# ---- jk_mod_counter ----
jk_mod_counter/layers.png
Scale bar: 10 um. Two of the layers only.
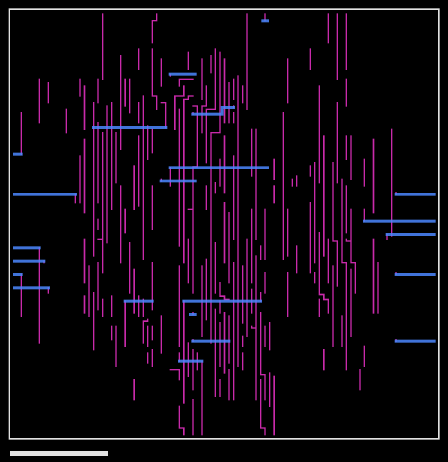

`src/rtl/jk_pkg.sv`:
```
// jk_pkg: shared definitions for the JK-flip-flop based modulo counter.
//   - jk_excite : (current bit, desired next bit) -> {J, K}, don't-cares = 0
//   - jk_next   : JK characteristic equation (J, K, q) -> q'
//   - parameter-range constants used by the elaboration checks
package jk_pkg;

  localparam int MIN_WIDTH   = 1;
  localparam int MAX_WIDTH   = 16;
  localparam int MIN_MODULUS = 2;

  // Excitation table with don't-cares resolved to 0:
  //   0->0 : J=0 K=x -> 00    0->1 : J=1 K=x -> 10
  //   1->0 : J=x K=1 -> 01    1->1 : J=x K=0 -> 00
  // J and K are therefore never both high.
  function automatic logic [1:0] jk_excite(input logic q_cur, input logic q_nxt);
    return {~q_cur & q_nxt, q_cur & ~q_nxt};
  endfunction

  // Characteristic equation of a JK flip-flop.
  function automatic logic jk_next(input logic j, input logic k, input logic q_cur);
    return (j & ~q_cur) | (~k & q_cur);
  endfunction

endpackage

```
`src/rtl/jk_cell.sv`:
```
// jk_cell: a single JK flip-flop bit.
// Ports:
//   clk   - rising-edge clock
//   reset - synchronous, active-low clear
//   j, k  - JK inputs
//   q     - registered state
//   qb    - complement of q
module jk_cell
  import jk_pkg::*;
(
  input  logic clk,
  input  logic reset,
  input  logic j,
  input  logic k,
  output logic q,
  output logic qb
);

  logic state_q;

  always_ff @(posedge clk) begin
    if (!reset) begin
      state_q <= 1'b0;
    end else begin
      state_q <= jk_next(j, k, state_q);
    end
  end

  assign q  = state_q;
  assign qb = ~state_q;

endmodule

```
`src/rtl/jk_mod_counter.sv`:
```
// jk_mod_counter: synchronous modulo-MODULUS up/down counter whose state bits
// are JK flip-flops driven through the excitation table.
// Parameters:
//   WIDTH   - counter width, 1..16
//   MODULUS - count range 0..MODULUS-1, 2..2**WIDTH
// Ports:
//   clk    - rising-edge clock
//   reset  - synchronous, active-low; clears q, wrap, err and forces J/K to 0
//   en     - count enable
//   up     - 1 counts up, 0 counts down
//   load   - parallel load request (overrides en/up)
//   din    - load value; values >= MODULUS are rejected
//   q      - registered count
//   j_vec  - per-bit J (combinational)
//   k_vec  - per-bit K (combinational)
//   wrap   - registered one-cycle pulse after a modulus wrap
//   err    - registered one-cycle pulse after a rejected load
module jk_mod_counter
  import jk_pkg::*;
#(
  parameter int WIDTH   = 4,
  parameter int MODULUS = 10
) (
  input  logic             clk,
  input  logic             reset,
  input  logic             en,
  input  logic             up,
  input  logic             load,
  input  logic [WIDTH-1:0] din,
  output logic [WIDTH-1:0] q,
  output logic [WIDTH-1:0] j_vec,
  output logic [WIDTH-1:0] k_vec,
  output logic             wrap,
  output logic             err
);

  generate
    if (WIDTH < MIN_WIDTH || WIDTH > MAX_WIDTH) begin : g_bad_width
      $error("jk_mod_counter: WIDTH out of range 1..16");
    end
    if (MODULUS < MIN_MODULUS || MODULUS > (2 ** WIDTH)) begin : g_bad_modulus
      $error("jk_mod_counter: MODULUS out of range 2..2**WIDTH");
    end
  endgenerate

  // MODULUS is compared at WIDTH+1 bits so that 2**WIDTH is representable;
  // the terminal count fits in WIDTH bits in every legal configuration.
  localparam logic [WIDTH:0]   MOD_EXT = (WIDTH+1)'(MODULUS);
  localparam logic [WIDTH-1:0] TOP_VAL = WIDTH'(MODULUS - 1);

  logic [WIDTH-1:0] q_vec;
  logic [WIDTH-1:0] qb_vec;
  logic [WIDTH-1:0] next_d;
  logic [WIDTH:0]   inc_ext;
  logic [WIDTH:0]   dec_ext;
  logic             at_zero;
  logic             at_top;
  logic             wrap_d;
  logic             err_d;
  logic             wrap_q;
  logic             err_q;

  assign inc_ext = {1'b0, q_vec} + {{WIDTH{1'b0}}, 1'b1};
  assign dec_ext = {1'b0, q_vec} - {{WIDTH{1'b0}}, 1'b1};
  // All complements high means the count is zero.
  assign at_zero = &qb_vec;
  assign at_top  = (q_vec == TOP_VAL);

  // Next-state selection; reset is handled in the cells and the flag
  // registers, and by gating J/K below.
  always_comb begin
    next_d = q_vec;
    wrap_d = 1'b0;
    err_d  = 1'b0;
    if (load) begin
      if ({1'b0, din} < MOD_EXT) begin
        next_d = din;
      end else begin
        err_d = 1'b1;
      end
    end else if (en) begin
      if (up) begin
        if (at_top) begin
          next_d = '0;
          wrap_d = 1'b1;
        end else begin
          next_d = inc_ext[WIDTH-1:0];
        end
      end else begin
        if (at_zero) begin
          next_d = TOP_VAL;
          wrap_d = 1'b1;
        end else begin
          next_d = dec_ext[WIDTH-1:0];
        end
      end
    end
  end

  genvar gi;
  generate
    for (gi = 0; gi < WIDTH; gi++) begin : g_bit
      logic [1:0] jk_pair;
      assign jk_pair     = jk_excite(q_vec[gi], next_d[gi]);
      assign j_vec[gi]   = reset & jk_pair[1];
      assign k_vec[gi]   = reset & jk_pair[0];

      jk_cell u_cell (
        .clk   (clk),
        .reset (reset),
        .j     (j_vec[gi]),
        .k     (k_vec[gi]),
        .q     (q_vec[gi]),
        .qb    (qb_vec[gi])
      );
    end
  endgenerate

  always_ff @(posedge clk) begin
    if (!reset) begin
      wrap_q <= 1'b0;
      err_q  <= 1'b0;
    end else begin
      wrap_q <= wrap_d;
      err_q  <= err_d;
    end
  end

  assign q    = q_vec;
  assign wrap = wrap_q;
  assign err  = err_q;

endmodule

```
`config.mk`:
```
export PLATFORM = sky130hd
export DESIGN_NAME = jk_mod_counter
export DESIGN_NICKNAME = d
export VERILOG_FILES = /design/src/rtl/jk_pkg.sv /design/src/rtl/jk_cell.sv /design/src/rtl/jk_mod_counter.sv
export SDC_FILE = /design/constraint.sdc
export NUM_CORES = 1
export LEC_CHECK = 0
export CAP_MARGIN = 20
export CORE_MARGIN = 2
export CORE_UTILIZATION = 45
export CTS_BUF_LIST = sky130_fd_sc_hd__clkbuf_2
export DETAILED_ROUTE_END_ITERATION = 10
export GPL_TIMING_DRIVEN = 0
export HOLD_SLACK_MARGIN = 0.02
export PLACE_DENSITY = 0.76
export SYNTH_ARGS = -nofsm -noshare
export SYNTH_HDL_FRONTEND = slang
export SYNTH_SLANG_ARGS = --single-unit
```
`constraint.sdc`:
```
create_clock -name clk -period 3.5 [get_ports clk]
set_input_delay 0.875 -clock clk [delete_from_list [all_inputs] [get_ports clk]]
set_output_delay 0.875 -clock clk [all_outputs]
set_load 0.005 [all_outputs]
```
# ---- wbm_ctrl ----
$ cat config.mk
export PLATFORM = sky130hd
export DESIGN_NAME = wbm_ctrl
export DESIGN_NICKNAME = d
export VERILOG_FILES = /design/src/rtl/wbm_pkg.sv /design/src/rtl/wbm_ctrl.sv
export SDC_FILE = /design/constraint.sdc
export NUM_CORES = 1
export LEC_CHECK = 0
export CORE_MARGIN = 10
export CORE_UTILIZATION = 45
export DETAILED_ROUTE_END_ITERATION = 10
export PLACE_DENSITY = 0.79
export REMOVE_ABC_BUFFERS = 1
export SYNTH_ARGS = -nofsm -noshare
export SYNTH_HDL_FRONTEND = slang
export SYNTH_SLANG_ARGS = --single-unit
export TNS_END_PERCENT = 20
$ cat constraint.sdc
create_clock -name wb_clk_i -period 3.09 [get_ports wb_clk_i]
set_clock_uncertainty 0.2 [all_clocks]
set_input_delay 0.4635 -clock wb_clk_i [delete_from_list [all_inputs] [get_ports wb_clk_i]]
set_output_delay 0.4635 -clock wb_clk_i [all_outputs]
set_load 0.02 [all_outputs]
$ cat src/rtl/wbm_pkg.sv
// Shared constants for the Wishbone classic burst master: widths, defaults
// and the controller state encoding.
package wbm_pkg;
    localparam int unsigned WB_ADR_W     = 32;
    localparam int unsigned WB_DAT_W     = 32;
    localparam int unsigned WB_SEL_W     = WB_DAT_W / 8;
    localparam int unsigned LEN_W        = 8;
    localparam int unsigned TMO_W        = 8;
    localparam int unsigned TIMEOUT_DEF  = 255;
    localparam int unsigned ADR_STEP_DEF = 4;

    localparam logic [1:0] ST_IDLE = 2'd0;
    localparam logic [1:0] ST_REQ  = 2'd1;
    localparam logic [1:0] ST_RESP = 2'd2;
endpackage

$ cat src/rtl/wbm_ctrl.sv
// Command-to-Wishbone classic master: single writes and incrementing read
// bursts, one response per beat, with a per-beat ack timeout.
module wbm_ctrl
    import wbm_pkg::*;
#(
    parameter int unsigned TIMEOUT  = TIMEOUT_DEF,
    parameter int unsigned ADR_STEP = ADR_STEP_DEF
) (
    input  logic                wb_clk_i,
    input  logic                wb_rst_n_i,
    input  logic                cmd_valid,
    output logic                cmd_ready,
    input  logic                cmd_we,
    input  logic [WB_ADR_W-1:0] cmd_adr,
    input  logic [WB_DAT_W-1:0] cmd_dat,
    input  logic [WB_SEL_W-1:0] cmd_sel,
    input  logic [LEN_W-1:0]    cmd_len,
    output logic                rsp_valid,
    input  logic                rsp_ready,
    output logic [WB_DAT_W-1:0] rsp_dat,
    output logic                rsp_err,
    output logic                rsp_last,
    output logic                wbm_cyc_o,
    output logic                wbm_stb_o,
    output logic                wbm_we_o,
    output logic [WB_ADR_W-1:0] wbm_adr_o,
    output logic [WB_DAT_W-1:0] wbm_dat_o,
    output logic [WB_SEL_W-1:0] wbm_sel_o,
    input  logic                wbm_ack_i,
    input  logic [WB_DAT_W-1:0] wbm_dat_i
);
    localparam logic [TMO_W-1:0]    TMO_LIM = TMO_W'(TIMEOUT);
    localparam logic [WB_ADR_W-1:0] STEP    = WB_ADR_W'(ADR_STEP);

    logic [1:0]          state_q, state_d;
    logic                cyc_q, cyc_d, stb_q, stb_d, we_q, we_d;
    logic [WB_ADR_W-1:0] adr_q, adr_d;
    logic [WB_DAT_W-1:0] dat_q, dat_d;
    logic [WB_SEL_W-1:0] sel_q, sel_d;
    logic [LEN_W-1:0]    beats_q, beats_d;   // beats remaining after the current one
    logic [TMO_W-1:0]    tmo_q, tmo_d;
    logic                rsp_valid_q, rsp_valid_d, rsp_err_q, rsp_err_d, rsp_last_q, rsp_last_d;
    logic [WB_DAT_W-1:0] rsp_dat_q, rsp_dat_d;

    always_comb begin
        state_d     = state_q;
        cyc_d       = cyc_q;
        stb_d       = stb_q;
        we_d        = we_q;
        adr_d       = adr_q;
        dat_d       = dat_q;
        sel_d       = sel_q;
        beats_d     = beats_q;
        tmo_d       = tmo_q;
        rsp_valid_d = rsp_valid_q;
        rsp_dat_d   = rsp_dat_q;
        rsp_err_d   = rsp_err_q;
        rsp_last_d  = rsp_last_q;
        case (state_q)
            ST_IDLE: begin
                if (cmd_valid) begin
                    we_d    = cmd_we;
                    adr_d   = cmd_adr;
                    dat_d   = cmd_dat;
                    sel_d   = cmd_sel;
                    beats_d = cmd_we ? '0 : cmd_len;
                    tmo_d   = '0;
                    cyc_d   = 1'b1;
                    stb_d   = 1'b1;
                    state_d = ST_REQ;
                end
            end
            ST_REQ: begin
                // An ack on the limit cycle wins over the timeout.
                if (wbm_ack_i) begin
                    stb_d       = 1'b0;
                    cyc_d       = (beats_q != '0);
                    rsp_valid_d = 1'b1;
                    rsp_dat_d   = we_q ? '0 : wbm_dat_i;
                    rsp_err_d   = 1'b0;
                    rsp_last_d  = (beats_q == '0);
                    state_d     = ST_RESP;
                end else if (tmo_q + TMO_W'(1) == TMO_LIM) begin
                    stb_d       = 1'b0;
                    cyc_d       = 1'b0;
                    beats_d     = '0;
                    rsp_valid_d = 1'b1;
                    rsp_dat_d   = '0;
                    rsp_err_d   = 1'b1;
                    rsp_last_d  = 1'b1;
                    state_d     = ST_RESP;
                end else begin
                    tmo_d = tmo_q + TMO_W'(1);
                end
            end
            ST_RESP: begin
                if (rsp_ready) begin
                    rsp_valid_d = 1'b0;
                    if (rsp_last_q) begin
                        state_d = ST_IDLE;
                    end else begin
                        adr_d   = adr_q + STEP;
                        beats_d = beats_q - LEN_W'(1);
                        tmo_d   = '0;
                        stb_d   = 1'b1;
                        state_d = ST_REQ;
                    end
                end
            end
            default: begin
                state_d = ST_IDLE;
                cyc_d   = 1'b0;
                stb_d   = 1'b0;
            end
        endcase
    end

    always_ff @(posedge wb_clk_i or negedge wb_rst_n_i) begin
        if (!wb_rst_n_i) begin
            state_q     <= ST_IDLE;
            cyc_q       <= 1'b0;
            stb_q       <= 1'b0;
            we_q        <= 1'b0;
            adr_q       <= '0;
            dat_q       <= '0;
            sel_q       <= '0;
            beats_q     <= '0;
            tmo_q       <= '0;
            rsp_valid_q <= 1'b0;
            rsp_dat_q   <= '0;
            rsp_err_q   <= 1'b0;
            rsp_last_q  <= 1'b0;
        end else begin
            state_q     <= state_d;
            cyc_q       <= cyc_d;
            stb_q       <= stb_d;
            we_q        <= we_d;
            adr_q       <= adr_d;
            dat_q       <= dat_d;
            sel_q       <= sel_d;
            beats_q     <= beats_d;
            tmo_q       <= tmo_d;
            rsp_valid_q <= rsp_valid_d;
            rsp_dat_q   <= rsp_dat_d;
            rsp_err_q   <= rsp_err_d;
            rsp_last_q  <= rsp_last_d;
        end
    end

    // Ready is gated by reset so every output reads 0 while reset is held.
    assign cmd_ready = (state_q == ST_IDLE) && wb_rst_n_i;
    assign rsp_valid = rsp_valid_q;
    assign rsp_dat   = rsp_dat_q;
    assign rsp_err   = rsp_err_q;
    assign rsp_last  = rsp_last_q;
    assign wbm_cyc_o = cyc_q;
    assign wbm_stb_o = stb_q;
    assign wbm_we_o  = we_q;
    assign wbm_adr_o = adr_q;
    assign wbm_dat_o = dat_q;
    assign wbm_sel_o = sel_q;
endmodule

# ---- centering ----
File: config.mk
export PLATFORM = sky130hd
export DESIGN_NAME = centering
export DESIGN_NICKNAME = d
export VERILOG_FILES = /design/src/rtl/ica_pkg.sv /design/src/rtl/center_sat_sub.sv /design/src/rtl/centering.sv
export SDC_FILE = /design/constraint.sdc
export NUM_CORES = 1
export LEC_CHECK = 0
export CAP_MARGIN = 5
export CORE_UTILIZATION = 30
export CTS_BUF_LIST = sky130_fd_sc_hd__clkbuf_4
export DETAILED_ROUTE_END_ITERATION = 7
export HOLD_SLACK_MARGIN = 0.12
export REMOVE_ABC_BUFFERS = 1
export SYNTH_ARGS = -nofsm -noshare
export SYNTH_HDL_FRONTEND = slang
export SYNTH_SLANG_ARGS = --single-unit
File: constraint.sdc
create_clock -name clk -period 4.35 [get_ports clk]
set_input_delay 0.87 -clock clk [delete_from_list [all_inputs] [get_ports clk]]
set_output_delay 0.87 -clock clk [all_outputs]
set_load 0.02 [all_outputs]
File: src/rtl/ica_pkg.sv
`default_nettype none
// ica_pkg: shared FSM encoding and sizing helpers for the FastICA centering stage.
// Rev 1.0
package ica_pkg;

  typedef enum logic [2:0] {
    CENT_IDLE  = 3'd0,
    CENT_ACCUM = 3'd1,
    CENT_MEAN  = 3'd2,
    CENT_SUB   = 3'd3,
    CENT_DONE  = 3'd4
  } cent_state_e;

  function automatic int cent_log2(input int samples);
    return $clog2(samples);
  endfunction

  // Summing 2^k samples grows the magnitude by k bits, so the sum never overflows.
  function automatic int cent_acc_width(input int data_width, input int samples);
    return data_width + $clog2(samples);
  endfunction

endpackage
`default_nettype wire

File: src/rtl/center_sat_sub.sv
`default_nettype none
// center_sat_sub: combinational a-b at one extra bit, saturated back to DATA_WIDTH.
// Rev 1.0
module center_sat_sub #(
  parameter int DATA_WIDTH = 16
) (
  input  logic signed [DATA_WIDTH-1:0] a,
  input  logic signed [DATA_WIDTH-1:0] b,
  output logic signed [DATA_WIDTH-1:0] y_o
);

  localparam logic signed [DATA_WIDTH-1:0] SAT_MAX = {1'b0, {(DATA_WIDTH-1){1'b1}}};
  localparam logic signed [DATA_WIDTH-1:0] SAT_MIN = {1'b1, {(DATA_WIDTH-1){1'b0}}};

  logic signed [DATA_WIDTH:0] diff;

  assign diff = {a[DATA_WIDTH-1], a} - {b[DATA_WIDTH-1], b};

  // Top two bits disagree only when the result left the DATA_WIDTH range.
  assign y_o = (diff[DATA_WIDTH] != diff[DATA_WIDTH-1])
             ? (diff[DATA_WIDTH] ? SAT_MIN : SAT_MAX)
             : diff[DATA_WIDTH-1:0];

endmodule
`default_nettype wire

File: src/rtl/centering.sv
`default_nettype none
// centering: captures a DIM x SAMPLES block, computes per-row means and subtracts them.
// Rev 1.0
module centering
  import ica_pkg::*;
#(
  parameter int DATA_WIDTH = 16,
  parameter int DIM        = 3,
  parameter int SAMPLES    = 4
) (
  input  logic                                  clk,
  input  logic                                  rstn,
  input  logic                                  en,
  input  logic [0:DATA_WIDTH*DIM*SAMPLES-1]     X_in,
  output logic [0:DATA_WIDTH*DIM*SAMPLES-1]     X_cent,
  output logic [DATA_WIDTH*DIM-1:0]             mean_vec,
  output logic                                  cent_opvld
);

  localparam int N            = DATA_WIDTH * DIM * SAMPLES;
  localparam int LOG2_SAMPLES = cent_log2(SAMPLES);
  localparam int ACC_W        = cent_acc_width(DATA_WIDTH, SAMPLES);

  cent_state_e                     state_q, state_d;
  logic [LOG2_SAMPLES-1:0]         s_count_q, s_count_d;
  logic [0:N-1]                    buf_q, buf_d;
  logic [DIM-1:0][ACC_W-1:0]       acc_q, acc_d;
  logic [0:N-1]                    x_cent_d;
  logic [DATA_WIDTH*DIM-1:0]       mean_vec_d;
  logic                            cent_opvld_d;

  logic [DIM-1:0][DATA_WIDTH-1:0]  row_sample;
  logic [DIM-1:0][DATA_WIDTH-1:0]  row_sat;
  logic                            last_sample;

  assign last_sample = (s_count_q == LOG2_SAMPLES'(SAMPLES - 1));

  for (genvar d = 0; d < DIM; d++) begin : g_row
    assign row_sample[d] = buf_q[(d*SAMPLES + int'(s_count_q))*DATA_WIDTH +: DATA_WIDTH];

    center_sat_sub #(
      .DATA_WIDTH (DATA_WIDTH)
    ) u_sat_sub (
      .a   (row_sample[d]),
      .b   (mean_vec[d*DATA_WIDTH +: DATA_WIDTH]),
      .y_o (row_sat[d])
    );
  end

  always_comb begin
    state_d      = state_q;
    s_count_d    = s_count_q;
    buf_d        = buf_q;
    acc_d        = acc_q;
    x_cent_d     = X_cent;
    mean_vec_d   = mean_vec;
    cent_opvld_d = cent_opvld;

    if (en) begin
      case (state_q)
        CENT_IDLE: begin
          buf_d        = X_in;
          acc_d        = '0;
          s_count_d    = '0;
          cent_opvld_d = 1'b0;
          state_d      = CENT_ACCUM;
        end
        CENT_ACCUM: begin
          for (int d = 0; d < DIM; d++) begin
            acc_d[d] = acc_q[d] + {{LOG2_SAMPLES{row_sample[d][DATA_WIDTH-1]}}, row_sample[d]};
          end
          s_count_d = last_sample ? '0 : s_count_q + LOG2_SAMPLES'(1);
          if (last_sample) state_d = CENT_MEAN;
        end
        CENT_MEAN: begin
          // Taking the top DATA_WIDTH bits is the arithmetic shift by LOG2_SAMPLES.
          for (int d = 0; d < DIM; d++) begin
            mean_vec_d[d*DATA_WIDTH +: DATA_WIDTH] = acc_q[d][LOG2_SAMPLES +: DATA_WIDTH];
          end
          state_d = CENT_SUB;
        end
        CENT_SUB: begin
          for (int d = 0; d < DIM; d++) begin
            x_cent_d[(d*SAMPLES + int'(s_count_q))*DATA_WIDTH +: DATA_WIDTH] = row_sat[d];
          end
          s_count_d = last_sample ? '0 : s_count_q + LOG2_SAMPLES'(1);
          if (last_sample) state_d = CENT_DONE;
        end
        CENT_DONE: begin
          cent_opvld_d = 1'b1;
          state_d      = CENT_IDLE;
        end
        default: state_d = CENT_IDLE;
      endcase
    end else if (state_q == CENT_IDLE) begin
      cent_opvld_d = 1'b0;
    end
  end

  always_ff @(posedge clk or negedge rstn) begin
    if (!rstn) begin
      state_q    <= CENT_IDLE;
      s_count_q  <= '0;
      buf_q      <= '0;
      acc_q      <= '0;
      X_cent     <= '0;
      mean_vec   <= '0;
      cent_opvld <= 1'b0;
    end else begin
      state_q    <= state_d;
      s_count_q  <= s_count_d;
      buf_q      <= buf_d;
      acc_q      <= acc_d;
      X_cent     <= x_cent_d;
      mean_vec   <= mean_vec_d;
      cent_opvld <= cent_opvld_d;
    end
  end

endmodule
`default_nettype wire


==> notes/layouts.md <==
Pictures saved along the way, in no particular order.

The clock network.
shot_01.png
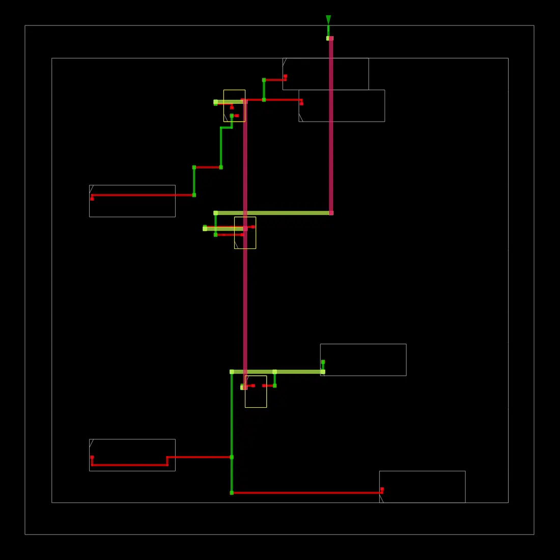
shot_02.png
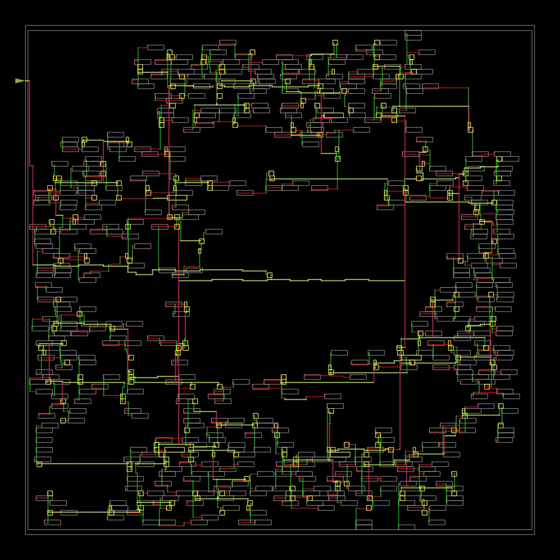
shot_03.png
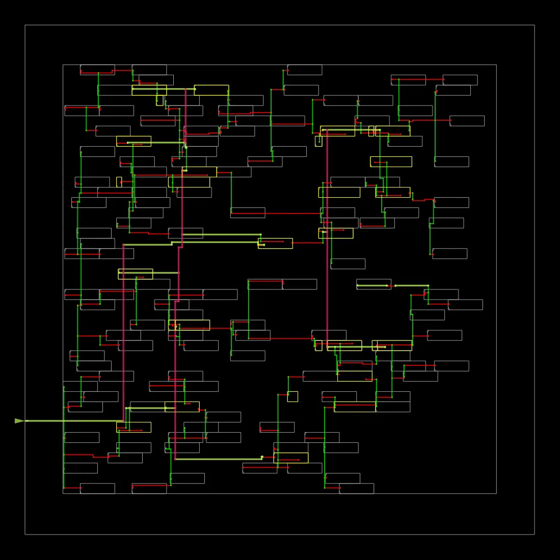
shot_01.png comes from jk_mod_counter.
shot_02.png comes from centering.
shot_03.png comes from wbm_ctrl.

centering/layers.png
Scale bar: 100 um. Two of the layers only.
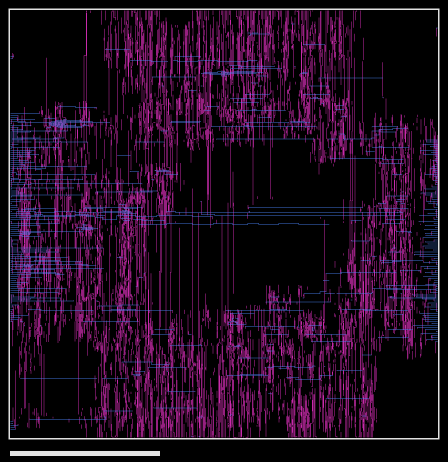
M3 -> blue  # wire length 6220 um
M2 -> magenta  # wire length 38.8 mm

==> impl_metrics.json, centering <==
{
  "floorplanUtilization": 0.305,
  "num_vias": 19600,
  "via_per_inst": 5.04,
  "die_w_um": 286,
  "crit_type": "reg -> reg",
  "slowest_delay_ps": 560,
  "hpwl_mm": 58.8,
  "avgSynthCellArea_um2": 11.2,
  "top_logic_kind": "AND-OR/OR-AND gates",
  "chipArea_um2": 81600,
  "ys_sh_adder": 0.0616,
  "placed_cell_area_um2": 30200,
  "finalClockPeriodUsage": 0.976,
  "grtUsageMet3": 0.0592,
  "gr-total-overflow": 0,
  "cp_top_family": "AND-OR/OR-AND gates",
  "ys_warn_count": 0,
  "status": "finished clean",
  "core_area_um2": 79300,
  "ys_cells": 2163,
  "yosysTopAreaCell": "dfrtp_1",
  "synthXorXnorAreaFrac": 0.0210,
  "synth-edff-count": 0,
  "pre_cts_slack_ps": -73.1,
  "max_freq_mhz": 236,
  "clock-sinks": 492,
  "top_layer": "met4",
  "crit_start": "s_count_q[0]",
  "yosys_area_um2": 24100,
  "slew_violations": 0,
  "crit_chain": "mux4_2 > ha_1 > nor2b_1 > o2111ai_2 > nand3_2 > a31o_2 > a21o_1 > a21oi_2 > o21ai_2 > xor2_1 > ha_2 > or4_1 > a21oi_2 > a211oi_2 > buf_4 > a22o_1"
}
centering: sequential cells by signal, summed over array words and instances, names as in the netlist:
name and count:
s_count_q 2, mean_vec 48, X_cent 192, state_q 3, acc_q 54, cent_opvld 1
buf_q 192
centering: layout make-up:
cell class | count | area [um^2] | share of cell area
sequential | 492 | 12300 | 0.383
clock buffer | 197 | 1480 | 0.0460
clock inverter | 48 | 349 | 0.0108
timing repair buffer | 523 | 5160 | 0.160
antenna | 2 | 5.00 | 0.000156
tap | 1050 | 1310 | 0.0408
inverter | 91 | 342 | 0.0106
multi-input combinational | 1485 | 11200 | 0.349
centering: placed cells by master, fill, tap and decap left out, types with 21 or more instances in the layout:
cell type        instances
mux4_2                  48
mux2_2                 197
ha_1                   103
a22o_1                  59
xnor2_1                 30
clkinv_1                31
a21o_1                  24
o21ai_1                 23
o21a_1                  21
xor2_1                  27
nor2_1                  62
dfrtp_1                490
o21ai_0                245
nand2_1                280
nand3_1                 33
inv_1                   89
buf_4                   74
a21oi_1                 77
clkbuf_4               197
clkdlybuf4s50_1        434
o31ai_1                 24
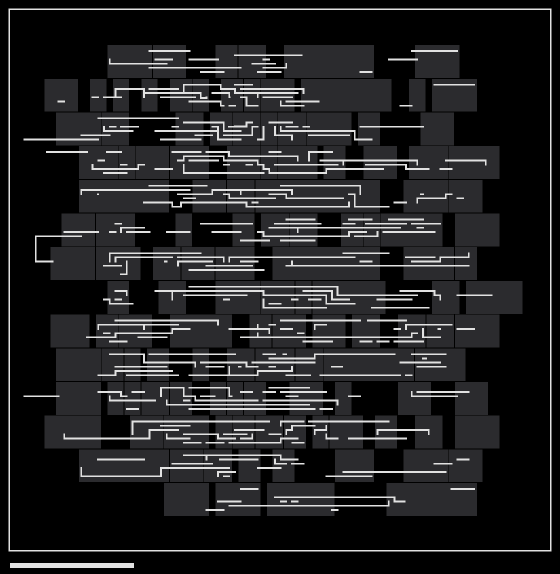
jk_mod_counter/m1.png
Scale bar: 10 um.
wire length on this layer = 913 um
longest straight run = 14.7 um
nets with wire on the layer = 122

## Picture notes: jk_mod_counter/layers.png
M3 -> blue  # wire length 85.1 um
M2 -> magenta  # wire length 933 um

==> impl_metrics.json, jk_mod_counter <==
{
  "status": "finished clean",
  "maxSlewHeadroom": 0.703,
  "finalClockPeriodUsage": 0.979,
  "dominant_cells": "combinational gates",
  "synth.most_common_cell": "buf_4",
  "ys_sh_simple": 0.307,
  "cp_top_family": "buffers and inverters",
  "ys_ff": 6,
  "async_flop_share": 0,
  "detail_route.first_pass.iterations": 4,
  "setup_slack_ps": 73.0,
  "floorplanUtilization": 0.474,
  "io_pins": 23,
  "fin_util": 0.700,
  "drtIter0Drc": 27,
  "cts_tree": "done",
  "crit_chain": "clkdlybuf4s50_1 > a21oi_1 > nor3_2 > buf_4 > nor3_1 > buf_4 > clkdlybuf4s50_1",
  "ys_sh_adder": 0,
  "yosys.area.top_type_share": 0.170,
  "ff_type": "dfxtp_1",
  "die_h_um": 43.6,
  "cts_buffers": 3,
  "ys_warn_count": 0,
  "synth.area.top_cells": "dfxtp_1 17%, buf_4 13%, nand2b_1 5.3%, nand2_1 4.8%, a21oi_1 3.5%",
  "top_usage_layer": "met2",
  "ctsRootBufferMaster": "clkbuf_2",
  "synth_seq_share": 0.170,
  "drc": 0,
  "hold_ws_ps": 783,
  "cts.htree.levels": 1,
  "signal_buffers": 44,
  "instances_no_fill": 144,
  "num_vias": 828,
  "ys_cells": 101,
  "finalHoldViolCount": 0,
  "pre_cts_slack_ps": -391,
  "grtUsageTotal": 0.214,
  "top_layer": "met4",
  "lay_top_count": "buf_4",
  "synth-edff-count": 0,
  "final_nets": 139
}
jk_mod_counter: path summary, 6_finish.rpt:
kind | from | end | slack [ps] | cells after the start
setup / recovery | din[2] | k_vec[1] | 70 | 7
hold / removal | register | wrap | 780 | 3
setup reg to reg | register | register | 1770 | 5
hold reg to reg | register | wrap | 780 | 3
jk_mod_counter: repair_timing:
item,in CTS,in global routing
buffers inserted,3,2
pin swaps,4,4
gates cloned,0,0
gates resized,17,6
endpoints found under the setup margin,8,7
hold buffers,0,0
jk_mod_counter: kinds of logic (layout without fill, tap and decap cells):
kind of cell              after synthesis  after routing
and+or+nand+nor                        39             39
AOI/OAI and AO/OA                      32             32
buffers and inverters                  23             50
DFF                                     6              6
xor gates and xnor gates                1              1
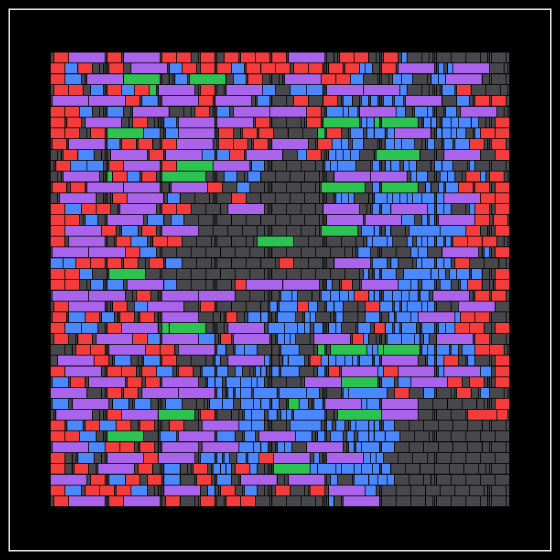
wbm_ctrl/class_map.png
Fill, decap, tap and diode cells in grey.
clock drivers and dummy loads -> green  # cells 29, share of their area 6.7%
remaining logic cells -> blue  # cells 394, share of their area 32%
registers -> purple  # cells 124, share of their area 35%
remaining buffers and delay cells -> red  # cells 231, share of their area 26%
fin util: 0.680
Finished Cell Area: 8970 um^2
core area: 13200 um^2
sequential share of cell area: 0.346
Site Rows: 42

==> impl_metrics.json, wbm_ctrl <==
{
  "yosys_area_um2": 6020,
  "status": "finished clean",
  "synth_seq_share": 0.515,
  "critPathMaxFanout": 8,
  "antenna_left": 0,
  "grtUsageMet3": 0.117,
  "grtUsageMet1": 0.239,
  "ys_warn_count": 0,
  "max_freq_mhz": 360,
  "gr-total-overflow": 0,
  "maxSlewHeadroom": 0.250,
  "grt_pass1_vias": 5781,
  "cts.htree.levels": 4,
  "chipArea_um2": 18400
}
==> wbm_ctrl: final cells by class <==
class	instances	area [um^2]	area share
flip-flops and latches	124	3100	0.346
multi-input cells	381	2720	0.303
repair buffers	231	2300	0.256
clock buffers	20	437	0.0487
well taps	176	220	0.0245
clock inverters	9	148	0.0165
inverters	13	48.8	0.00544
==> wbm_ctrl: worst paths after layout <==
check	endpoint	slack [ps]	cells after the start
setup / recovery	cmd_ready	320	4
hold / removal	beats_q[6]	290	1
setup reg to reg	wbm_adr_o[7]	380	6
hold reg to reg	beats_q[6]	290	1
max in group asynchronous	rsp_dat[14]	1670	3
min in group asynchronous	wbm_adr_o[25]	480	3
==> wbm_ctrl: critical path: stages, from the launching register on <==
cell and delay (ps):
dfrtp_1 400, inv_1 110, ha_1 390, and2_1 180
clkdlybuf4s50_1 610
==> wbm_ctrl: routing by layer <==
| layer | routed length [um] | up-vias |
|---|---|---|
| met5 | 0 | - |
| met1 | 7630 | 2634 |
| met3 | 2530 | 22 |
| li1 | - | 2467 |
| met2 | 9240 | 278 |
| met4 | 331 | 0 |

# ---- seg_scan_driver ----
seg_scan_driver/clock_nets.png
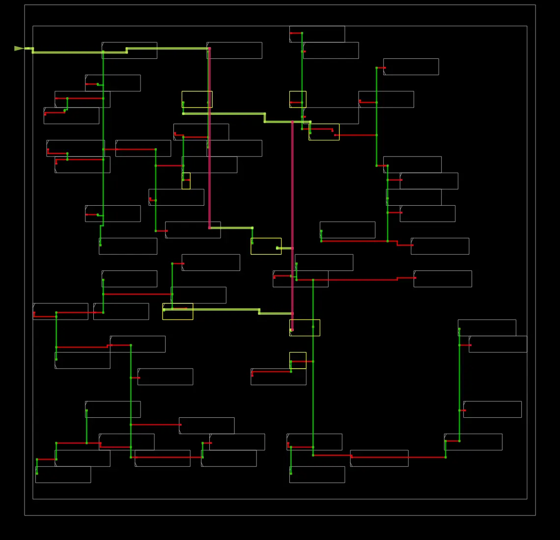

### config.mk
export PLATFORM = sky130hd
export DESIGN_NAME = seg_scan_driver
export DESIGN_NICKNAME = d
export VERILOG_FILES = /design/src/rtl/seg_pkg.sv /design/src/rtl/seg_decoder.sv /design/src/rtl/seg_scan_driver.sv
export SDC_FILE = /design/constraint.sdc
export NUM_CORES = 1
export LEC_CHECK = 0
export CELL_PAD_IN_SITES_DETAIL_PLACEMENT = 1
export CELL_PAD_IN_SITES_GLOBAL_PLACEMENT = 1
export CORE_UTILIZATION = 39
export CTS_CLUSTER_SIZE = 14
export DETAILED_ROUTE_END_ITERATION = 7
export GPL_ROUTABILITY_DRIVEN = 0
export PLACE_DENSITY_LB_ADDON = 0.25
export SLEW_MARGIN = 20
export SYNTH_ARGS = -nofsm -noshare
export SYNTH_HDL_FRONTEND = slang
export SYNTH_HIERARCHICAL = 1
export SYNTH_SLANG_ARGS = --single-unit
### constraint.sdc
create_clock -name clk -period 2.1 [get_ports clk]
set_input_delay 0.42 -clock clk [delete_from_list [all_inputs] [get_ports clk]]
set_output_delay 0.42 -clock clk [all_outputs]
set_load 0.03 [all_outputs]
### src/rtl/seg_pkg.sv
// seg_pkg: segment patterns ({g,f,e,d,c,b,a}, active-low) and nibble width for the scan driver.
// Latency: n/a (constants only); no backpressure.
package seg_pkg;
    localparam int DIGIT_W = 4;

    localparam logic [6:0] SEG_BLANK = 7'b1111111;

    localparam logic [6:0] SEG_0 = 7'b1000000;
    localparam logic [6:0] SEG_1 = 7'b1111001;
    localparam logic [6:0] SEG_2 = 7'b0100100;
    localparam logic [6:0] SEG_3 = 7'b0110000;
    localparam logic [6:0] SEG_4 = 7'b0011001;
    localparam logic [6:0] SEG_5 = 7'b0010010;
    localparam logic [6:0] SEG_6 = 7'b0000010;
    localparam logic [6:0] SEG_7 = 7'b1111000;
    localparam logic [6:0] SEG_8 = 7'b0000000;
    localparam logic [6:0] SEG_9 = 7'b0010000;
    localparam logic [6:0] SEG_A = 7'b0001000;
    localparam logic [6:0] SEG_B = 7'b0000011;
    localparam logic [6:0] SEG_C = 7'b1000110;
    localparam logic [6:0] SEG_D = 7'b0100001;
    localparam logic [6:0] SEG_E = 7'b0000110;
    localparam logic [6:0] SEG_F = 7'b0001110;
endpackage

### src/rtl/seg_decoder.sv
// seg_decoder: nibble to active-low segment pattern; 10..15 become letters or blank.
// Latency: combinational; no backpressure.
module seg_decoder
    import seg_pkg::*;
(
    input  logic [DIGIT_W-1:0] nibble,
    input  logic               hex_mode,
    input  logic               blank,
    output logic [6:0]         seg
);

    always_comb begin
        seg = SEG_BLANK;
        if (!blank) begin
            case (nibble)
                4'h0:    seg = SEG_0;
                4'h1:    seg = SEG_1;
                4'h2:    seg = SEG_2;
                4'h3:    seg = SEG_3;
                4'h4:    seg = SEG_4;
                4'h5:    seg = SEG_5;
                4'h6:    seg = SEG_6;
                4'h7:    seg = SEG_7;
                4'h8:    seg = SEG_8;
                4'h9:    seg = SEG_9;
                4'hA:    seg = hex_mode ? SEG_A : SEG_BLANK;
                4'hB:    seg = hex_mode ? SEG_B : SEG_BLANK;
                4'hC:    seg = hex_mode ? SEG_C : SEG_BLANK;
                4'hD:    seg = hex_mode ? SEG_D : SEG_BLANK;
                4'hE:    seg = hex_mode ? SEG_E : SEG_BLANK;
                4'hF:    seg = hex_mode ? SEG_F : SEG_BLANK;
                default: seg = SEG_BLANK;
            endcase
        end
    end

endmodule

### src/rtl/seg_scan_driver.sv
// seg_scan_driver: multiplexed seven-segment bank driver with frame-coherent capture, LZ blanking and anode guard.
// Latency: outputs registered one cycle behind scan state; no backpressure (free-running, inputs sampled once per frame).
module seg_scan_driver
    import seg_pkg::*;
#(
    parameter int NUM_DIGITS  = 4,
    parameter int REFRESH_DIV = 50000,
    parameter int GUARD       = 4
) (
    input  logic                          clk,
    input  logic                          rst_n,
    input  logic [DIGIT_W*NUM_DIGITS-1:0] value,
    input  logic [NUM_DIGITS-1:0]         dp_in,
    input  logic                          hex_mode,
    input  logic                          lz_blank,
    input  logic                          blank_all,
    output logic [6:0]                    seg,
    output logic                          dp,
    output logic [NUM_DIGITS-1:0]         an,
    output logic                          frame_tick
);

    localparam int PW = $clog2(REFRESH_DIV);
    localparam int IW = $clog2(NUM_DIGITS);
    localparam logic [PW-1:0] PRESC_LAST = PW'(REFRESH_DIV - 1);
    localparam logic [PW-1:0] GUARD_P    = PW'(GUARD);
    localparam logic [IW-1:0] IDX_LAST   = IW'(NUM_DIGITS - 1);

    logic [PW-1:0]                   presc;
    logic [IW-1:0]                   idx;
    logic [DIGIT_W*NUM_DIGITS-1:0]   value_sh;
    logic [NUM_DIGITS-1:0]           dp_sh;
    logic                            hex_sh;
    logic                            lz_sh;

    logic                            slot_end;
    logic                            frame_end;
    logic                            guard;
    logic [DIGIT_W-1:0]              nib;
    logic [NUM_DIGITS-1:0]           upper_zero;
    logic                            suppress;
    logic [6:0]                      seg_pat;
    logic [NUM_DIGITS-1:0]           an_pat;

    assign slot_end  = (presc == PRESC_LAST);
    assign frame_end = slot_end && (idx == IDX_LAST);
    assign guard     = (presc < GUARD_P);

    // upper_zero[i]: nibble i and every nibble above it are zero in the shadow copy
    always_comb begin
        logic run;
        run        = 1'b1;
        upper_zero = '0;
        for (int i = NUM_DIGITS - 1; i >= 0; i--) begin
            run           = run && (value_sh[i*DIGIT_W +: DIGIT_W] == '0);
            upper_zero[i] = run;
        end
    end

    always_comb begin
        nib      = value_sh[int'(idx)*DIGIT_W +: DIGIT_W];
        suppress = lz_sh && (idx != '0) && upper_zero[idx];
        an_pat   = '1;
        if (!guard) begin
            an_pat[idx] = 1'b0;
        end
    end

    seg_decoder u_dec (
        .nibble   (nib),
        .hex_mode (hex_sh),
        .blank    (suppress),
        .seg      (seg_pat)
    );

    always_ff @(posedge clk or negedge rst_n) begin
        if (!rst_n) begin
            presc      <= '0;
            idx        <= '0;
            value_sh   <= '0;
            dp_sh      <= '0;
            hex_sh     <= 1'b0;
            lz_sh      <= 1'b0;
            an         <= '1;
            seg        <= SEG_BLANK;
            dp         <= 1'b1;
            frame_tick <= 1'b0;
        end else begin
            if (slot_end) begin
                presc <= '0;
                idx   <= frame_end ? '0 : idx + 1'b1;
            end else begin
                presc <= presc + 1'b1;
            end

            // all shadowed controls reload together so a frame never mixes old and new
            frame_tick <= frame_end;
            if (frame_end) begin
                value_sh <= value;
                dp_sh    <= dp_in;
                hex_sh   <= hex_mode;
                lz_sh    <= lz_blank;
            end

            if (blank_all) begin
                an  <= '1;
                seg <= SEG_BLANK;
                dp  <= 1'b1;
            end else begin
                an  <= an_pat;
                seg <= seg_pat;
                dp  <= guard | ~dp_sh[idx];
            end
        end
    end

endmodule

# ---- button_conditioner ----
## config.mk

```make
export PLATFORM = sky130hd
export DESIGN_NAME = button_conditioner
export DESIGN_NICKNAME = d
export VERILOG_FILES = /design/src/rtl/button_pkg.sv /design/src/rtl/key_debouncer.sv /design/src/rtl/button_conditioner.sv
export SDC_FILE = /design/constraint.sdc
export NUM_CORES = 1
export LEC_CHECK = 0
export CAP_MARGIN = 10
export CELL_PAD_IN_SITES_DETAIL_PLACEMENT = 0
export CELL_PAD_IN_SITES_GLOBAL_PLACEMENT = 2
export CORE_MARGIN = 8
export CORE_UTILIZATION = 38
export CTS_BUF_LIST = sky130_fd_sc_hd__clkbuf_2
export DETAILED_ROUTE_END_ITERATION = 16
export PLACE_DENSITY = 0.86
export SLEW_MARGIN = 20
export SYNTH_ARGS = -nofsm -noshare
export SYNTH_HDL_FRONTEND = slang
export SYNTH_SLANG_ARGS = --single-unit
```

## constraint.sdc

```tcl
create_clock -name clock -period 4.5 [get_ports clock]
set_clock_uncertainty 0.2 [all_clocks]
set_input_delay 0.9 -clock clock [delete_from_list [all_inputs] [get_ports clock]]
set_output_delay 0.9 -clock clock [all_outputs]
set_load 0.1 [all_outputs]
```

## src/rtl/button_pkg.sv

```systemverilog
// Shared types for the button/switch front end (key_debouncer FSM states, idle key level).
// The debounce FSM is built only when BUTTON_DEBOUNCE_EN is defined.
package button_pkg;
  typedef enum logic [1:0] {IDLE, PRESS_WT, PRESSED, REL_WT} key_state_t;
  localparam logic KEY_RELEASED = 1'b1;
endpackage

```

## src/rtl/key_debouncer.sv

```systemverilog
// One pushbutton: synchronizer chain, then debounce FSM (BUTTON_DEBOUNCE_EN) or a
// direct edge detector, producing a clean level plus one-cycle press/release strobes.
module key_debouncer
  import button_pkg::*;
#(
  parameter int SYNC_STAGES     = 2,
  parameter int DEBOUNCE_CYCLES = 1_000_000
) (
  input  logic clock,
  input  logic reset,
  input  logic key_n,
  output logic key_level,
  output logic key_pulse,
  output logic key_release
);

  if (SYNC_STAGES < 2) begin : g_bad_sync
    $error("key_debouncer: SYNC_STAGES must be >= 2");
  end
  if (DEBOUNCE_CYCLES < 1) begin : g_bad_debounce
    $error("key_debouncer: DEBOUNCE_CYCLES must be >= 1");
  end

  logic [SYNC_STAGES-1:0] sync_q, sync_d;
  logic p;

  always_comb begin
    sync_d = {sync_q[SYNC_STAGES-2:0], key_n};
  end

  always_ff @(posedge clock or posedge reset) begin
    if (reset) sync_q <= {SYNC_STAGES{KEY_RELEASED}};
    else       sync_q <= sync_d;
  end

  assign p = ~sync_q[SYNC_STAGES-1];

  logic level_q, level_d;
  logic pulse_q, pulse_d;
  logic release_q, release_d;

`ifdef BUTTON_DEBOUNCE_EN
  localparam int CNT_W = $clog2(DEBOUNCE_CYCLES + 1);
  // The sample that moves the FSM out of a settled state is the first stable one,
  // so the wait states need DEBOUNCE_CYCLES-1 further matching samples.
  localparam bit INSTANT = (DEBOUNCE_CYCLES < 2);
  localparam logic [CNT_W-1:0] CNT_LAST = CNT_W'(INSTANT ? 0 : DEBOUNCE_CYCLES - 2);

  key_state_t state_q, state_d;
  logic [CNT_W-1:0] cnt_q, cnt_d;

  always_comb begin
    state_d   = state_q;
    cnt_d     = cnt_q;
    level_d   = level_q;
    pulse_d   = 1'b0;
    release_d = 1'b0;
    case (state_q)
      IDLE: begin
        if (p) begin
          cnt_d = '0;
          if (INSTANT) begin
            state_d = PRESSED;
            level_d = 1'b1;
            pulse_d = 1'b1;
          end else begin
            state_d = PRESS_WT;
          end
        end
      end
      PRESS_WT: begin
        if (!p) begin
          state_d = IDLE;
          cnt_d   = '0;
        end else if (cnt_q == CNT_LAST) begin
          state_d = PRESSED;
          cnt_d   = '0;
          level_d = 1'b1;
          pulse_d = 1'b1;
        end else begin
          cnt_d = cnt_q + CNT_W'(1);
        end
      end
      PRESSED: begin
        if (!p) begin
          cnt_d = '0;
          if (INSTANT) begin
            state_d   = IDLE;
            level_d   = 1'b0;
            release_d = 1'b1;
          end else begin
            state_d = REL_WT;
          end
        end
      end
      REL_WT: begin
        if (p) begin
          state_d = PRESSED;
          cnt_d   = '0;
        end else if (cnt_q == CNT_LAST) begin
          state_d   = IDLE;
          cnt_d     = '0;
          level_d   = 1'b0;
          release_d = 1'b1;
        end else begin
          cnt_d = cnt_q + CNT_W'(1);
        end
      end
      default: begin
        state_d = IDLE;
        cnt_d   = '0;
        level_d = 1'b0;
      end
    endcase
  end

  always_ff @(posedge clock or posedge reset) begin
    if (reset) begin
      state_q <= IDLE;
      cnt_q   <= '0;
    end else begin
      state_q <= state_d;
      cnt_q   <= cnt_d;
    end
  end
`else
  always_comb begin
    level_d   = p;
    pulse_d   = p & ~level_q;
    release_d = ~p & level_q;
  end
`endif

  always_ff @(posedge clock or posedge reset) begin
    if (reset) begin
      level_q   <= 1'b0;
      pulse_q   <= 1'b0;
      release_q <= 1'b0;
    end else begin
      level_q   <= level_d;
      pulse_q   <= pulse_d;
      release_q <= release_d;
    end
  end

  assign key_level   = level_q;
  assign key_pulse   = pulse_q;
  assign key_release = release_q;

endmodule

```

## src/rtl/button_conditioner.sv

```systemverilog
// Board input front end: per-key synchronize/debounce/strobe (debounce FSM when
// BUTTON_DEBOUNCE_EN is defined) and synchronized switches with an any-change strobe.
module button_conditioner #(
  parameter int NUM_KEYS        = 4,
  parameter int NUM_SW          = 18,
  parameter int SYNC_STAGES     = 2,
  parameter int DEBOUNCE_CYCLES = 1_000_000
) (
  input  logic                clock,
  input  logic                reset,
  input  logic [NUM_KEYS-1:0] key_n,
  input  logic [NUM_SW-1:0]   sw,
  output logic [NUM_KEYS-1:0] key_level,
  output logic [NUM_KEYS-1:0] key_pulse,
  output logic [NUM_KEYS-1:0] key_release,
  output logic [NUM_SW-1:0]   sw_sync,
  output logic                sw_changed
);

  for (genvar gi = 0; gi < NUM_KEYS; gi++) begin : g_key
    key_debouncer #(
      .SYNC_STAGES    (SYNC_STAGES),
      .DEBOUNCE_CYCLES(DEBOUNCE_CYCLES)
    ) u_key (
      .clock      (clock),
      .reset      (reset),
      .key_n      (key_n[gi]),
      .key_level  (key_level[gi]),
      .key_pulse  (key_pulse[gi]),
      .key_release(key_release[gi])
    );
  end

  logic [NUM_SW-1:0] sw_sync_q [SYNC_STAGES];
  logic [NUM_SW-1:0] sw_sync_d [SYNC_STAGES];
  logic [NUM_SW-1:0] sw_prev_q, sw_prev_d;
  logic              sw_changed_q, sw_changed_d;

  always_comb begin
    sw_sync_d[0] = sw;
    for (int i = 1; i < SYNC_STAGES; i++) sw_sync_d[i] = sw_sync_q[i-1];
    sw_prev_d    = sw_sync_q[SYNC_STAGES-1];
    // Prev register starts at the same reset value, so no strobe right after reset.
    sw_changed_d = |(sw_sync_q[SYNC_STAGES-1] ^ sw_prev_q);
  end

  always_ff @(posedge clock or posedge reset) begin
    if (reset) begin
      for (int i = 0; i < SYNC_STAGES; i++) sw_sync_q[i] <= '0;
      sw_prev_q    <= '0;
      sw_changed_q <= 1'b0;
    end else begin
      for (int i = 0; i < SYNC_STAGES; i++) sw_sync_q[i] <= sw_sync_d[i];
      sw_prev_q    <= sw_prev_d;
      sw_changed_q <= sw_changed_d;
    end
  end

  assign sw_sync    = sw_sync_q[SYNC_STAGES-1];
  assign sw_changed = sw_changed_q;

endmodule
```

# ---- bloom_header_extractor ----
$ cat config.mk
export PLATFORM = sky130hd
export DESIGN_NAME = bloom_header_extractor
export DESIGN_NICKNAME = d
export VERILOG_FILES = /design/src/rtl/bloom_header_extractor.sv
export SDC_FILE = /design/constraint.sdc
export NUM_CORES = 1
export LEC_CHECK = 0
export CAP_MARGIN = 20
export CORE_AREA = 2 2 222 224
export CTS_BUF_LIST = sky130_fd_sc_hd__clkbuf_16
export CTS_CLUSTER_DIAMETER = 120
export DETAILED_ROUTE_END_ITERATION = 10
export DIE_AREA = 0 0 224 226
export GPL_ROUTABILITY_DRIVEN = 0
export GPL_TIMING_DRIVEN = 1
export PLACE_DENSITY = 0.57
export SYNTH_ARGS = -nofsm -noshare
export SYNTH_HDL_FRONTEND = slang
export SYNTH_SLANG_ARGS = --single-unit
$ cat constraint.sdc
create_clock -name clk -period 7.6 [get_ports clk]
set_clock_uncertainty 0.05 [all_clocks]
set_input_delay 1.52 -clock clk [delete_from_list [all_inputs] [get_ports clk]]
set_output_delay 1.52 -clock clk [all_outputs]
set_load 0.03 [all_outputs]
$ cat src/rtl/bloom_header_extractor.sv
// Ethernet/IPv4 header sniffer feeding the Bloom filter lookup stage.
// Extracts src/dest IPv4 addresses, tags them, queues them and issues one-cycle lookups.
module bloom_header_extractor #(
   parameter int FIFO_DEPTH = 4,
   parameter int TAG_WIDTH  = 16,
   parameter int CNT_WIDTH  = 16
) (
   input  logic                          clk,
   input  logic                          rst,
   input  logic [7:0]                    s_data,
   input  logic                          s_valid,
   input  logic                          s_last,
   output logic                          s_ready,
   input  logic                          bf_busy,
   output logic                          bf_enable,
   output logic [31:0]                   bf_src_ip,
   output logic [31:0]                   bf_dest_ip,
   output logic [TAG_WIDTH-1:0]          bf_tag,
   output logic [CNT_WIDTH-1:0]          ipv4_count,
   output logic [CNT_WIDTH-1:0]          drop_count,
   output logic [$clog2(FIFO_DEPTH):0]   fifo_level
);

   localparam int PTR_W = $clog2(FIFO_DEPTH);
   localparam int LVL_W = PTR_W + 1;

   localparam logic [5:0] IDX_ETH_HI  = 6'd12;
   localparam logic [5:0] IDX_ETH_LO  = 6'd13;
   localparam logic [5:0] IDX_VER     = 6'd14;
   localparam logic [5:0] IDX_SRC_0   = 6'd26;
   localparam logic [5:0] IDX_SRC_3   = 6'd29;
   localparam logic [5:0] IDX_DEST_0  = 6'd30;
   localparam logic [5:0] IDX_DEST_2  = 6'd32;
   localparam logic [5:0] IDX_LAST_HDR = 6'd33;

   typedef enum logic [1:0] {
      HDR  = 2'd0,
      DROP = 2'd1,
      PASS = 2'd2
   } state_t;

   typedef struct packed {
      logic [31:0]          src;
      logic [31:0]          dest;
      logic [TAG_WIDTH-1:0] tag;
   } entry_t;

   state_t               state;
   state_t               state_next;
   logic [5:0]           byte_cnt;
   logic [31:0]          src_q;
   logic [23:0]          dest_q;
   logic [TAG_WIDTH-1:0] tag_cnt;

   entry_t               mem [FIFO_DEPTH];
   logic [PTR_W-1:0]     wr_ptr;
   logic [PTR_W-1:0]     rd_ptr;
   logic [LVL_W-1:0]     level;
   logic                 fifo_full;
   logic                 fifo_empty;

   logic                 hs;
   logic                 hdr_bad;
   logic                 push;
   logic                 pop;
   logic                 drop_evt;
   logic                 cap_src;
   logic                 cap_dest;
   entry_t               push_entry;

   assign fifo_full  = (level == LVL_W'(FIFO_DEPTH));
   assign fifo_empty = (level == '0);
   assign hs         = s_valid && s_ready;
   assign fifo_level = level;

   assign hdr_bad = ((byte_cnt == IDX_ETH_HI) && (s_data != 8'h08)) ||
                    ((byte_cnt == IDX_ETH_LO) && (s_data != 8'h00)) ||
                    ((byte_cnt == IDX_VER)    && (s_data[7:4] != 4'h4));

   // ---------------------------------------------------------------- FSM
   always_ff @(posedge clk) begin
      if (rst) begin
         state <= HDR;
      end else begin
         state <= state_next;
      end
   end

   always_comb begin
      // NOTE: every always_comb output gets a default first so no path can infer a latch.
      state_next = state;
      if (hs) begin
         unique case (state)
            HDR: begin
               if (byte_cnt == IDX_LAST_HDR) begin
                  state_next = s_last ? HDR : PASS;
               end else if (s_last) begin
                  state_next = HDR;
               end else if (hdr_bad) begin
                  state_next = DROP;
               end
            end
            DROP, PASS: begin
               if (s_last) state_next = HDR;
            end
            default: state_next = HDR;
         endcase
      end
   end

   always_comb begin
      s_ready  = 1'b1;
      push     = 1'b0;
      drop_evt = 1'b0;
      cap_src  = 1'b0;
      cap_dest = 1'b0;
      // The only stall point: the last header byte cannot be accepted without FIFO space.
      if (rst || ((state == HDR) && (byte_cnt == IDX_LAST_HDR) && fifo_full)) begin
         s_ready = 1'b0;
      end
      if (hs && (state == HDR)) begin
         push     = (byte_cnt == IDX_LAST_HDR);
         drop_evt = s_last && (byte_cnt != IDX_LAST_HDR);
         cap_src  = (byte_cnt >= IDX_SRC_0)  && (byte_cnt <= IDX_SRC_3);
         cap_dest = (byte_cnt >= IDX_DEST_0) && (byte_cnt <= IDX_DEST_2);
      end
      if (hs && (state == DROP) && s_last) begin
         drop_evt = 1'b1;
      end
   end

   // -------------------------------------------------------- header capture
   always_ff @(posedge clk) begin
      if (rst) begin
         byte_cnt <= '0;
         src_q    <= '0;
         dest_q   <= '0;
      end else if (hs) begin
         // NOTE: sequential state is updated with non-blocking assignments only.
         byte_cnt <= s_last ? 6'd0 : byte_cnt + 6'd1;
         if (cap_src)  src_q  <= {src_q[23:0], s_data};
         if (cap_dest) dest_q <= {dest_q[15:0], s_data};
      end
   end

   // The final destination byte goes straight into the entry being pushed.
   assign push_entry = {src_q, dest_q, s_data, tag_cnt};

   // ------------------------------------------------------------------ FIFO
   always_ff @(posedge clk) begin
      // NOTE: storage is not reset; the pointers and level define which entries are valid.
      if (push) mem[wr_ptr] <= push_entry;
   end

   always_ff @(posedge clk) begin
      if (rst) begin
         wr_ptr <= '0;
         rd_ptr <= '0;
         level  <= '0;
      end else begin
         if (push) wr_ptr <= wr_ptr + PTR_W'(1);
         if (pop)  rd_ptr <= rd_ptr + PTR_W'(1);
         if (push && !pop) begin
            level <= level + LVL_W'(1);
         end else if (pop && !push) begin
            level <= level - LVL_W'(1);
         end
      end
   end

   // ----------------------------------------------------------------- issue
   // Blocking on bf_enable guarantees an idle cycle between pulses so bf_busy can rise.
   assign pop = !fifo_empty && !bf_busy && !bf_enable;

   always_ff @(posedge clk) begin
      if (rst) begin
         bf_enable  <= 1'b0;
         bf_src_ip  <= '0;
         bf_dest_ip <= '0;
         bf_tag     <= '0;
      end else begin
         bf_enable <= pop;
         if (pop) begin
            bf_src_ip  <= mem[rd_ptr].src;
            bf_dest_ip <= mem[rd_ptr].dest;
            bf_tag     <= mem[rd_ptr].tag;
         end
      end
   end

   // ------------------------------------------------------------ statistics
   always_ff @(posedge clk) begin
      if (rst) begin
         tag_cnt    <= '0;
         ipv4_count <= '0;
         drop_count <= '0;
      end else begin
         if (push) begin
            tag_cnt <= tag_cnt + TAG_WIDTH'(1);
            if (ipv4_count != '1) ipv4_count <= ipv4_count + CNT_WIDTH'(1);
         end
         if (drop_evt && (drop_count != '1)) begin
            drop_count <= drop_count + CNT_WIDTH'(1);
         end
      end
   end

endmodule
# ---- speed_test_controller_seq ----
===== src/rtl/speed_test_controller_seq.sv =====
`default_nettype none
// ============================================================================
// Module      : speed_test_controller_seq
// Description : Run sequencer for the multi-port speed tester. Polls the
//               host control memory for a go command, loads per-port config,
//               starts/stops the enabled generator/checker pairs, writes the
//               per-port results back and publishes status with a run count.
// Revision    : 1.0 - initial release
// ============================================================================
module speed_test_controller_seq #(
    parameter int MEM_ADDR_WIDTH = 9,
    parameter int TEST_PORT      = 4,
    parameter int RES_WORDS      = 2,
    parameter int READY_TIMEOUT  = 1024
) (
    input  logic                              clk,
    input  logic                              rst,
    output logic                              mem_we,
    output logic [MEM_ADDR_WIDTH-1:0]         mem_addr,
    output logic [63:0]                       mem_din,
    input  logic [63:0]                       mem_dout,
    input  logic [TEST_PORT-1:0]              gen_ready,
    input  logic [TEST_PORT-1:0]              check_ready,
    input  logic [TEST_PORT*RES_WORDS*64-1:0] check_results,
    output logic [TEST_PORT-1:0]              start,
    output logic [TEST_PORT-1:0]              stop,
    output logic [TEST_PORT*64-1:0]           port_config
);

    localparam int c_cfg_base = 2;
    localparam int c_res_base = 2 + TEST_PORT;
    localparam int c_pw       = $clog2(TEST_PORT + 1);
    localparam int c_ww       = (RES_WORDS > 1) ? $clog2(RES_WORDS) : 1;
    localparam int c_cnt_w    = (READY_TIMEOUT > 1) ? $clog2(READY_TIMEOUT) : 1;
    localparam logic [c_cnt_w-1:0] c_to_last = c_cnt_w'(READY_TIMEOUT - 1);

    typedef enum logic [3:0] {
        S_IDLE       = 4'd0,
        S_LOAD_CFG   = 4'd1,
        S_WAIT_READY = 4'd2,
        S_START      = 4'd3,
        S_TESTING    = 4'd4,
        S_STOP       = 4'd5,
        S_DRAIN      = 4'd6,
        S_WRITEBACK  = 4'd7,
        S_FINISH     = 4'd8
    } state_t;

    state_t                         r_state;
    logic                           r_mem_we;
    logic [MEM_ADDR_WIDTH-1:0]      r_mem_addr;
    logic [63:0]                    r_mem_din;
    logic [TEST_PORT-1:0]           r_start;
    logic [TEST_PORT-1:0]           r_stop;
    logic [TEST_PORT*64-1:0]        r_port_config;
    logic [63:0]                    r_cmd;
    logic [TEST_PORT-1:0]           r_mask;
    logic [31:0]                    r_dur;
    logic [31:0]                    r_cnt;
    logic [c_cnt_w-1:0]             r_to;
    logic [2:0]                     r_err;
    logic [31:0]                    r_run;
    logic [c_pw-1:0]                r_ld;
    logic [c_pw-1:0]                r_wb_port;
    logic [c_ww-1:0]                r_wb_word;
    logic [TEST_PORT*RES_WORDS*64-1:0] r_snap;
    logic                           r_fin2;
    logic                           r_cmd_vld;

    logic [c_pw-1:0]                w_first_port;
    logic [c_pw-1:0]                w_next_port;
    logic                           w_next_vld;
    logic                           w_ready_ok;
    logic                           w_drain_ok;
    logic                           w_go;

    function automatic logic [MEM_ADDR_WIDTH-1:0] res_addr(input logic [c_pw-1:0] p,
                                                           input logic [c_ww-1:0] w);
        return MEM_ADDR_WIDTH'(c_res_base + int'(p) * RES_WORDS + int'(w));
    endfunction

    function automatic logic [63:0] res_word(input logic [TEST_PORT*RES_WORDS*64-1:0] flat,
                                             input logic [c_pw-1:0] p,
                                             input logic [c_ww-1:0] w);
        return flat[(int'(p) * RES_WORDS + int'(w)) * 64 +: 64];
    endfunction

    assign w_ready_ok = ((gen_ready & check_ready & r_mask) == r_mask);
    assign w_drain_ok = ((check_ready & r_mask) == r_mask);
    // mem_dout only reflects CMD when the previous cycle presented a read of word 0
    assign w_go       = r_cmd_vld && mem_dout[0];

    // Lowest enabled port overall and lowest enabled port above the current one
    always_comb begin
        w_first_port = '0;
        w_next_port  = '0;
        w_next_vld   = 1'b0;
        for (int p = TEST_PORT - 1; p >= 0; p--) begin
            if (r_mask[p]) begin
                w_first_port = c_pw'(p);
            end
            if (r_mask[p] && (c_pw'(p) > r_wb_port)) begin
                w_next_port = c_pw'(p);
                w_next_vld  = 1'b1;
            end
        end
    end

    // Tracks whether the word on mem_dout this cycle is a genuine CMD read
    always_ff @(posedge clk) begin
        if (rst) begin
            r_cmd_vld <= 1'b0;
        end else begin
            r_cmd_vld <= (r_mem_addr == '0) && !r_mem_we;
        end
    end

    // Main sequencer; all outputs are registered and default to a CMD read
    always_ff @(posedge clk) begin
        if (rst) begin
            r_state       <= S_IDLE;
            r_mem_we      <= 1'b0;
            r_mem_addr    <= '0;
            r_mem_din     <= '0;
            r_start       <= '0;
            r_stop        <= '0;
            r_port_config <= '0;
            r_cmd         <= '0;
            r_mask        <= '0;
            r_dur         <= '0;
            r_cnt         <= '0;
            r_to          <= '0;
            r_err         <= '0;
            r_run         <= '0;
            r_ld          <= '0;
            r_wb_port     <= '0;
            r_wb_word     <= '0;
            r_snap        <= '0;
            r_fin2        <= 1'b0;
        end else begin
            r_mem_we   <= 1'b0;
            r_mem_addr <= '0;
            r_mem_din  <= '0;
            r_start    <= '0;
            r_stop     <= '0;
            case (r_state)
                S_IDLE: begin
                    if (w_go) begin
                        r_cmd  <= mem_dout;
                        r_mask <= mem_dout[8 +: TEST_PORT];
                        r_dur  <= mem_dout[63:32];
                        if (mem_dout[8 +: TEST_PORT] == '0) begin
                            r_err      <= 3'd2;
                            r_mem_we   <= 1'b1;
                            r_mem_addr <= MEM_ADDR_WIDTH'(1);
                            r_mem_din  <= {r_run + 32'd1, 28'd0, 3'd2, 1'b1};
                            r_run      <= r_run + 32'd1;
                            r_fin2     <= 1'b0;
                            r_state    <= S_FINISH;
                        end else begin
                            r_err      <= 3'd0;
                            r_ld       <= '0;
                            r_mem_addr <= MEM_ADDR_WIDTH'(c_cfg_base);
                            r_state    <= S_LOAD_CFG;
                        end
                    end
                end
                S_LOAD_CFG: begin
                    // Address k is issued in LOAD_CFG cycle k, its data captured in cycle k+1
                    if (r_ld != '0) begin
                        r_port_config[(int'(r_ld) - 1) * 64 +: 64] <= mem_dout;
                    end
                    if (int'(r_ld) == TEST_PORT) begin
                        r_to    <= '0;
                        r_state <= S_WAIT_READY;
                    end else begin
                        r_ld <= r_ld + c_pw'(1);
                        if (int'(r_ld) + 1 < TEST_PORT) begin
                            r_mem_addr <= MEM_ADDR_WIDTH'(int'(r_ld) + c_cfg_base + 1);
                        end
                    end
                end
                S_WAIT_READY: begin
                    if (w_ready_ok) begin
                        r_start <= r_mask;
                        r_state <= S_START;
                    end else if (r_to == c_to_last) begin
                        r_err      <= 3'd1;
                        r_mem_we   <= 1'b1;
                        r_mem_addr <= MEM_ADDR_WIDTH'(1);
                        r_mem_din  <= {r_run + 32'd1, 28'd0, 3'd1, 1'b1};
                        r_run      <= r_run + 32'd1;
                        r_fin2     <= 1'b0;
                        r_state    <= S_FINISH;
                    end else begin
                        r_to <= r_to + c_cnt_w'(1);
                    end
                end
                S_START: begin
                    if (r_dur == 32'd0) begin
                        r_stop  <= r_mask;
                        r_state <= S_STOP;
                    end else begin
                        r_cnt   <= r_dur;
                        r_state <= S_TESTING;
                    end
                end
                S_TESTING: begin
                    if (r_cmd_vld && mem_dout[1]) begin
                        r_err   <= 3'd4;
                        r_stop  <= r_mask;
                        r_state <= S_STOP;
                    end else if (r_cnt == 32'd1) begin
                        r_stop  <= r_mask;
                        r_state <= S_STOP;
                    end else begin
                        r_cnt <= r_cnt - 32'd1;
                    end
                end
                S_STOP: begin
                    r_to    <= '0;
                    r_state <= S_DRAIN;
                end
                S_DRAIN: begin
                    if (w_drain_ok || (r_to == c_to_last)) begin
                        if (!w_drain_ok) begin
                            r_err <= 3'd3;
                        end
                        r_snap     <= check_results;
                        r_wb_port  <= w_first_port;
                        r_wb_word  <= '0;
                        r_mem_we   <= 1'b1;
                        r_mem_addr <= res_addr(w_first_port, '0);
                        r_mem_din  <= res_word(check_results, w_first_port, '0);
                        r_state    <= S_WRITEBACK;
                    end else begin
                        r_to <= r_to + c_cnt_w'(1);
                    end
                end
                S_WRITEBACK: begin
                    // Disabled ports are skipped without spending a cycle
                    if (int'(r_wb_word) < RES_WORDS - 1) begin
                        r_wb_word  <= r_wb_word + c_ww'(1);
                        r_mem_we   <= 1'b1;
                        r_mem_addr <= res_addr(r_wb_port, r_wb_word + c_ww'(1));
                        r_mem_din  <= res_word(r_snap, r_wb_port, r_wb_word + c_ww'(1));
                    end else if (w_next_vld) begin
                        r_wb_port  <= w_next_port;
                        r_wb_word  <= '0;
                        r_mem_we   <= 1'b1;
                        r_mem_addr <= res_addr(w_next_port, '0);
                        r_mem_din  <= res_word(r_snap, w_next_port, '0);
                    end else begin
                        r_mem_we   <= 1'b1;
                        r_mem_addr <= MEM_ADDR_WIDTH'(1);
                        r_mem_din  <= {r_run + 32'd1, 28'd0, r_err, 1'b1};
                        r_run      <= r_run + 32'd1;
                        r_fin2     <= 1'b0;
                        r_state    <= S_FINISH;
                    end
                end
                S_FINISH: begin
                    // STATUS is on the bus this cycle; follow with the cleared CMD word
                    if (!r_fin2) begin
                        r_fin2     <= 1'b1;
                        r_mem_we   <= 1'b1;
                        r_mem_addr <= '0;
                        r_mem_din  <= r_cmd & ~64'h3;
                    end else begin
                        r_state <= S_IDLE;
                    end
                end
                default: begin
                    r_state <= S_IDLE;
                end
            endcase
        end
    end

    assign mem_we      = r_mem_we;
    assign mem_addr    = r_mem_addr;
    assign mem_din     = r_mem_din;
    assign start       = r_start;
    assign stop        = r_stop;
    assign port_config = r_port_config;

endmodule
`default_nettype wire


===== config.mk =====
export PLATFORM = sky130hd
export DESIGN_NAME = speed_test_controller_seq
export DESIGN_NICKNAME = d
export VERILOG_FILES = /design/src/rtl/speed_test_controller_seq.sv
export SDC_FILE = /design/constraint.sdc
export NUM_CORES = 2
export LEC_CHECK = 0
export CORE_AREA = 2 2 362 364
export DETAILED_ROUTE_END_ITERATION = 10
export DIE_AREA = 0 0 364 366
export PLACE_DENSITY = 0.66
export SLEW_MARGIN = 0
export SYNTH_ARGS = -nofsm -noshare
export SYNTH_HDL_FRONTEND = slang
export SYNTH_SLANG_ARGS = --single-unit

===== constraint.sdc =====
create_clock -name clk -period 11.43 [get_ports clk]
set_input_delay 1.7145 -clock clk [delete_from_list [all_inputs] [get_ports clk]]
set_output_delay 1.7145 -clock clk [all_outputs]
set_load 0.03 [all_outputs]


## Gallery

Clock wires, drivers and flops.
(a)
Scale bar: 100 um.
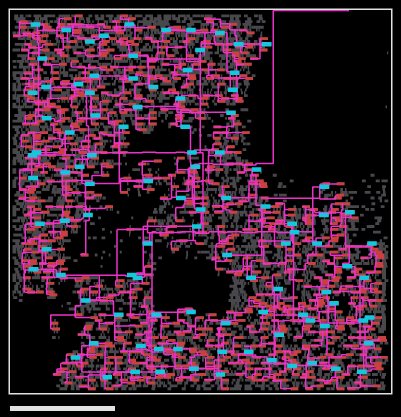
(b)
Scale bar: 20 um.
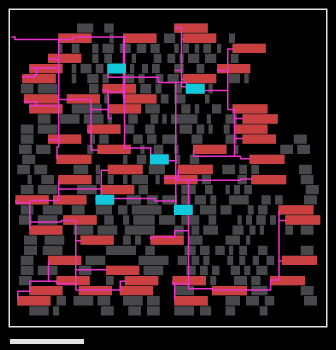
(c)
Scale bar: 20 um.
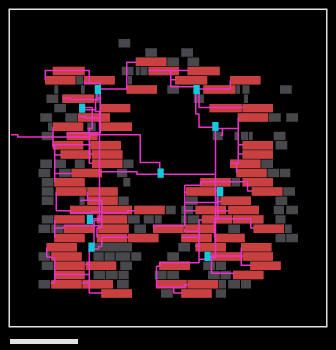
(d)
Scale bar: 50 um.
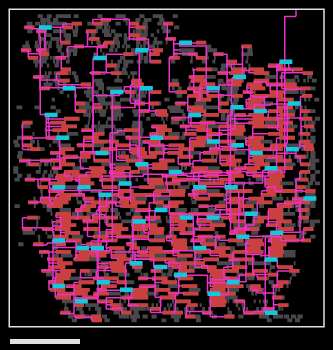
| from | picture |
|---|---|
| bloom_header_extractor | (d) |
| button_conditioner | (c) |
| speed_test_controller_seq | (a) |
| seg_scan_driver | (b) |
- most sequential cells: (a)

Key to (a):
flip-flops -> red  # count 932
clock-net drivers -> cyan  # count 102
clock wires -> magenta  # length 12600 um
flops lie = spread over the die
routed clock nets = 103

bloom_header_extractor/clock_nets.png
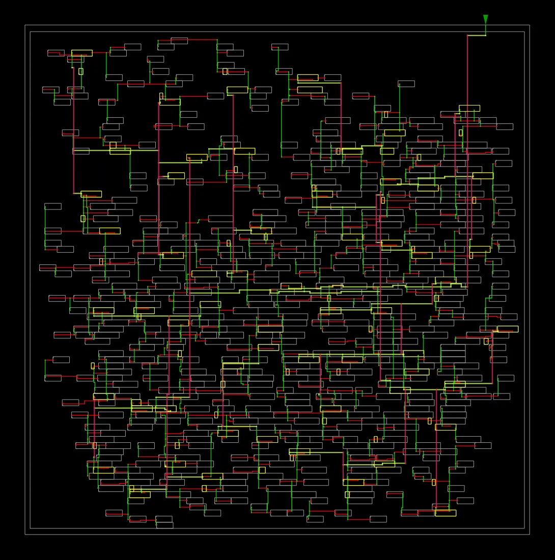
clock buf count: 54
Clock Power: 2.51 mW

==> impl_metrics.json, bloom_header_extractor <==
{
  "finalClockPeriodUsage": 0.616,
  "dominant_cells": "sequential cells",
  "maxSlewHeadroom": 0.366,
  "common_cells": "320 x edfxtp_1, 200 x dfxtp_1, 192 x nand2_1, 104 x nor2_1, 98 x a21oi_1",
  "warnings": 33,
  "seq_power_share": 0.497,
  "core_area_um2": 48300,
  "hpwl_mm": 23.7,
  "slew_violations": 0,
  "grtUsageTotal": 0.164,
  "detail_route.first_pass.iterations": 4,
  "layout.area.comb_um2": 5680,
  "inv_count": 14,
  "finalSetupViolations": 0,
  "crit_path_top_delay_cell": "clkdlybuf4s50_1",
  "num_vias": 11100,
  "yosysTopAreaCell": "edfxtp_1",
  "top_logic_kind": "multiplexers",
  "yosys.area.top_type_share": 0.489,
  "placed_cell_area_um2": 21500,
  "ff_latch_area_um2": 13600,
  "crit_path_start_kind": "input port",
  "design_area_um2": 23200,
  "finalHoldViolCount": 0,
  "cp.required_ps": 6030,
  "cap_violations": 0,
  "hold_start": "bf_tag[8]",
  "cts_buffers": 54,
  "layout_top_cells": "320 x edfxtp_1, 198 x dfxtp_1, 192 x nand2_1, 128 x clkdlybuf4s50_1, 104 x nor2_1",
  "die_h_um": 226,
  "hold_ws_ps": 403,
  "power_leakage_nw": 8.34,
  "status": "finished clean",
  "fillCellCount": 4210,
  "synthXorXnorAreaFrac": 0.0125,
  "drive_gt1_frac": 0.128,
  "synth_seq_share": 0.693,
  "cts.htree.levels": 2,
  "hold_buffers": 0,
  "n_tap_cell": 622,
  "routedWlPerCell_um": 19.0,
  "p_per_area_nw_per_um2": 263,
  "yosys_area_um2": 19600,
  "floorplanUtilization": 0.406,
  "drc": 0,
  "p_seq_mw": 3.04,
  "rows": 81,
  "nonClkBufAreaFrac": 0.0610
}
[bloom_header_extractor: worst reg2reg max path, delay by kind of cell, from the launching register on]
kind	cells	cell delay, ps
and+or+nand+nor	3	1500
buffers and inverters	2	880
DFF	1	430
[bloom_header_extractor: metal layers]
| layer | part of all wire | global-route usage | vias up |
|---|---|---|---|
| li1 | - | - | 5307 |
| met1 | 0.45 | 0.222 | 5489 |
| met2 | 0.48 | 0.271 | 197 |
| met3 | 0.040 | 0.0239 | 60 |
| met4 | 0.024 | 0.0548 | 0 |
| met5 | 0 | 0 | - |
[bloom_header_extractor: worst paths after layout]
kind	end	slack [ps]	cells past startpoint
worst max-delay path	s_ready	2920	4
worst min-delay path	bf_tag[8]	400	2
worst max register to register	mem[1][11]	4330	5
worst min register to register	bf_tag[8]	400	2
[bloom_header_extractor: state kept, by name, indices dropped and copies added (netlist names)]
signal	flops
drop_count	16
fifo_level	3
bf_enable	1
wr_ptr	2
bf_tag	16
ipv4_count	16
src_q	32
byte_cnt	6
state	2
tag_cnt	16
bf_dest_ip	32
dest_q	24
bf_src_ip	32
rd_ptr	2
mem	320
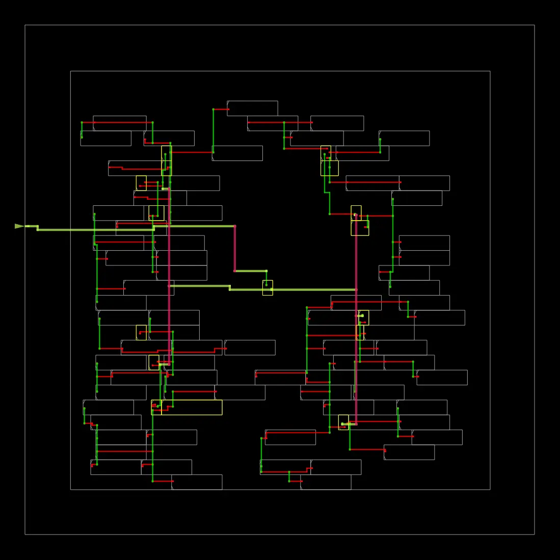
button_conditioner/clock_nets.png
Late-Pin Clk Latency: 470 ps
total CTS buffers: 9
Flops: 75
clock sinks: 75
Clock Power: 0.349 mW

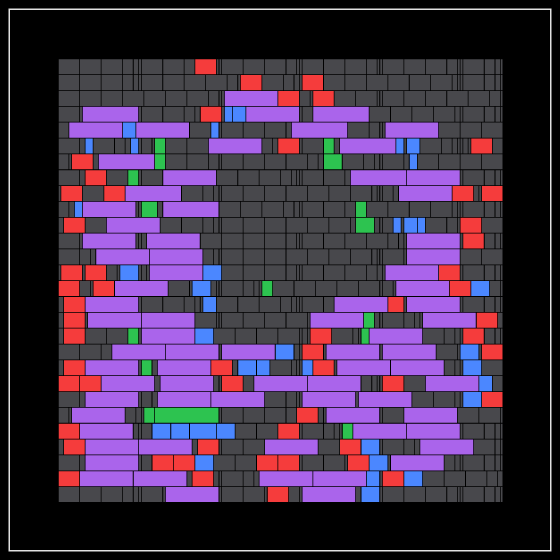
button_conditioner/class_map.png
Fill, decap, tap and diode cells in grey.
remaining buffers and delay cells -> red  # cells 55, share of their area 20%
registers -> purple  # cells 75, share of their area 67%
remaining logic cells -> blue  # cells 37, share of their area 9.2%
clock drivers and dummy loads -> green  # cells 16, share of their area 4.1%
Finished Cell Area: 2900 um^2
fin util: 0.499

==> impl_metrics.json, button_conditioner <==
{
  "core_area_um2": 5820,
  "hold_start": "sw_sync_d[4]",
  "finalClockPeriodUsage": 0.704,
  "crit_type": "reg -> out",
  "grt_pass1_vias": 1191,
  "status": "finished clean",
  "r2r-start": "sw_sync[8]",
  "p_per_area_nw_per_um2": 434,
  "ys_cells": 124,
  "placed_cells": 242,
  "lay_top_count": "dfrtp_1",
  "finalWirelength_mm": 3.40,
  "syn_inst": 124,
  "hold_buffers": 0,
  "worstMarginPinSlew_ps": 999,
  "clock_path_buffers": 2,
  "antenna_found_initial": 0,
  "cp.arrival_ps": 2070,
  "irDropWorstVdd_mv": 0.316,
  "grtUsageTotal": 0.0883,
  "slowest_delay_ps": 1160,
  "setup_slack_ps": 1330,
  "tns_ps": 0,
  "top_logic_kind": "XOR/XNOR gates",
  "rows": 28
}
button_conditioner: flip-flops by register name, indices dropped and copies added, names as in the netlist:
| register | cells |
|---|---|
| sw_sync | 18 |
| g_key.u_key.sync_q | 8 |
| sw_changed | 1 |
| sw_prev_q | 18 |
| g_key.u_key.key_pulse | 4 |
| sw_sync_d | 18 |
| g_key.u_key.key_level | 4 |
| g_key.u_key.key_release | 4 |
button_conditioner: where the power goes:
part / total (mW) / internal, mW / switching [mW]
logic: 0.183 / 0.0519 / 0.131
registers: 0.728 / 0.711 / 0.0175
clock network: 0.349 / 0.131 / 0.218
total: 1.26 / 0.894 / 0.367
button_conditioner: final cells by class:
cell class | instances | area, um^2
Inverter | 5 | 18.8
Tap cell | 75 | 93.8
Fill cell | 475 | 2910
Clock inverter | 6 | 63.8
Clock buffer | 10 | 50.0
Timing Repair Buffer | 55 | 548
Sequential cell | 75 | 1890
Multi-Input combinational cell | 32 | 240
button_conditioner: per-layer routing:
metal / GRT usage / share of wire / vias to the layer above
met5: 0 / 0 / -
met4: 0.0604 / 0.023 / 0
met3: 0.0405 / 0.073 / 9
met2: 0.140 / 0.50 / 36
met1: 0.0924 / 0.40 / 502
li1: - / - / 485
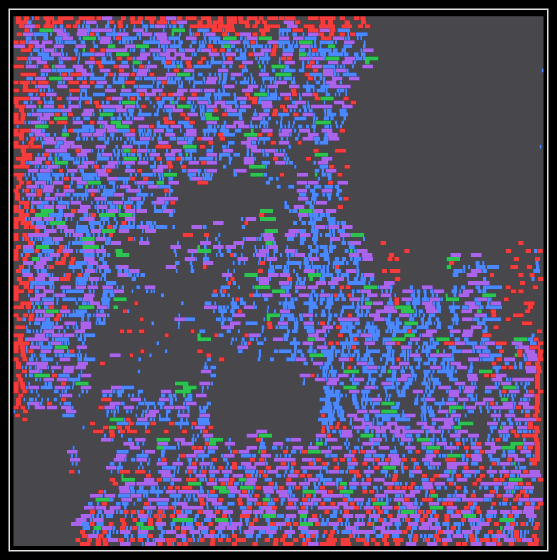
speed_test_controller_seq/class_map.png
Fill, decap, tap and diode cells in grey.
remaining buffers and delay cells -> red  # cells 977, share of their area 18%
remaining logic cells -> blue  # cells 3714, share of their area 39%
clock drivers and dummy loads -> green  # cells 187, share of their area 6.8%
registers -> purple  # cells 932, share of their area 36%
fin util: 0.424
core area: 129000 um^2
Finished Cell Area: 54700 um^2
sequential share of cell area: 0.341
Site Rows: 132

==> impl_metrics.json, speed_test_controller_seq <==
{
  "max_freq_mhz": 188,
  "timing.rr.end": "r_snap[87]",
  "ff_latch_area_um2": 18700,
  "hpwl_mm": 144,
  "ctsRootBufferMaster": "clkbuf_16",
  "skew_ps": 94.0,
  "synth.area.mux_share": 0.0720,
  "clock_path_buffers": 3,
  "crit_path_top_delay_cell": "buf_4",
  "worst_setup_path_end_kind": "register",
  "top_logic_kind": "simple AND/OR/NAND/NOR gates",
  "cp.arrival_ps": 5980,
  "slowest_delay_ps": 1010,
  "clock_area_frac": 0.0648,
  "signal_buffers": 977,
  "n_tap_cell": 1742,
  "yosysTopAreaCell": "dfxtp_1",
  "critPathMaxFanout": 110,
  "status": "finished clean",
  "power_leakage_nw": 17.2,
  "crit_cells": 9,
  "ys_cells": 5093,
  "synth.area.top_cells": "dfxtp_1 46%, nand2_1 13%, a21oi_1 11%, mux4_2 7.0%, nand3_1 4.0%"
}
-- speed_test_controller_seq: per-layer routing --
metal	vias up	track usage	routed length (um)	share of wire
li1	19000	-	-	-
met1	20500	0.365	78600	0.40
met2	2365	0.439	90000	0.45
met3	496	0.0655	18700	0.094
met4	24	0.148	10700	0.054
met5	-	0	157	0.00079
-- speed_test_controller_seq: stage by stage --
| stage | utilization | hold slack, ps | setup WS (ps) | instances |
|---|---|---|---|---|
| global placement | 0.396 | 437 | 5600 | 7365 |
| detailed placement | 0.396 | 442 | 5500 | 7365 |
| global route | 0.424 | 463 | 5910 | 7583 |
| finish | 0.424 | 448 | 6120 | 7590 |
| CTS | 0.423 | 450 | 6290 | 7552 |
| floorplan | - | 424 | 7850 | 5097 |
-- speed_test_controller_seq: where the power goes --
| group | internal (mW) | switching (mW) | total [mW] |
|---|---|---|---|
| Combinational | 0.507 | 0.873 | 1.38 |
| Sequential | 3.31 | 0.120 | 3.43 |
| Clock | 2.00 | 1.49 | 3.49 |
| Total | 5.81 | 2.48 | 8.29 |
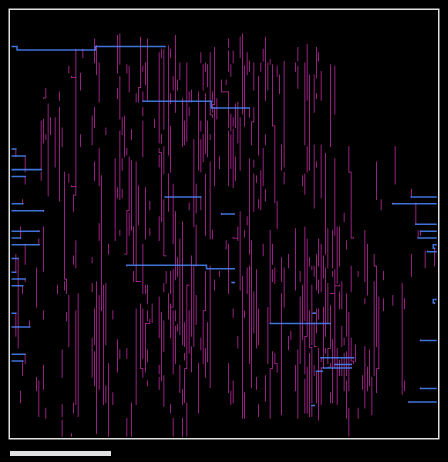
seg_scan_driver/layers.png
Scale bar: 20 um. Two of the layers only.
M2 -> magenta  # wire length 2950 um
M3 -> blue  # wire length 202 um

Notes on seg_scan_driver/clock_nets.png above:
Layout Skew: 6.98 ps
total CTS buffers: 5
clock buf count: 6

==> impl_metrics.json, seg_scan_driver <==
{
  "ctsRootBufferMaster": "clkbuf_8",
  "grt_pass1_vias": 2078,
  "syn_inst": 225,
  "power_leader": "sequential cells",
  "grt_setup_unrepaired": "true",
  "grtUsageTotal": 0.187,
  "postCtsSetupRepairBufs": 1,
  "setup_slack_ps": -29.3,
  "ys_sh_simple": 0.156,
  "powerComb_mw": 0.257,
  "min_period_ps": 2130,
  "antenna_left": 0,
  "grtUsageMet1": 0.261,
  "async_flop_share": 1.00,
  "crit_path_top_delay_cell": "dfrtp_2",
  "synth.area.mux_share": 0.164,
  "violations": "setup timing",
  "ys_warn_count": 6,
  "top_logic_kind": "multiplexers",
  "yosys.area.top_type_share": 0.381,
  "warnings": 32,
  "ff_latch_area_um2": 1340,
  "drc": 0,
  "finalSetupViolations": 20,
  "ys_ff": 53,
  "common_cells": "41 x dfrtp_1, 19 x mux2_4, 15 x nor2_1, 12 x dfstp_2, 12 x nand2_1",
  "status": "finished with violations",
  "sw_frac_of_total": 0.249,
  "layout.area.comb_um2": 1300,
  "pwr-share-clk": 0.299,
  "grt_pass1_wl_mm": 10.4
}
==> seg_scan_driver: cell type report <==
| cell class | instances | share of cell area |
|---|---|---|
| inverters | 8 | 0.00856 |
| well taps | 77 | 0.0275 |
| multi-input cells | 154 | 0.370 |
| clock buffers | 6 | 0.0207 |
| flip-flops and latches | 53 | 0.383 |
| repair buffers | 71 | 0.186 |
| clock inverters | 2 | 0.00428 |
==> seg_scan_driver: worst paths after layout <==
kind / endpoint / startpoint / cells after the start / slack [ps]
worst max-delay path: value_sh[4] / idx[0] / 5 / -30
worst min-delay path: value_sh[8] / rst_n / 2 / 230
worst max register to register: value_sh[4] / idx[0] / 5 / -30
worst min register to register: presc[0] / presc[0] / 1 / 490
max in group asynchronous: idx[0] / rst_n / 2 / 1390
min in group clk: presc[0] / presc[0] / 1 / 490
==> seg_scan_driver: registers in the layout, summed over array words and instances (netlist names) <==
name / cells
dp: 1
seg: 7
hex_sh: 1
an: 4
lz_sh: 1
value_sh: 16
dp_sh: 4
presc: 16
frame_tick: 1
idx: 2
==> seg_scan_driver: critical path: cells and delay by family (launching register included) <==
kind,cells,cell delay (ps)
adders and majority gates,1,190
muxes,1,310
DFF,1,440
and+or+nand+nor,2,880
buffers and inverters,1,190


==> screenshots <==
Placed cells, one colour a class.
Fill, decap, tap and diode cells in grey.
panel A
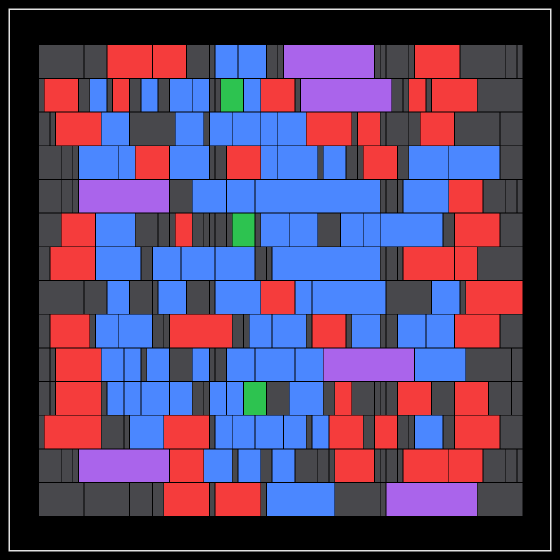
panel B
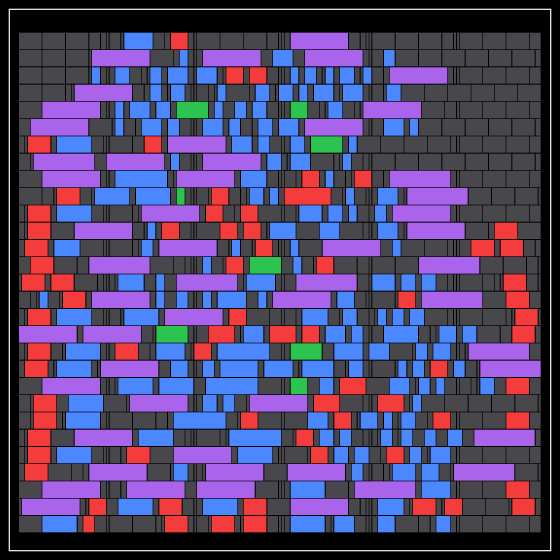
panel C
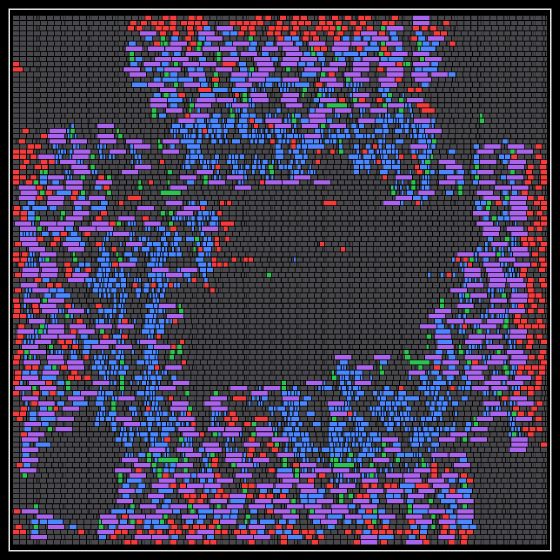
panel D
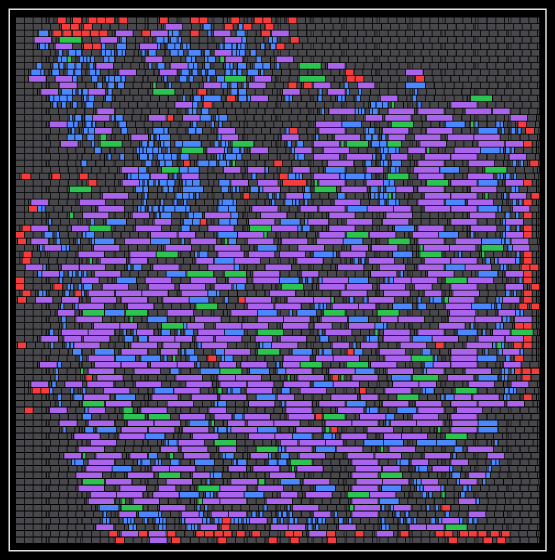
jk_mod_counter -> panel A
bloom_header_extractor -> panel D
centering -> panel C
seg_scan_driver -> panel B
The one with the fewest sequential cells is panel A.

Key to panel D:
clock drivers and dummy loads -> green  # cells 101, share of their area 7.5%
remaining logic cells -> blue  # cells 762, share of their area 26%
remaining buffers and delay cells -> red  # cells 143, share of their area 6.3%
registers -> purple  # cells 520, share of their area 61%


==> gallery <==
Sequential cells grouped by signal name.
image #1
Scale bar: 100 um. Other sequential cells in the stronger grey, the rest of the logic in the fainter grey.
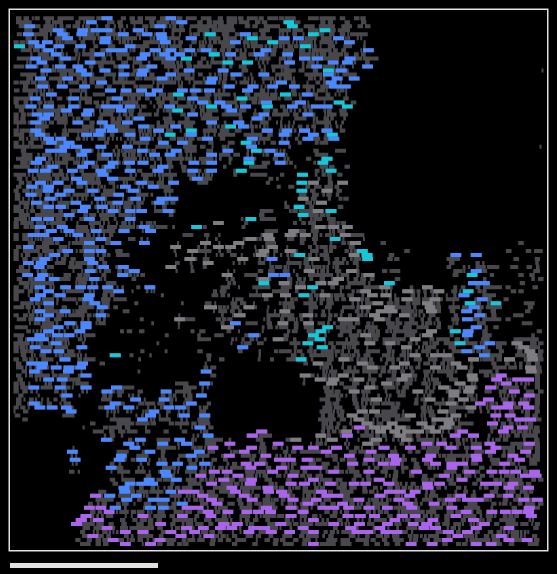
image #2
Scale bar: 100 um. Other sequential cells in the stronger grey, the rest of the logic in the fainter grey.
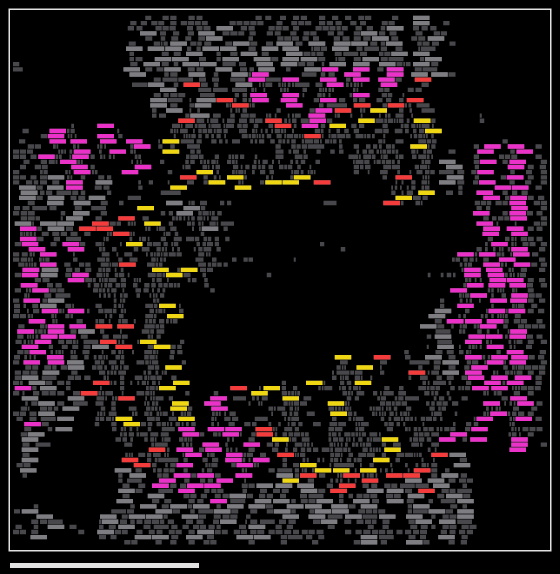
image #3
Scale bar: 20 um. Other sequential cells in the stronger grey, the rest of the logic in the fainter grey.
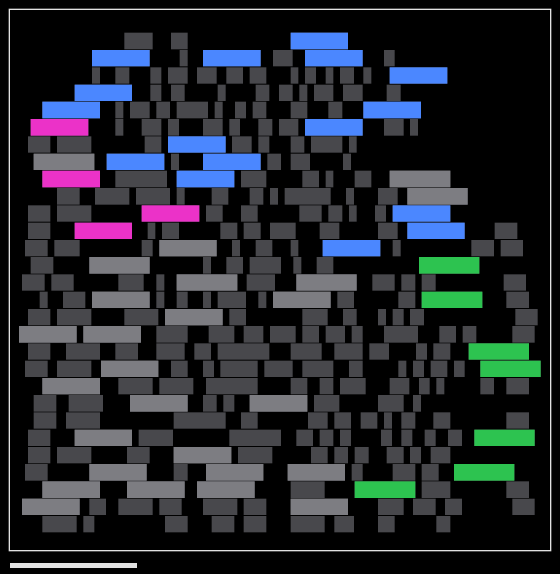
image #4
Scale bar: 50 um. Other sequential cells in the stronger grey, the rest of the logic in the fainter grey.
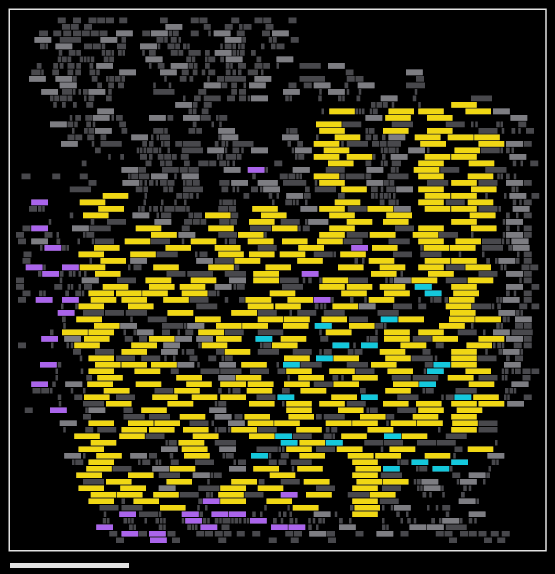
image #5
Scale bar: 20 um. Other sequential cells in the stronger grey, the rest of the logic in the fainter grey.
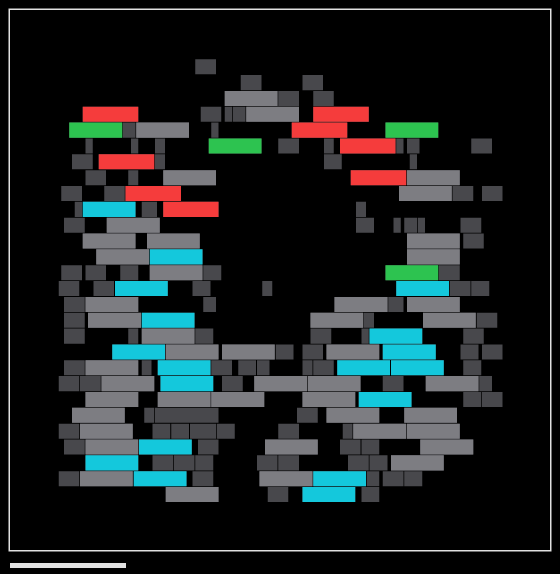
image #6
Scale bar: 50 um. Other sequential cells in the stronger grey, the rest of the logic in the fainter grey.
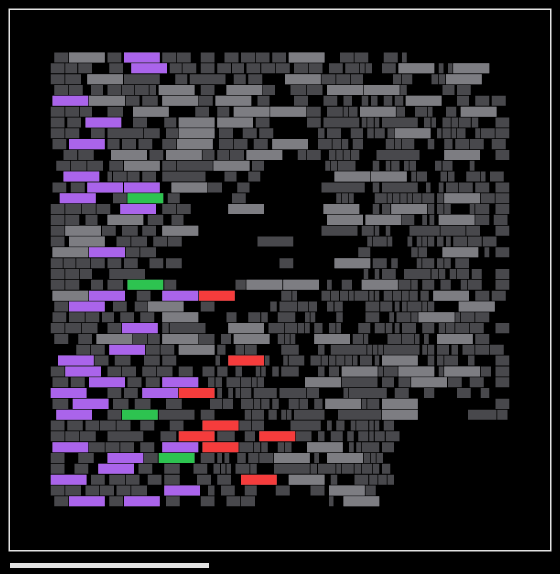
- seg_scan_driver = image #3
- bloom_header_extractor = image #4
- button_conditioner = image #5
- centering = image #2
- speed_test_controller_seq = image #1
- wbm_ctrl = image #6
Of these, most sequential cells: image #1
Of these, fewest cells: image #5

Key to image #2:
acc_q -> yellow  # placed flops 54
X_cent -> magenta  # placed flops 192, where spread over the die
mean_vec -> red  # placed flops 48
not coloured = 198

Power is estimated from default activity; no workload was simulated.
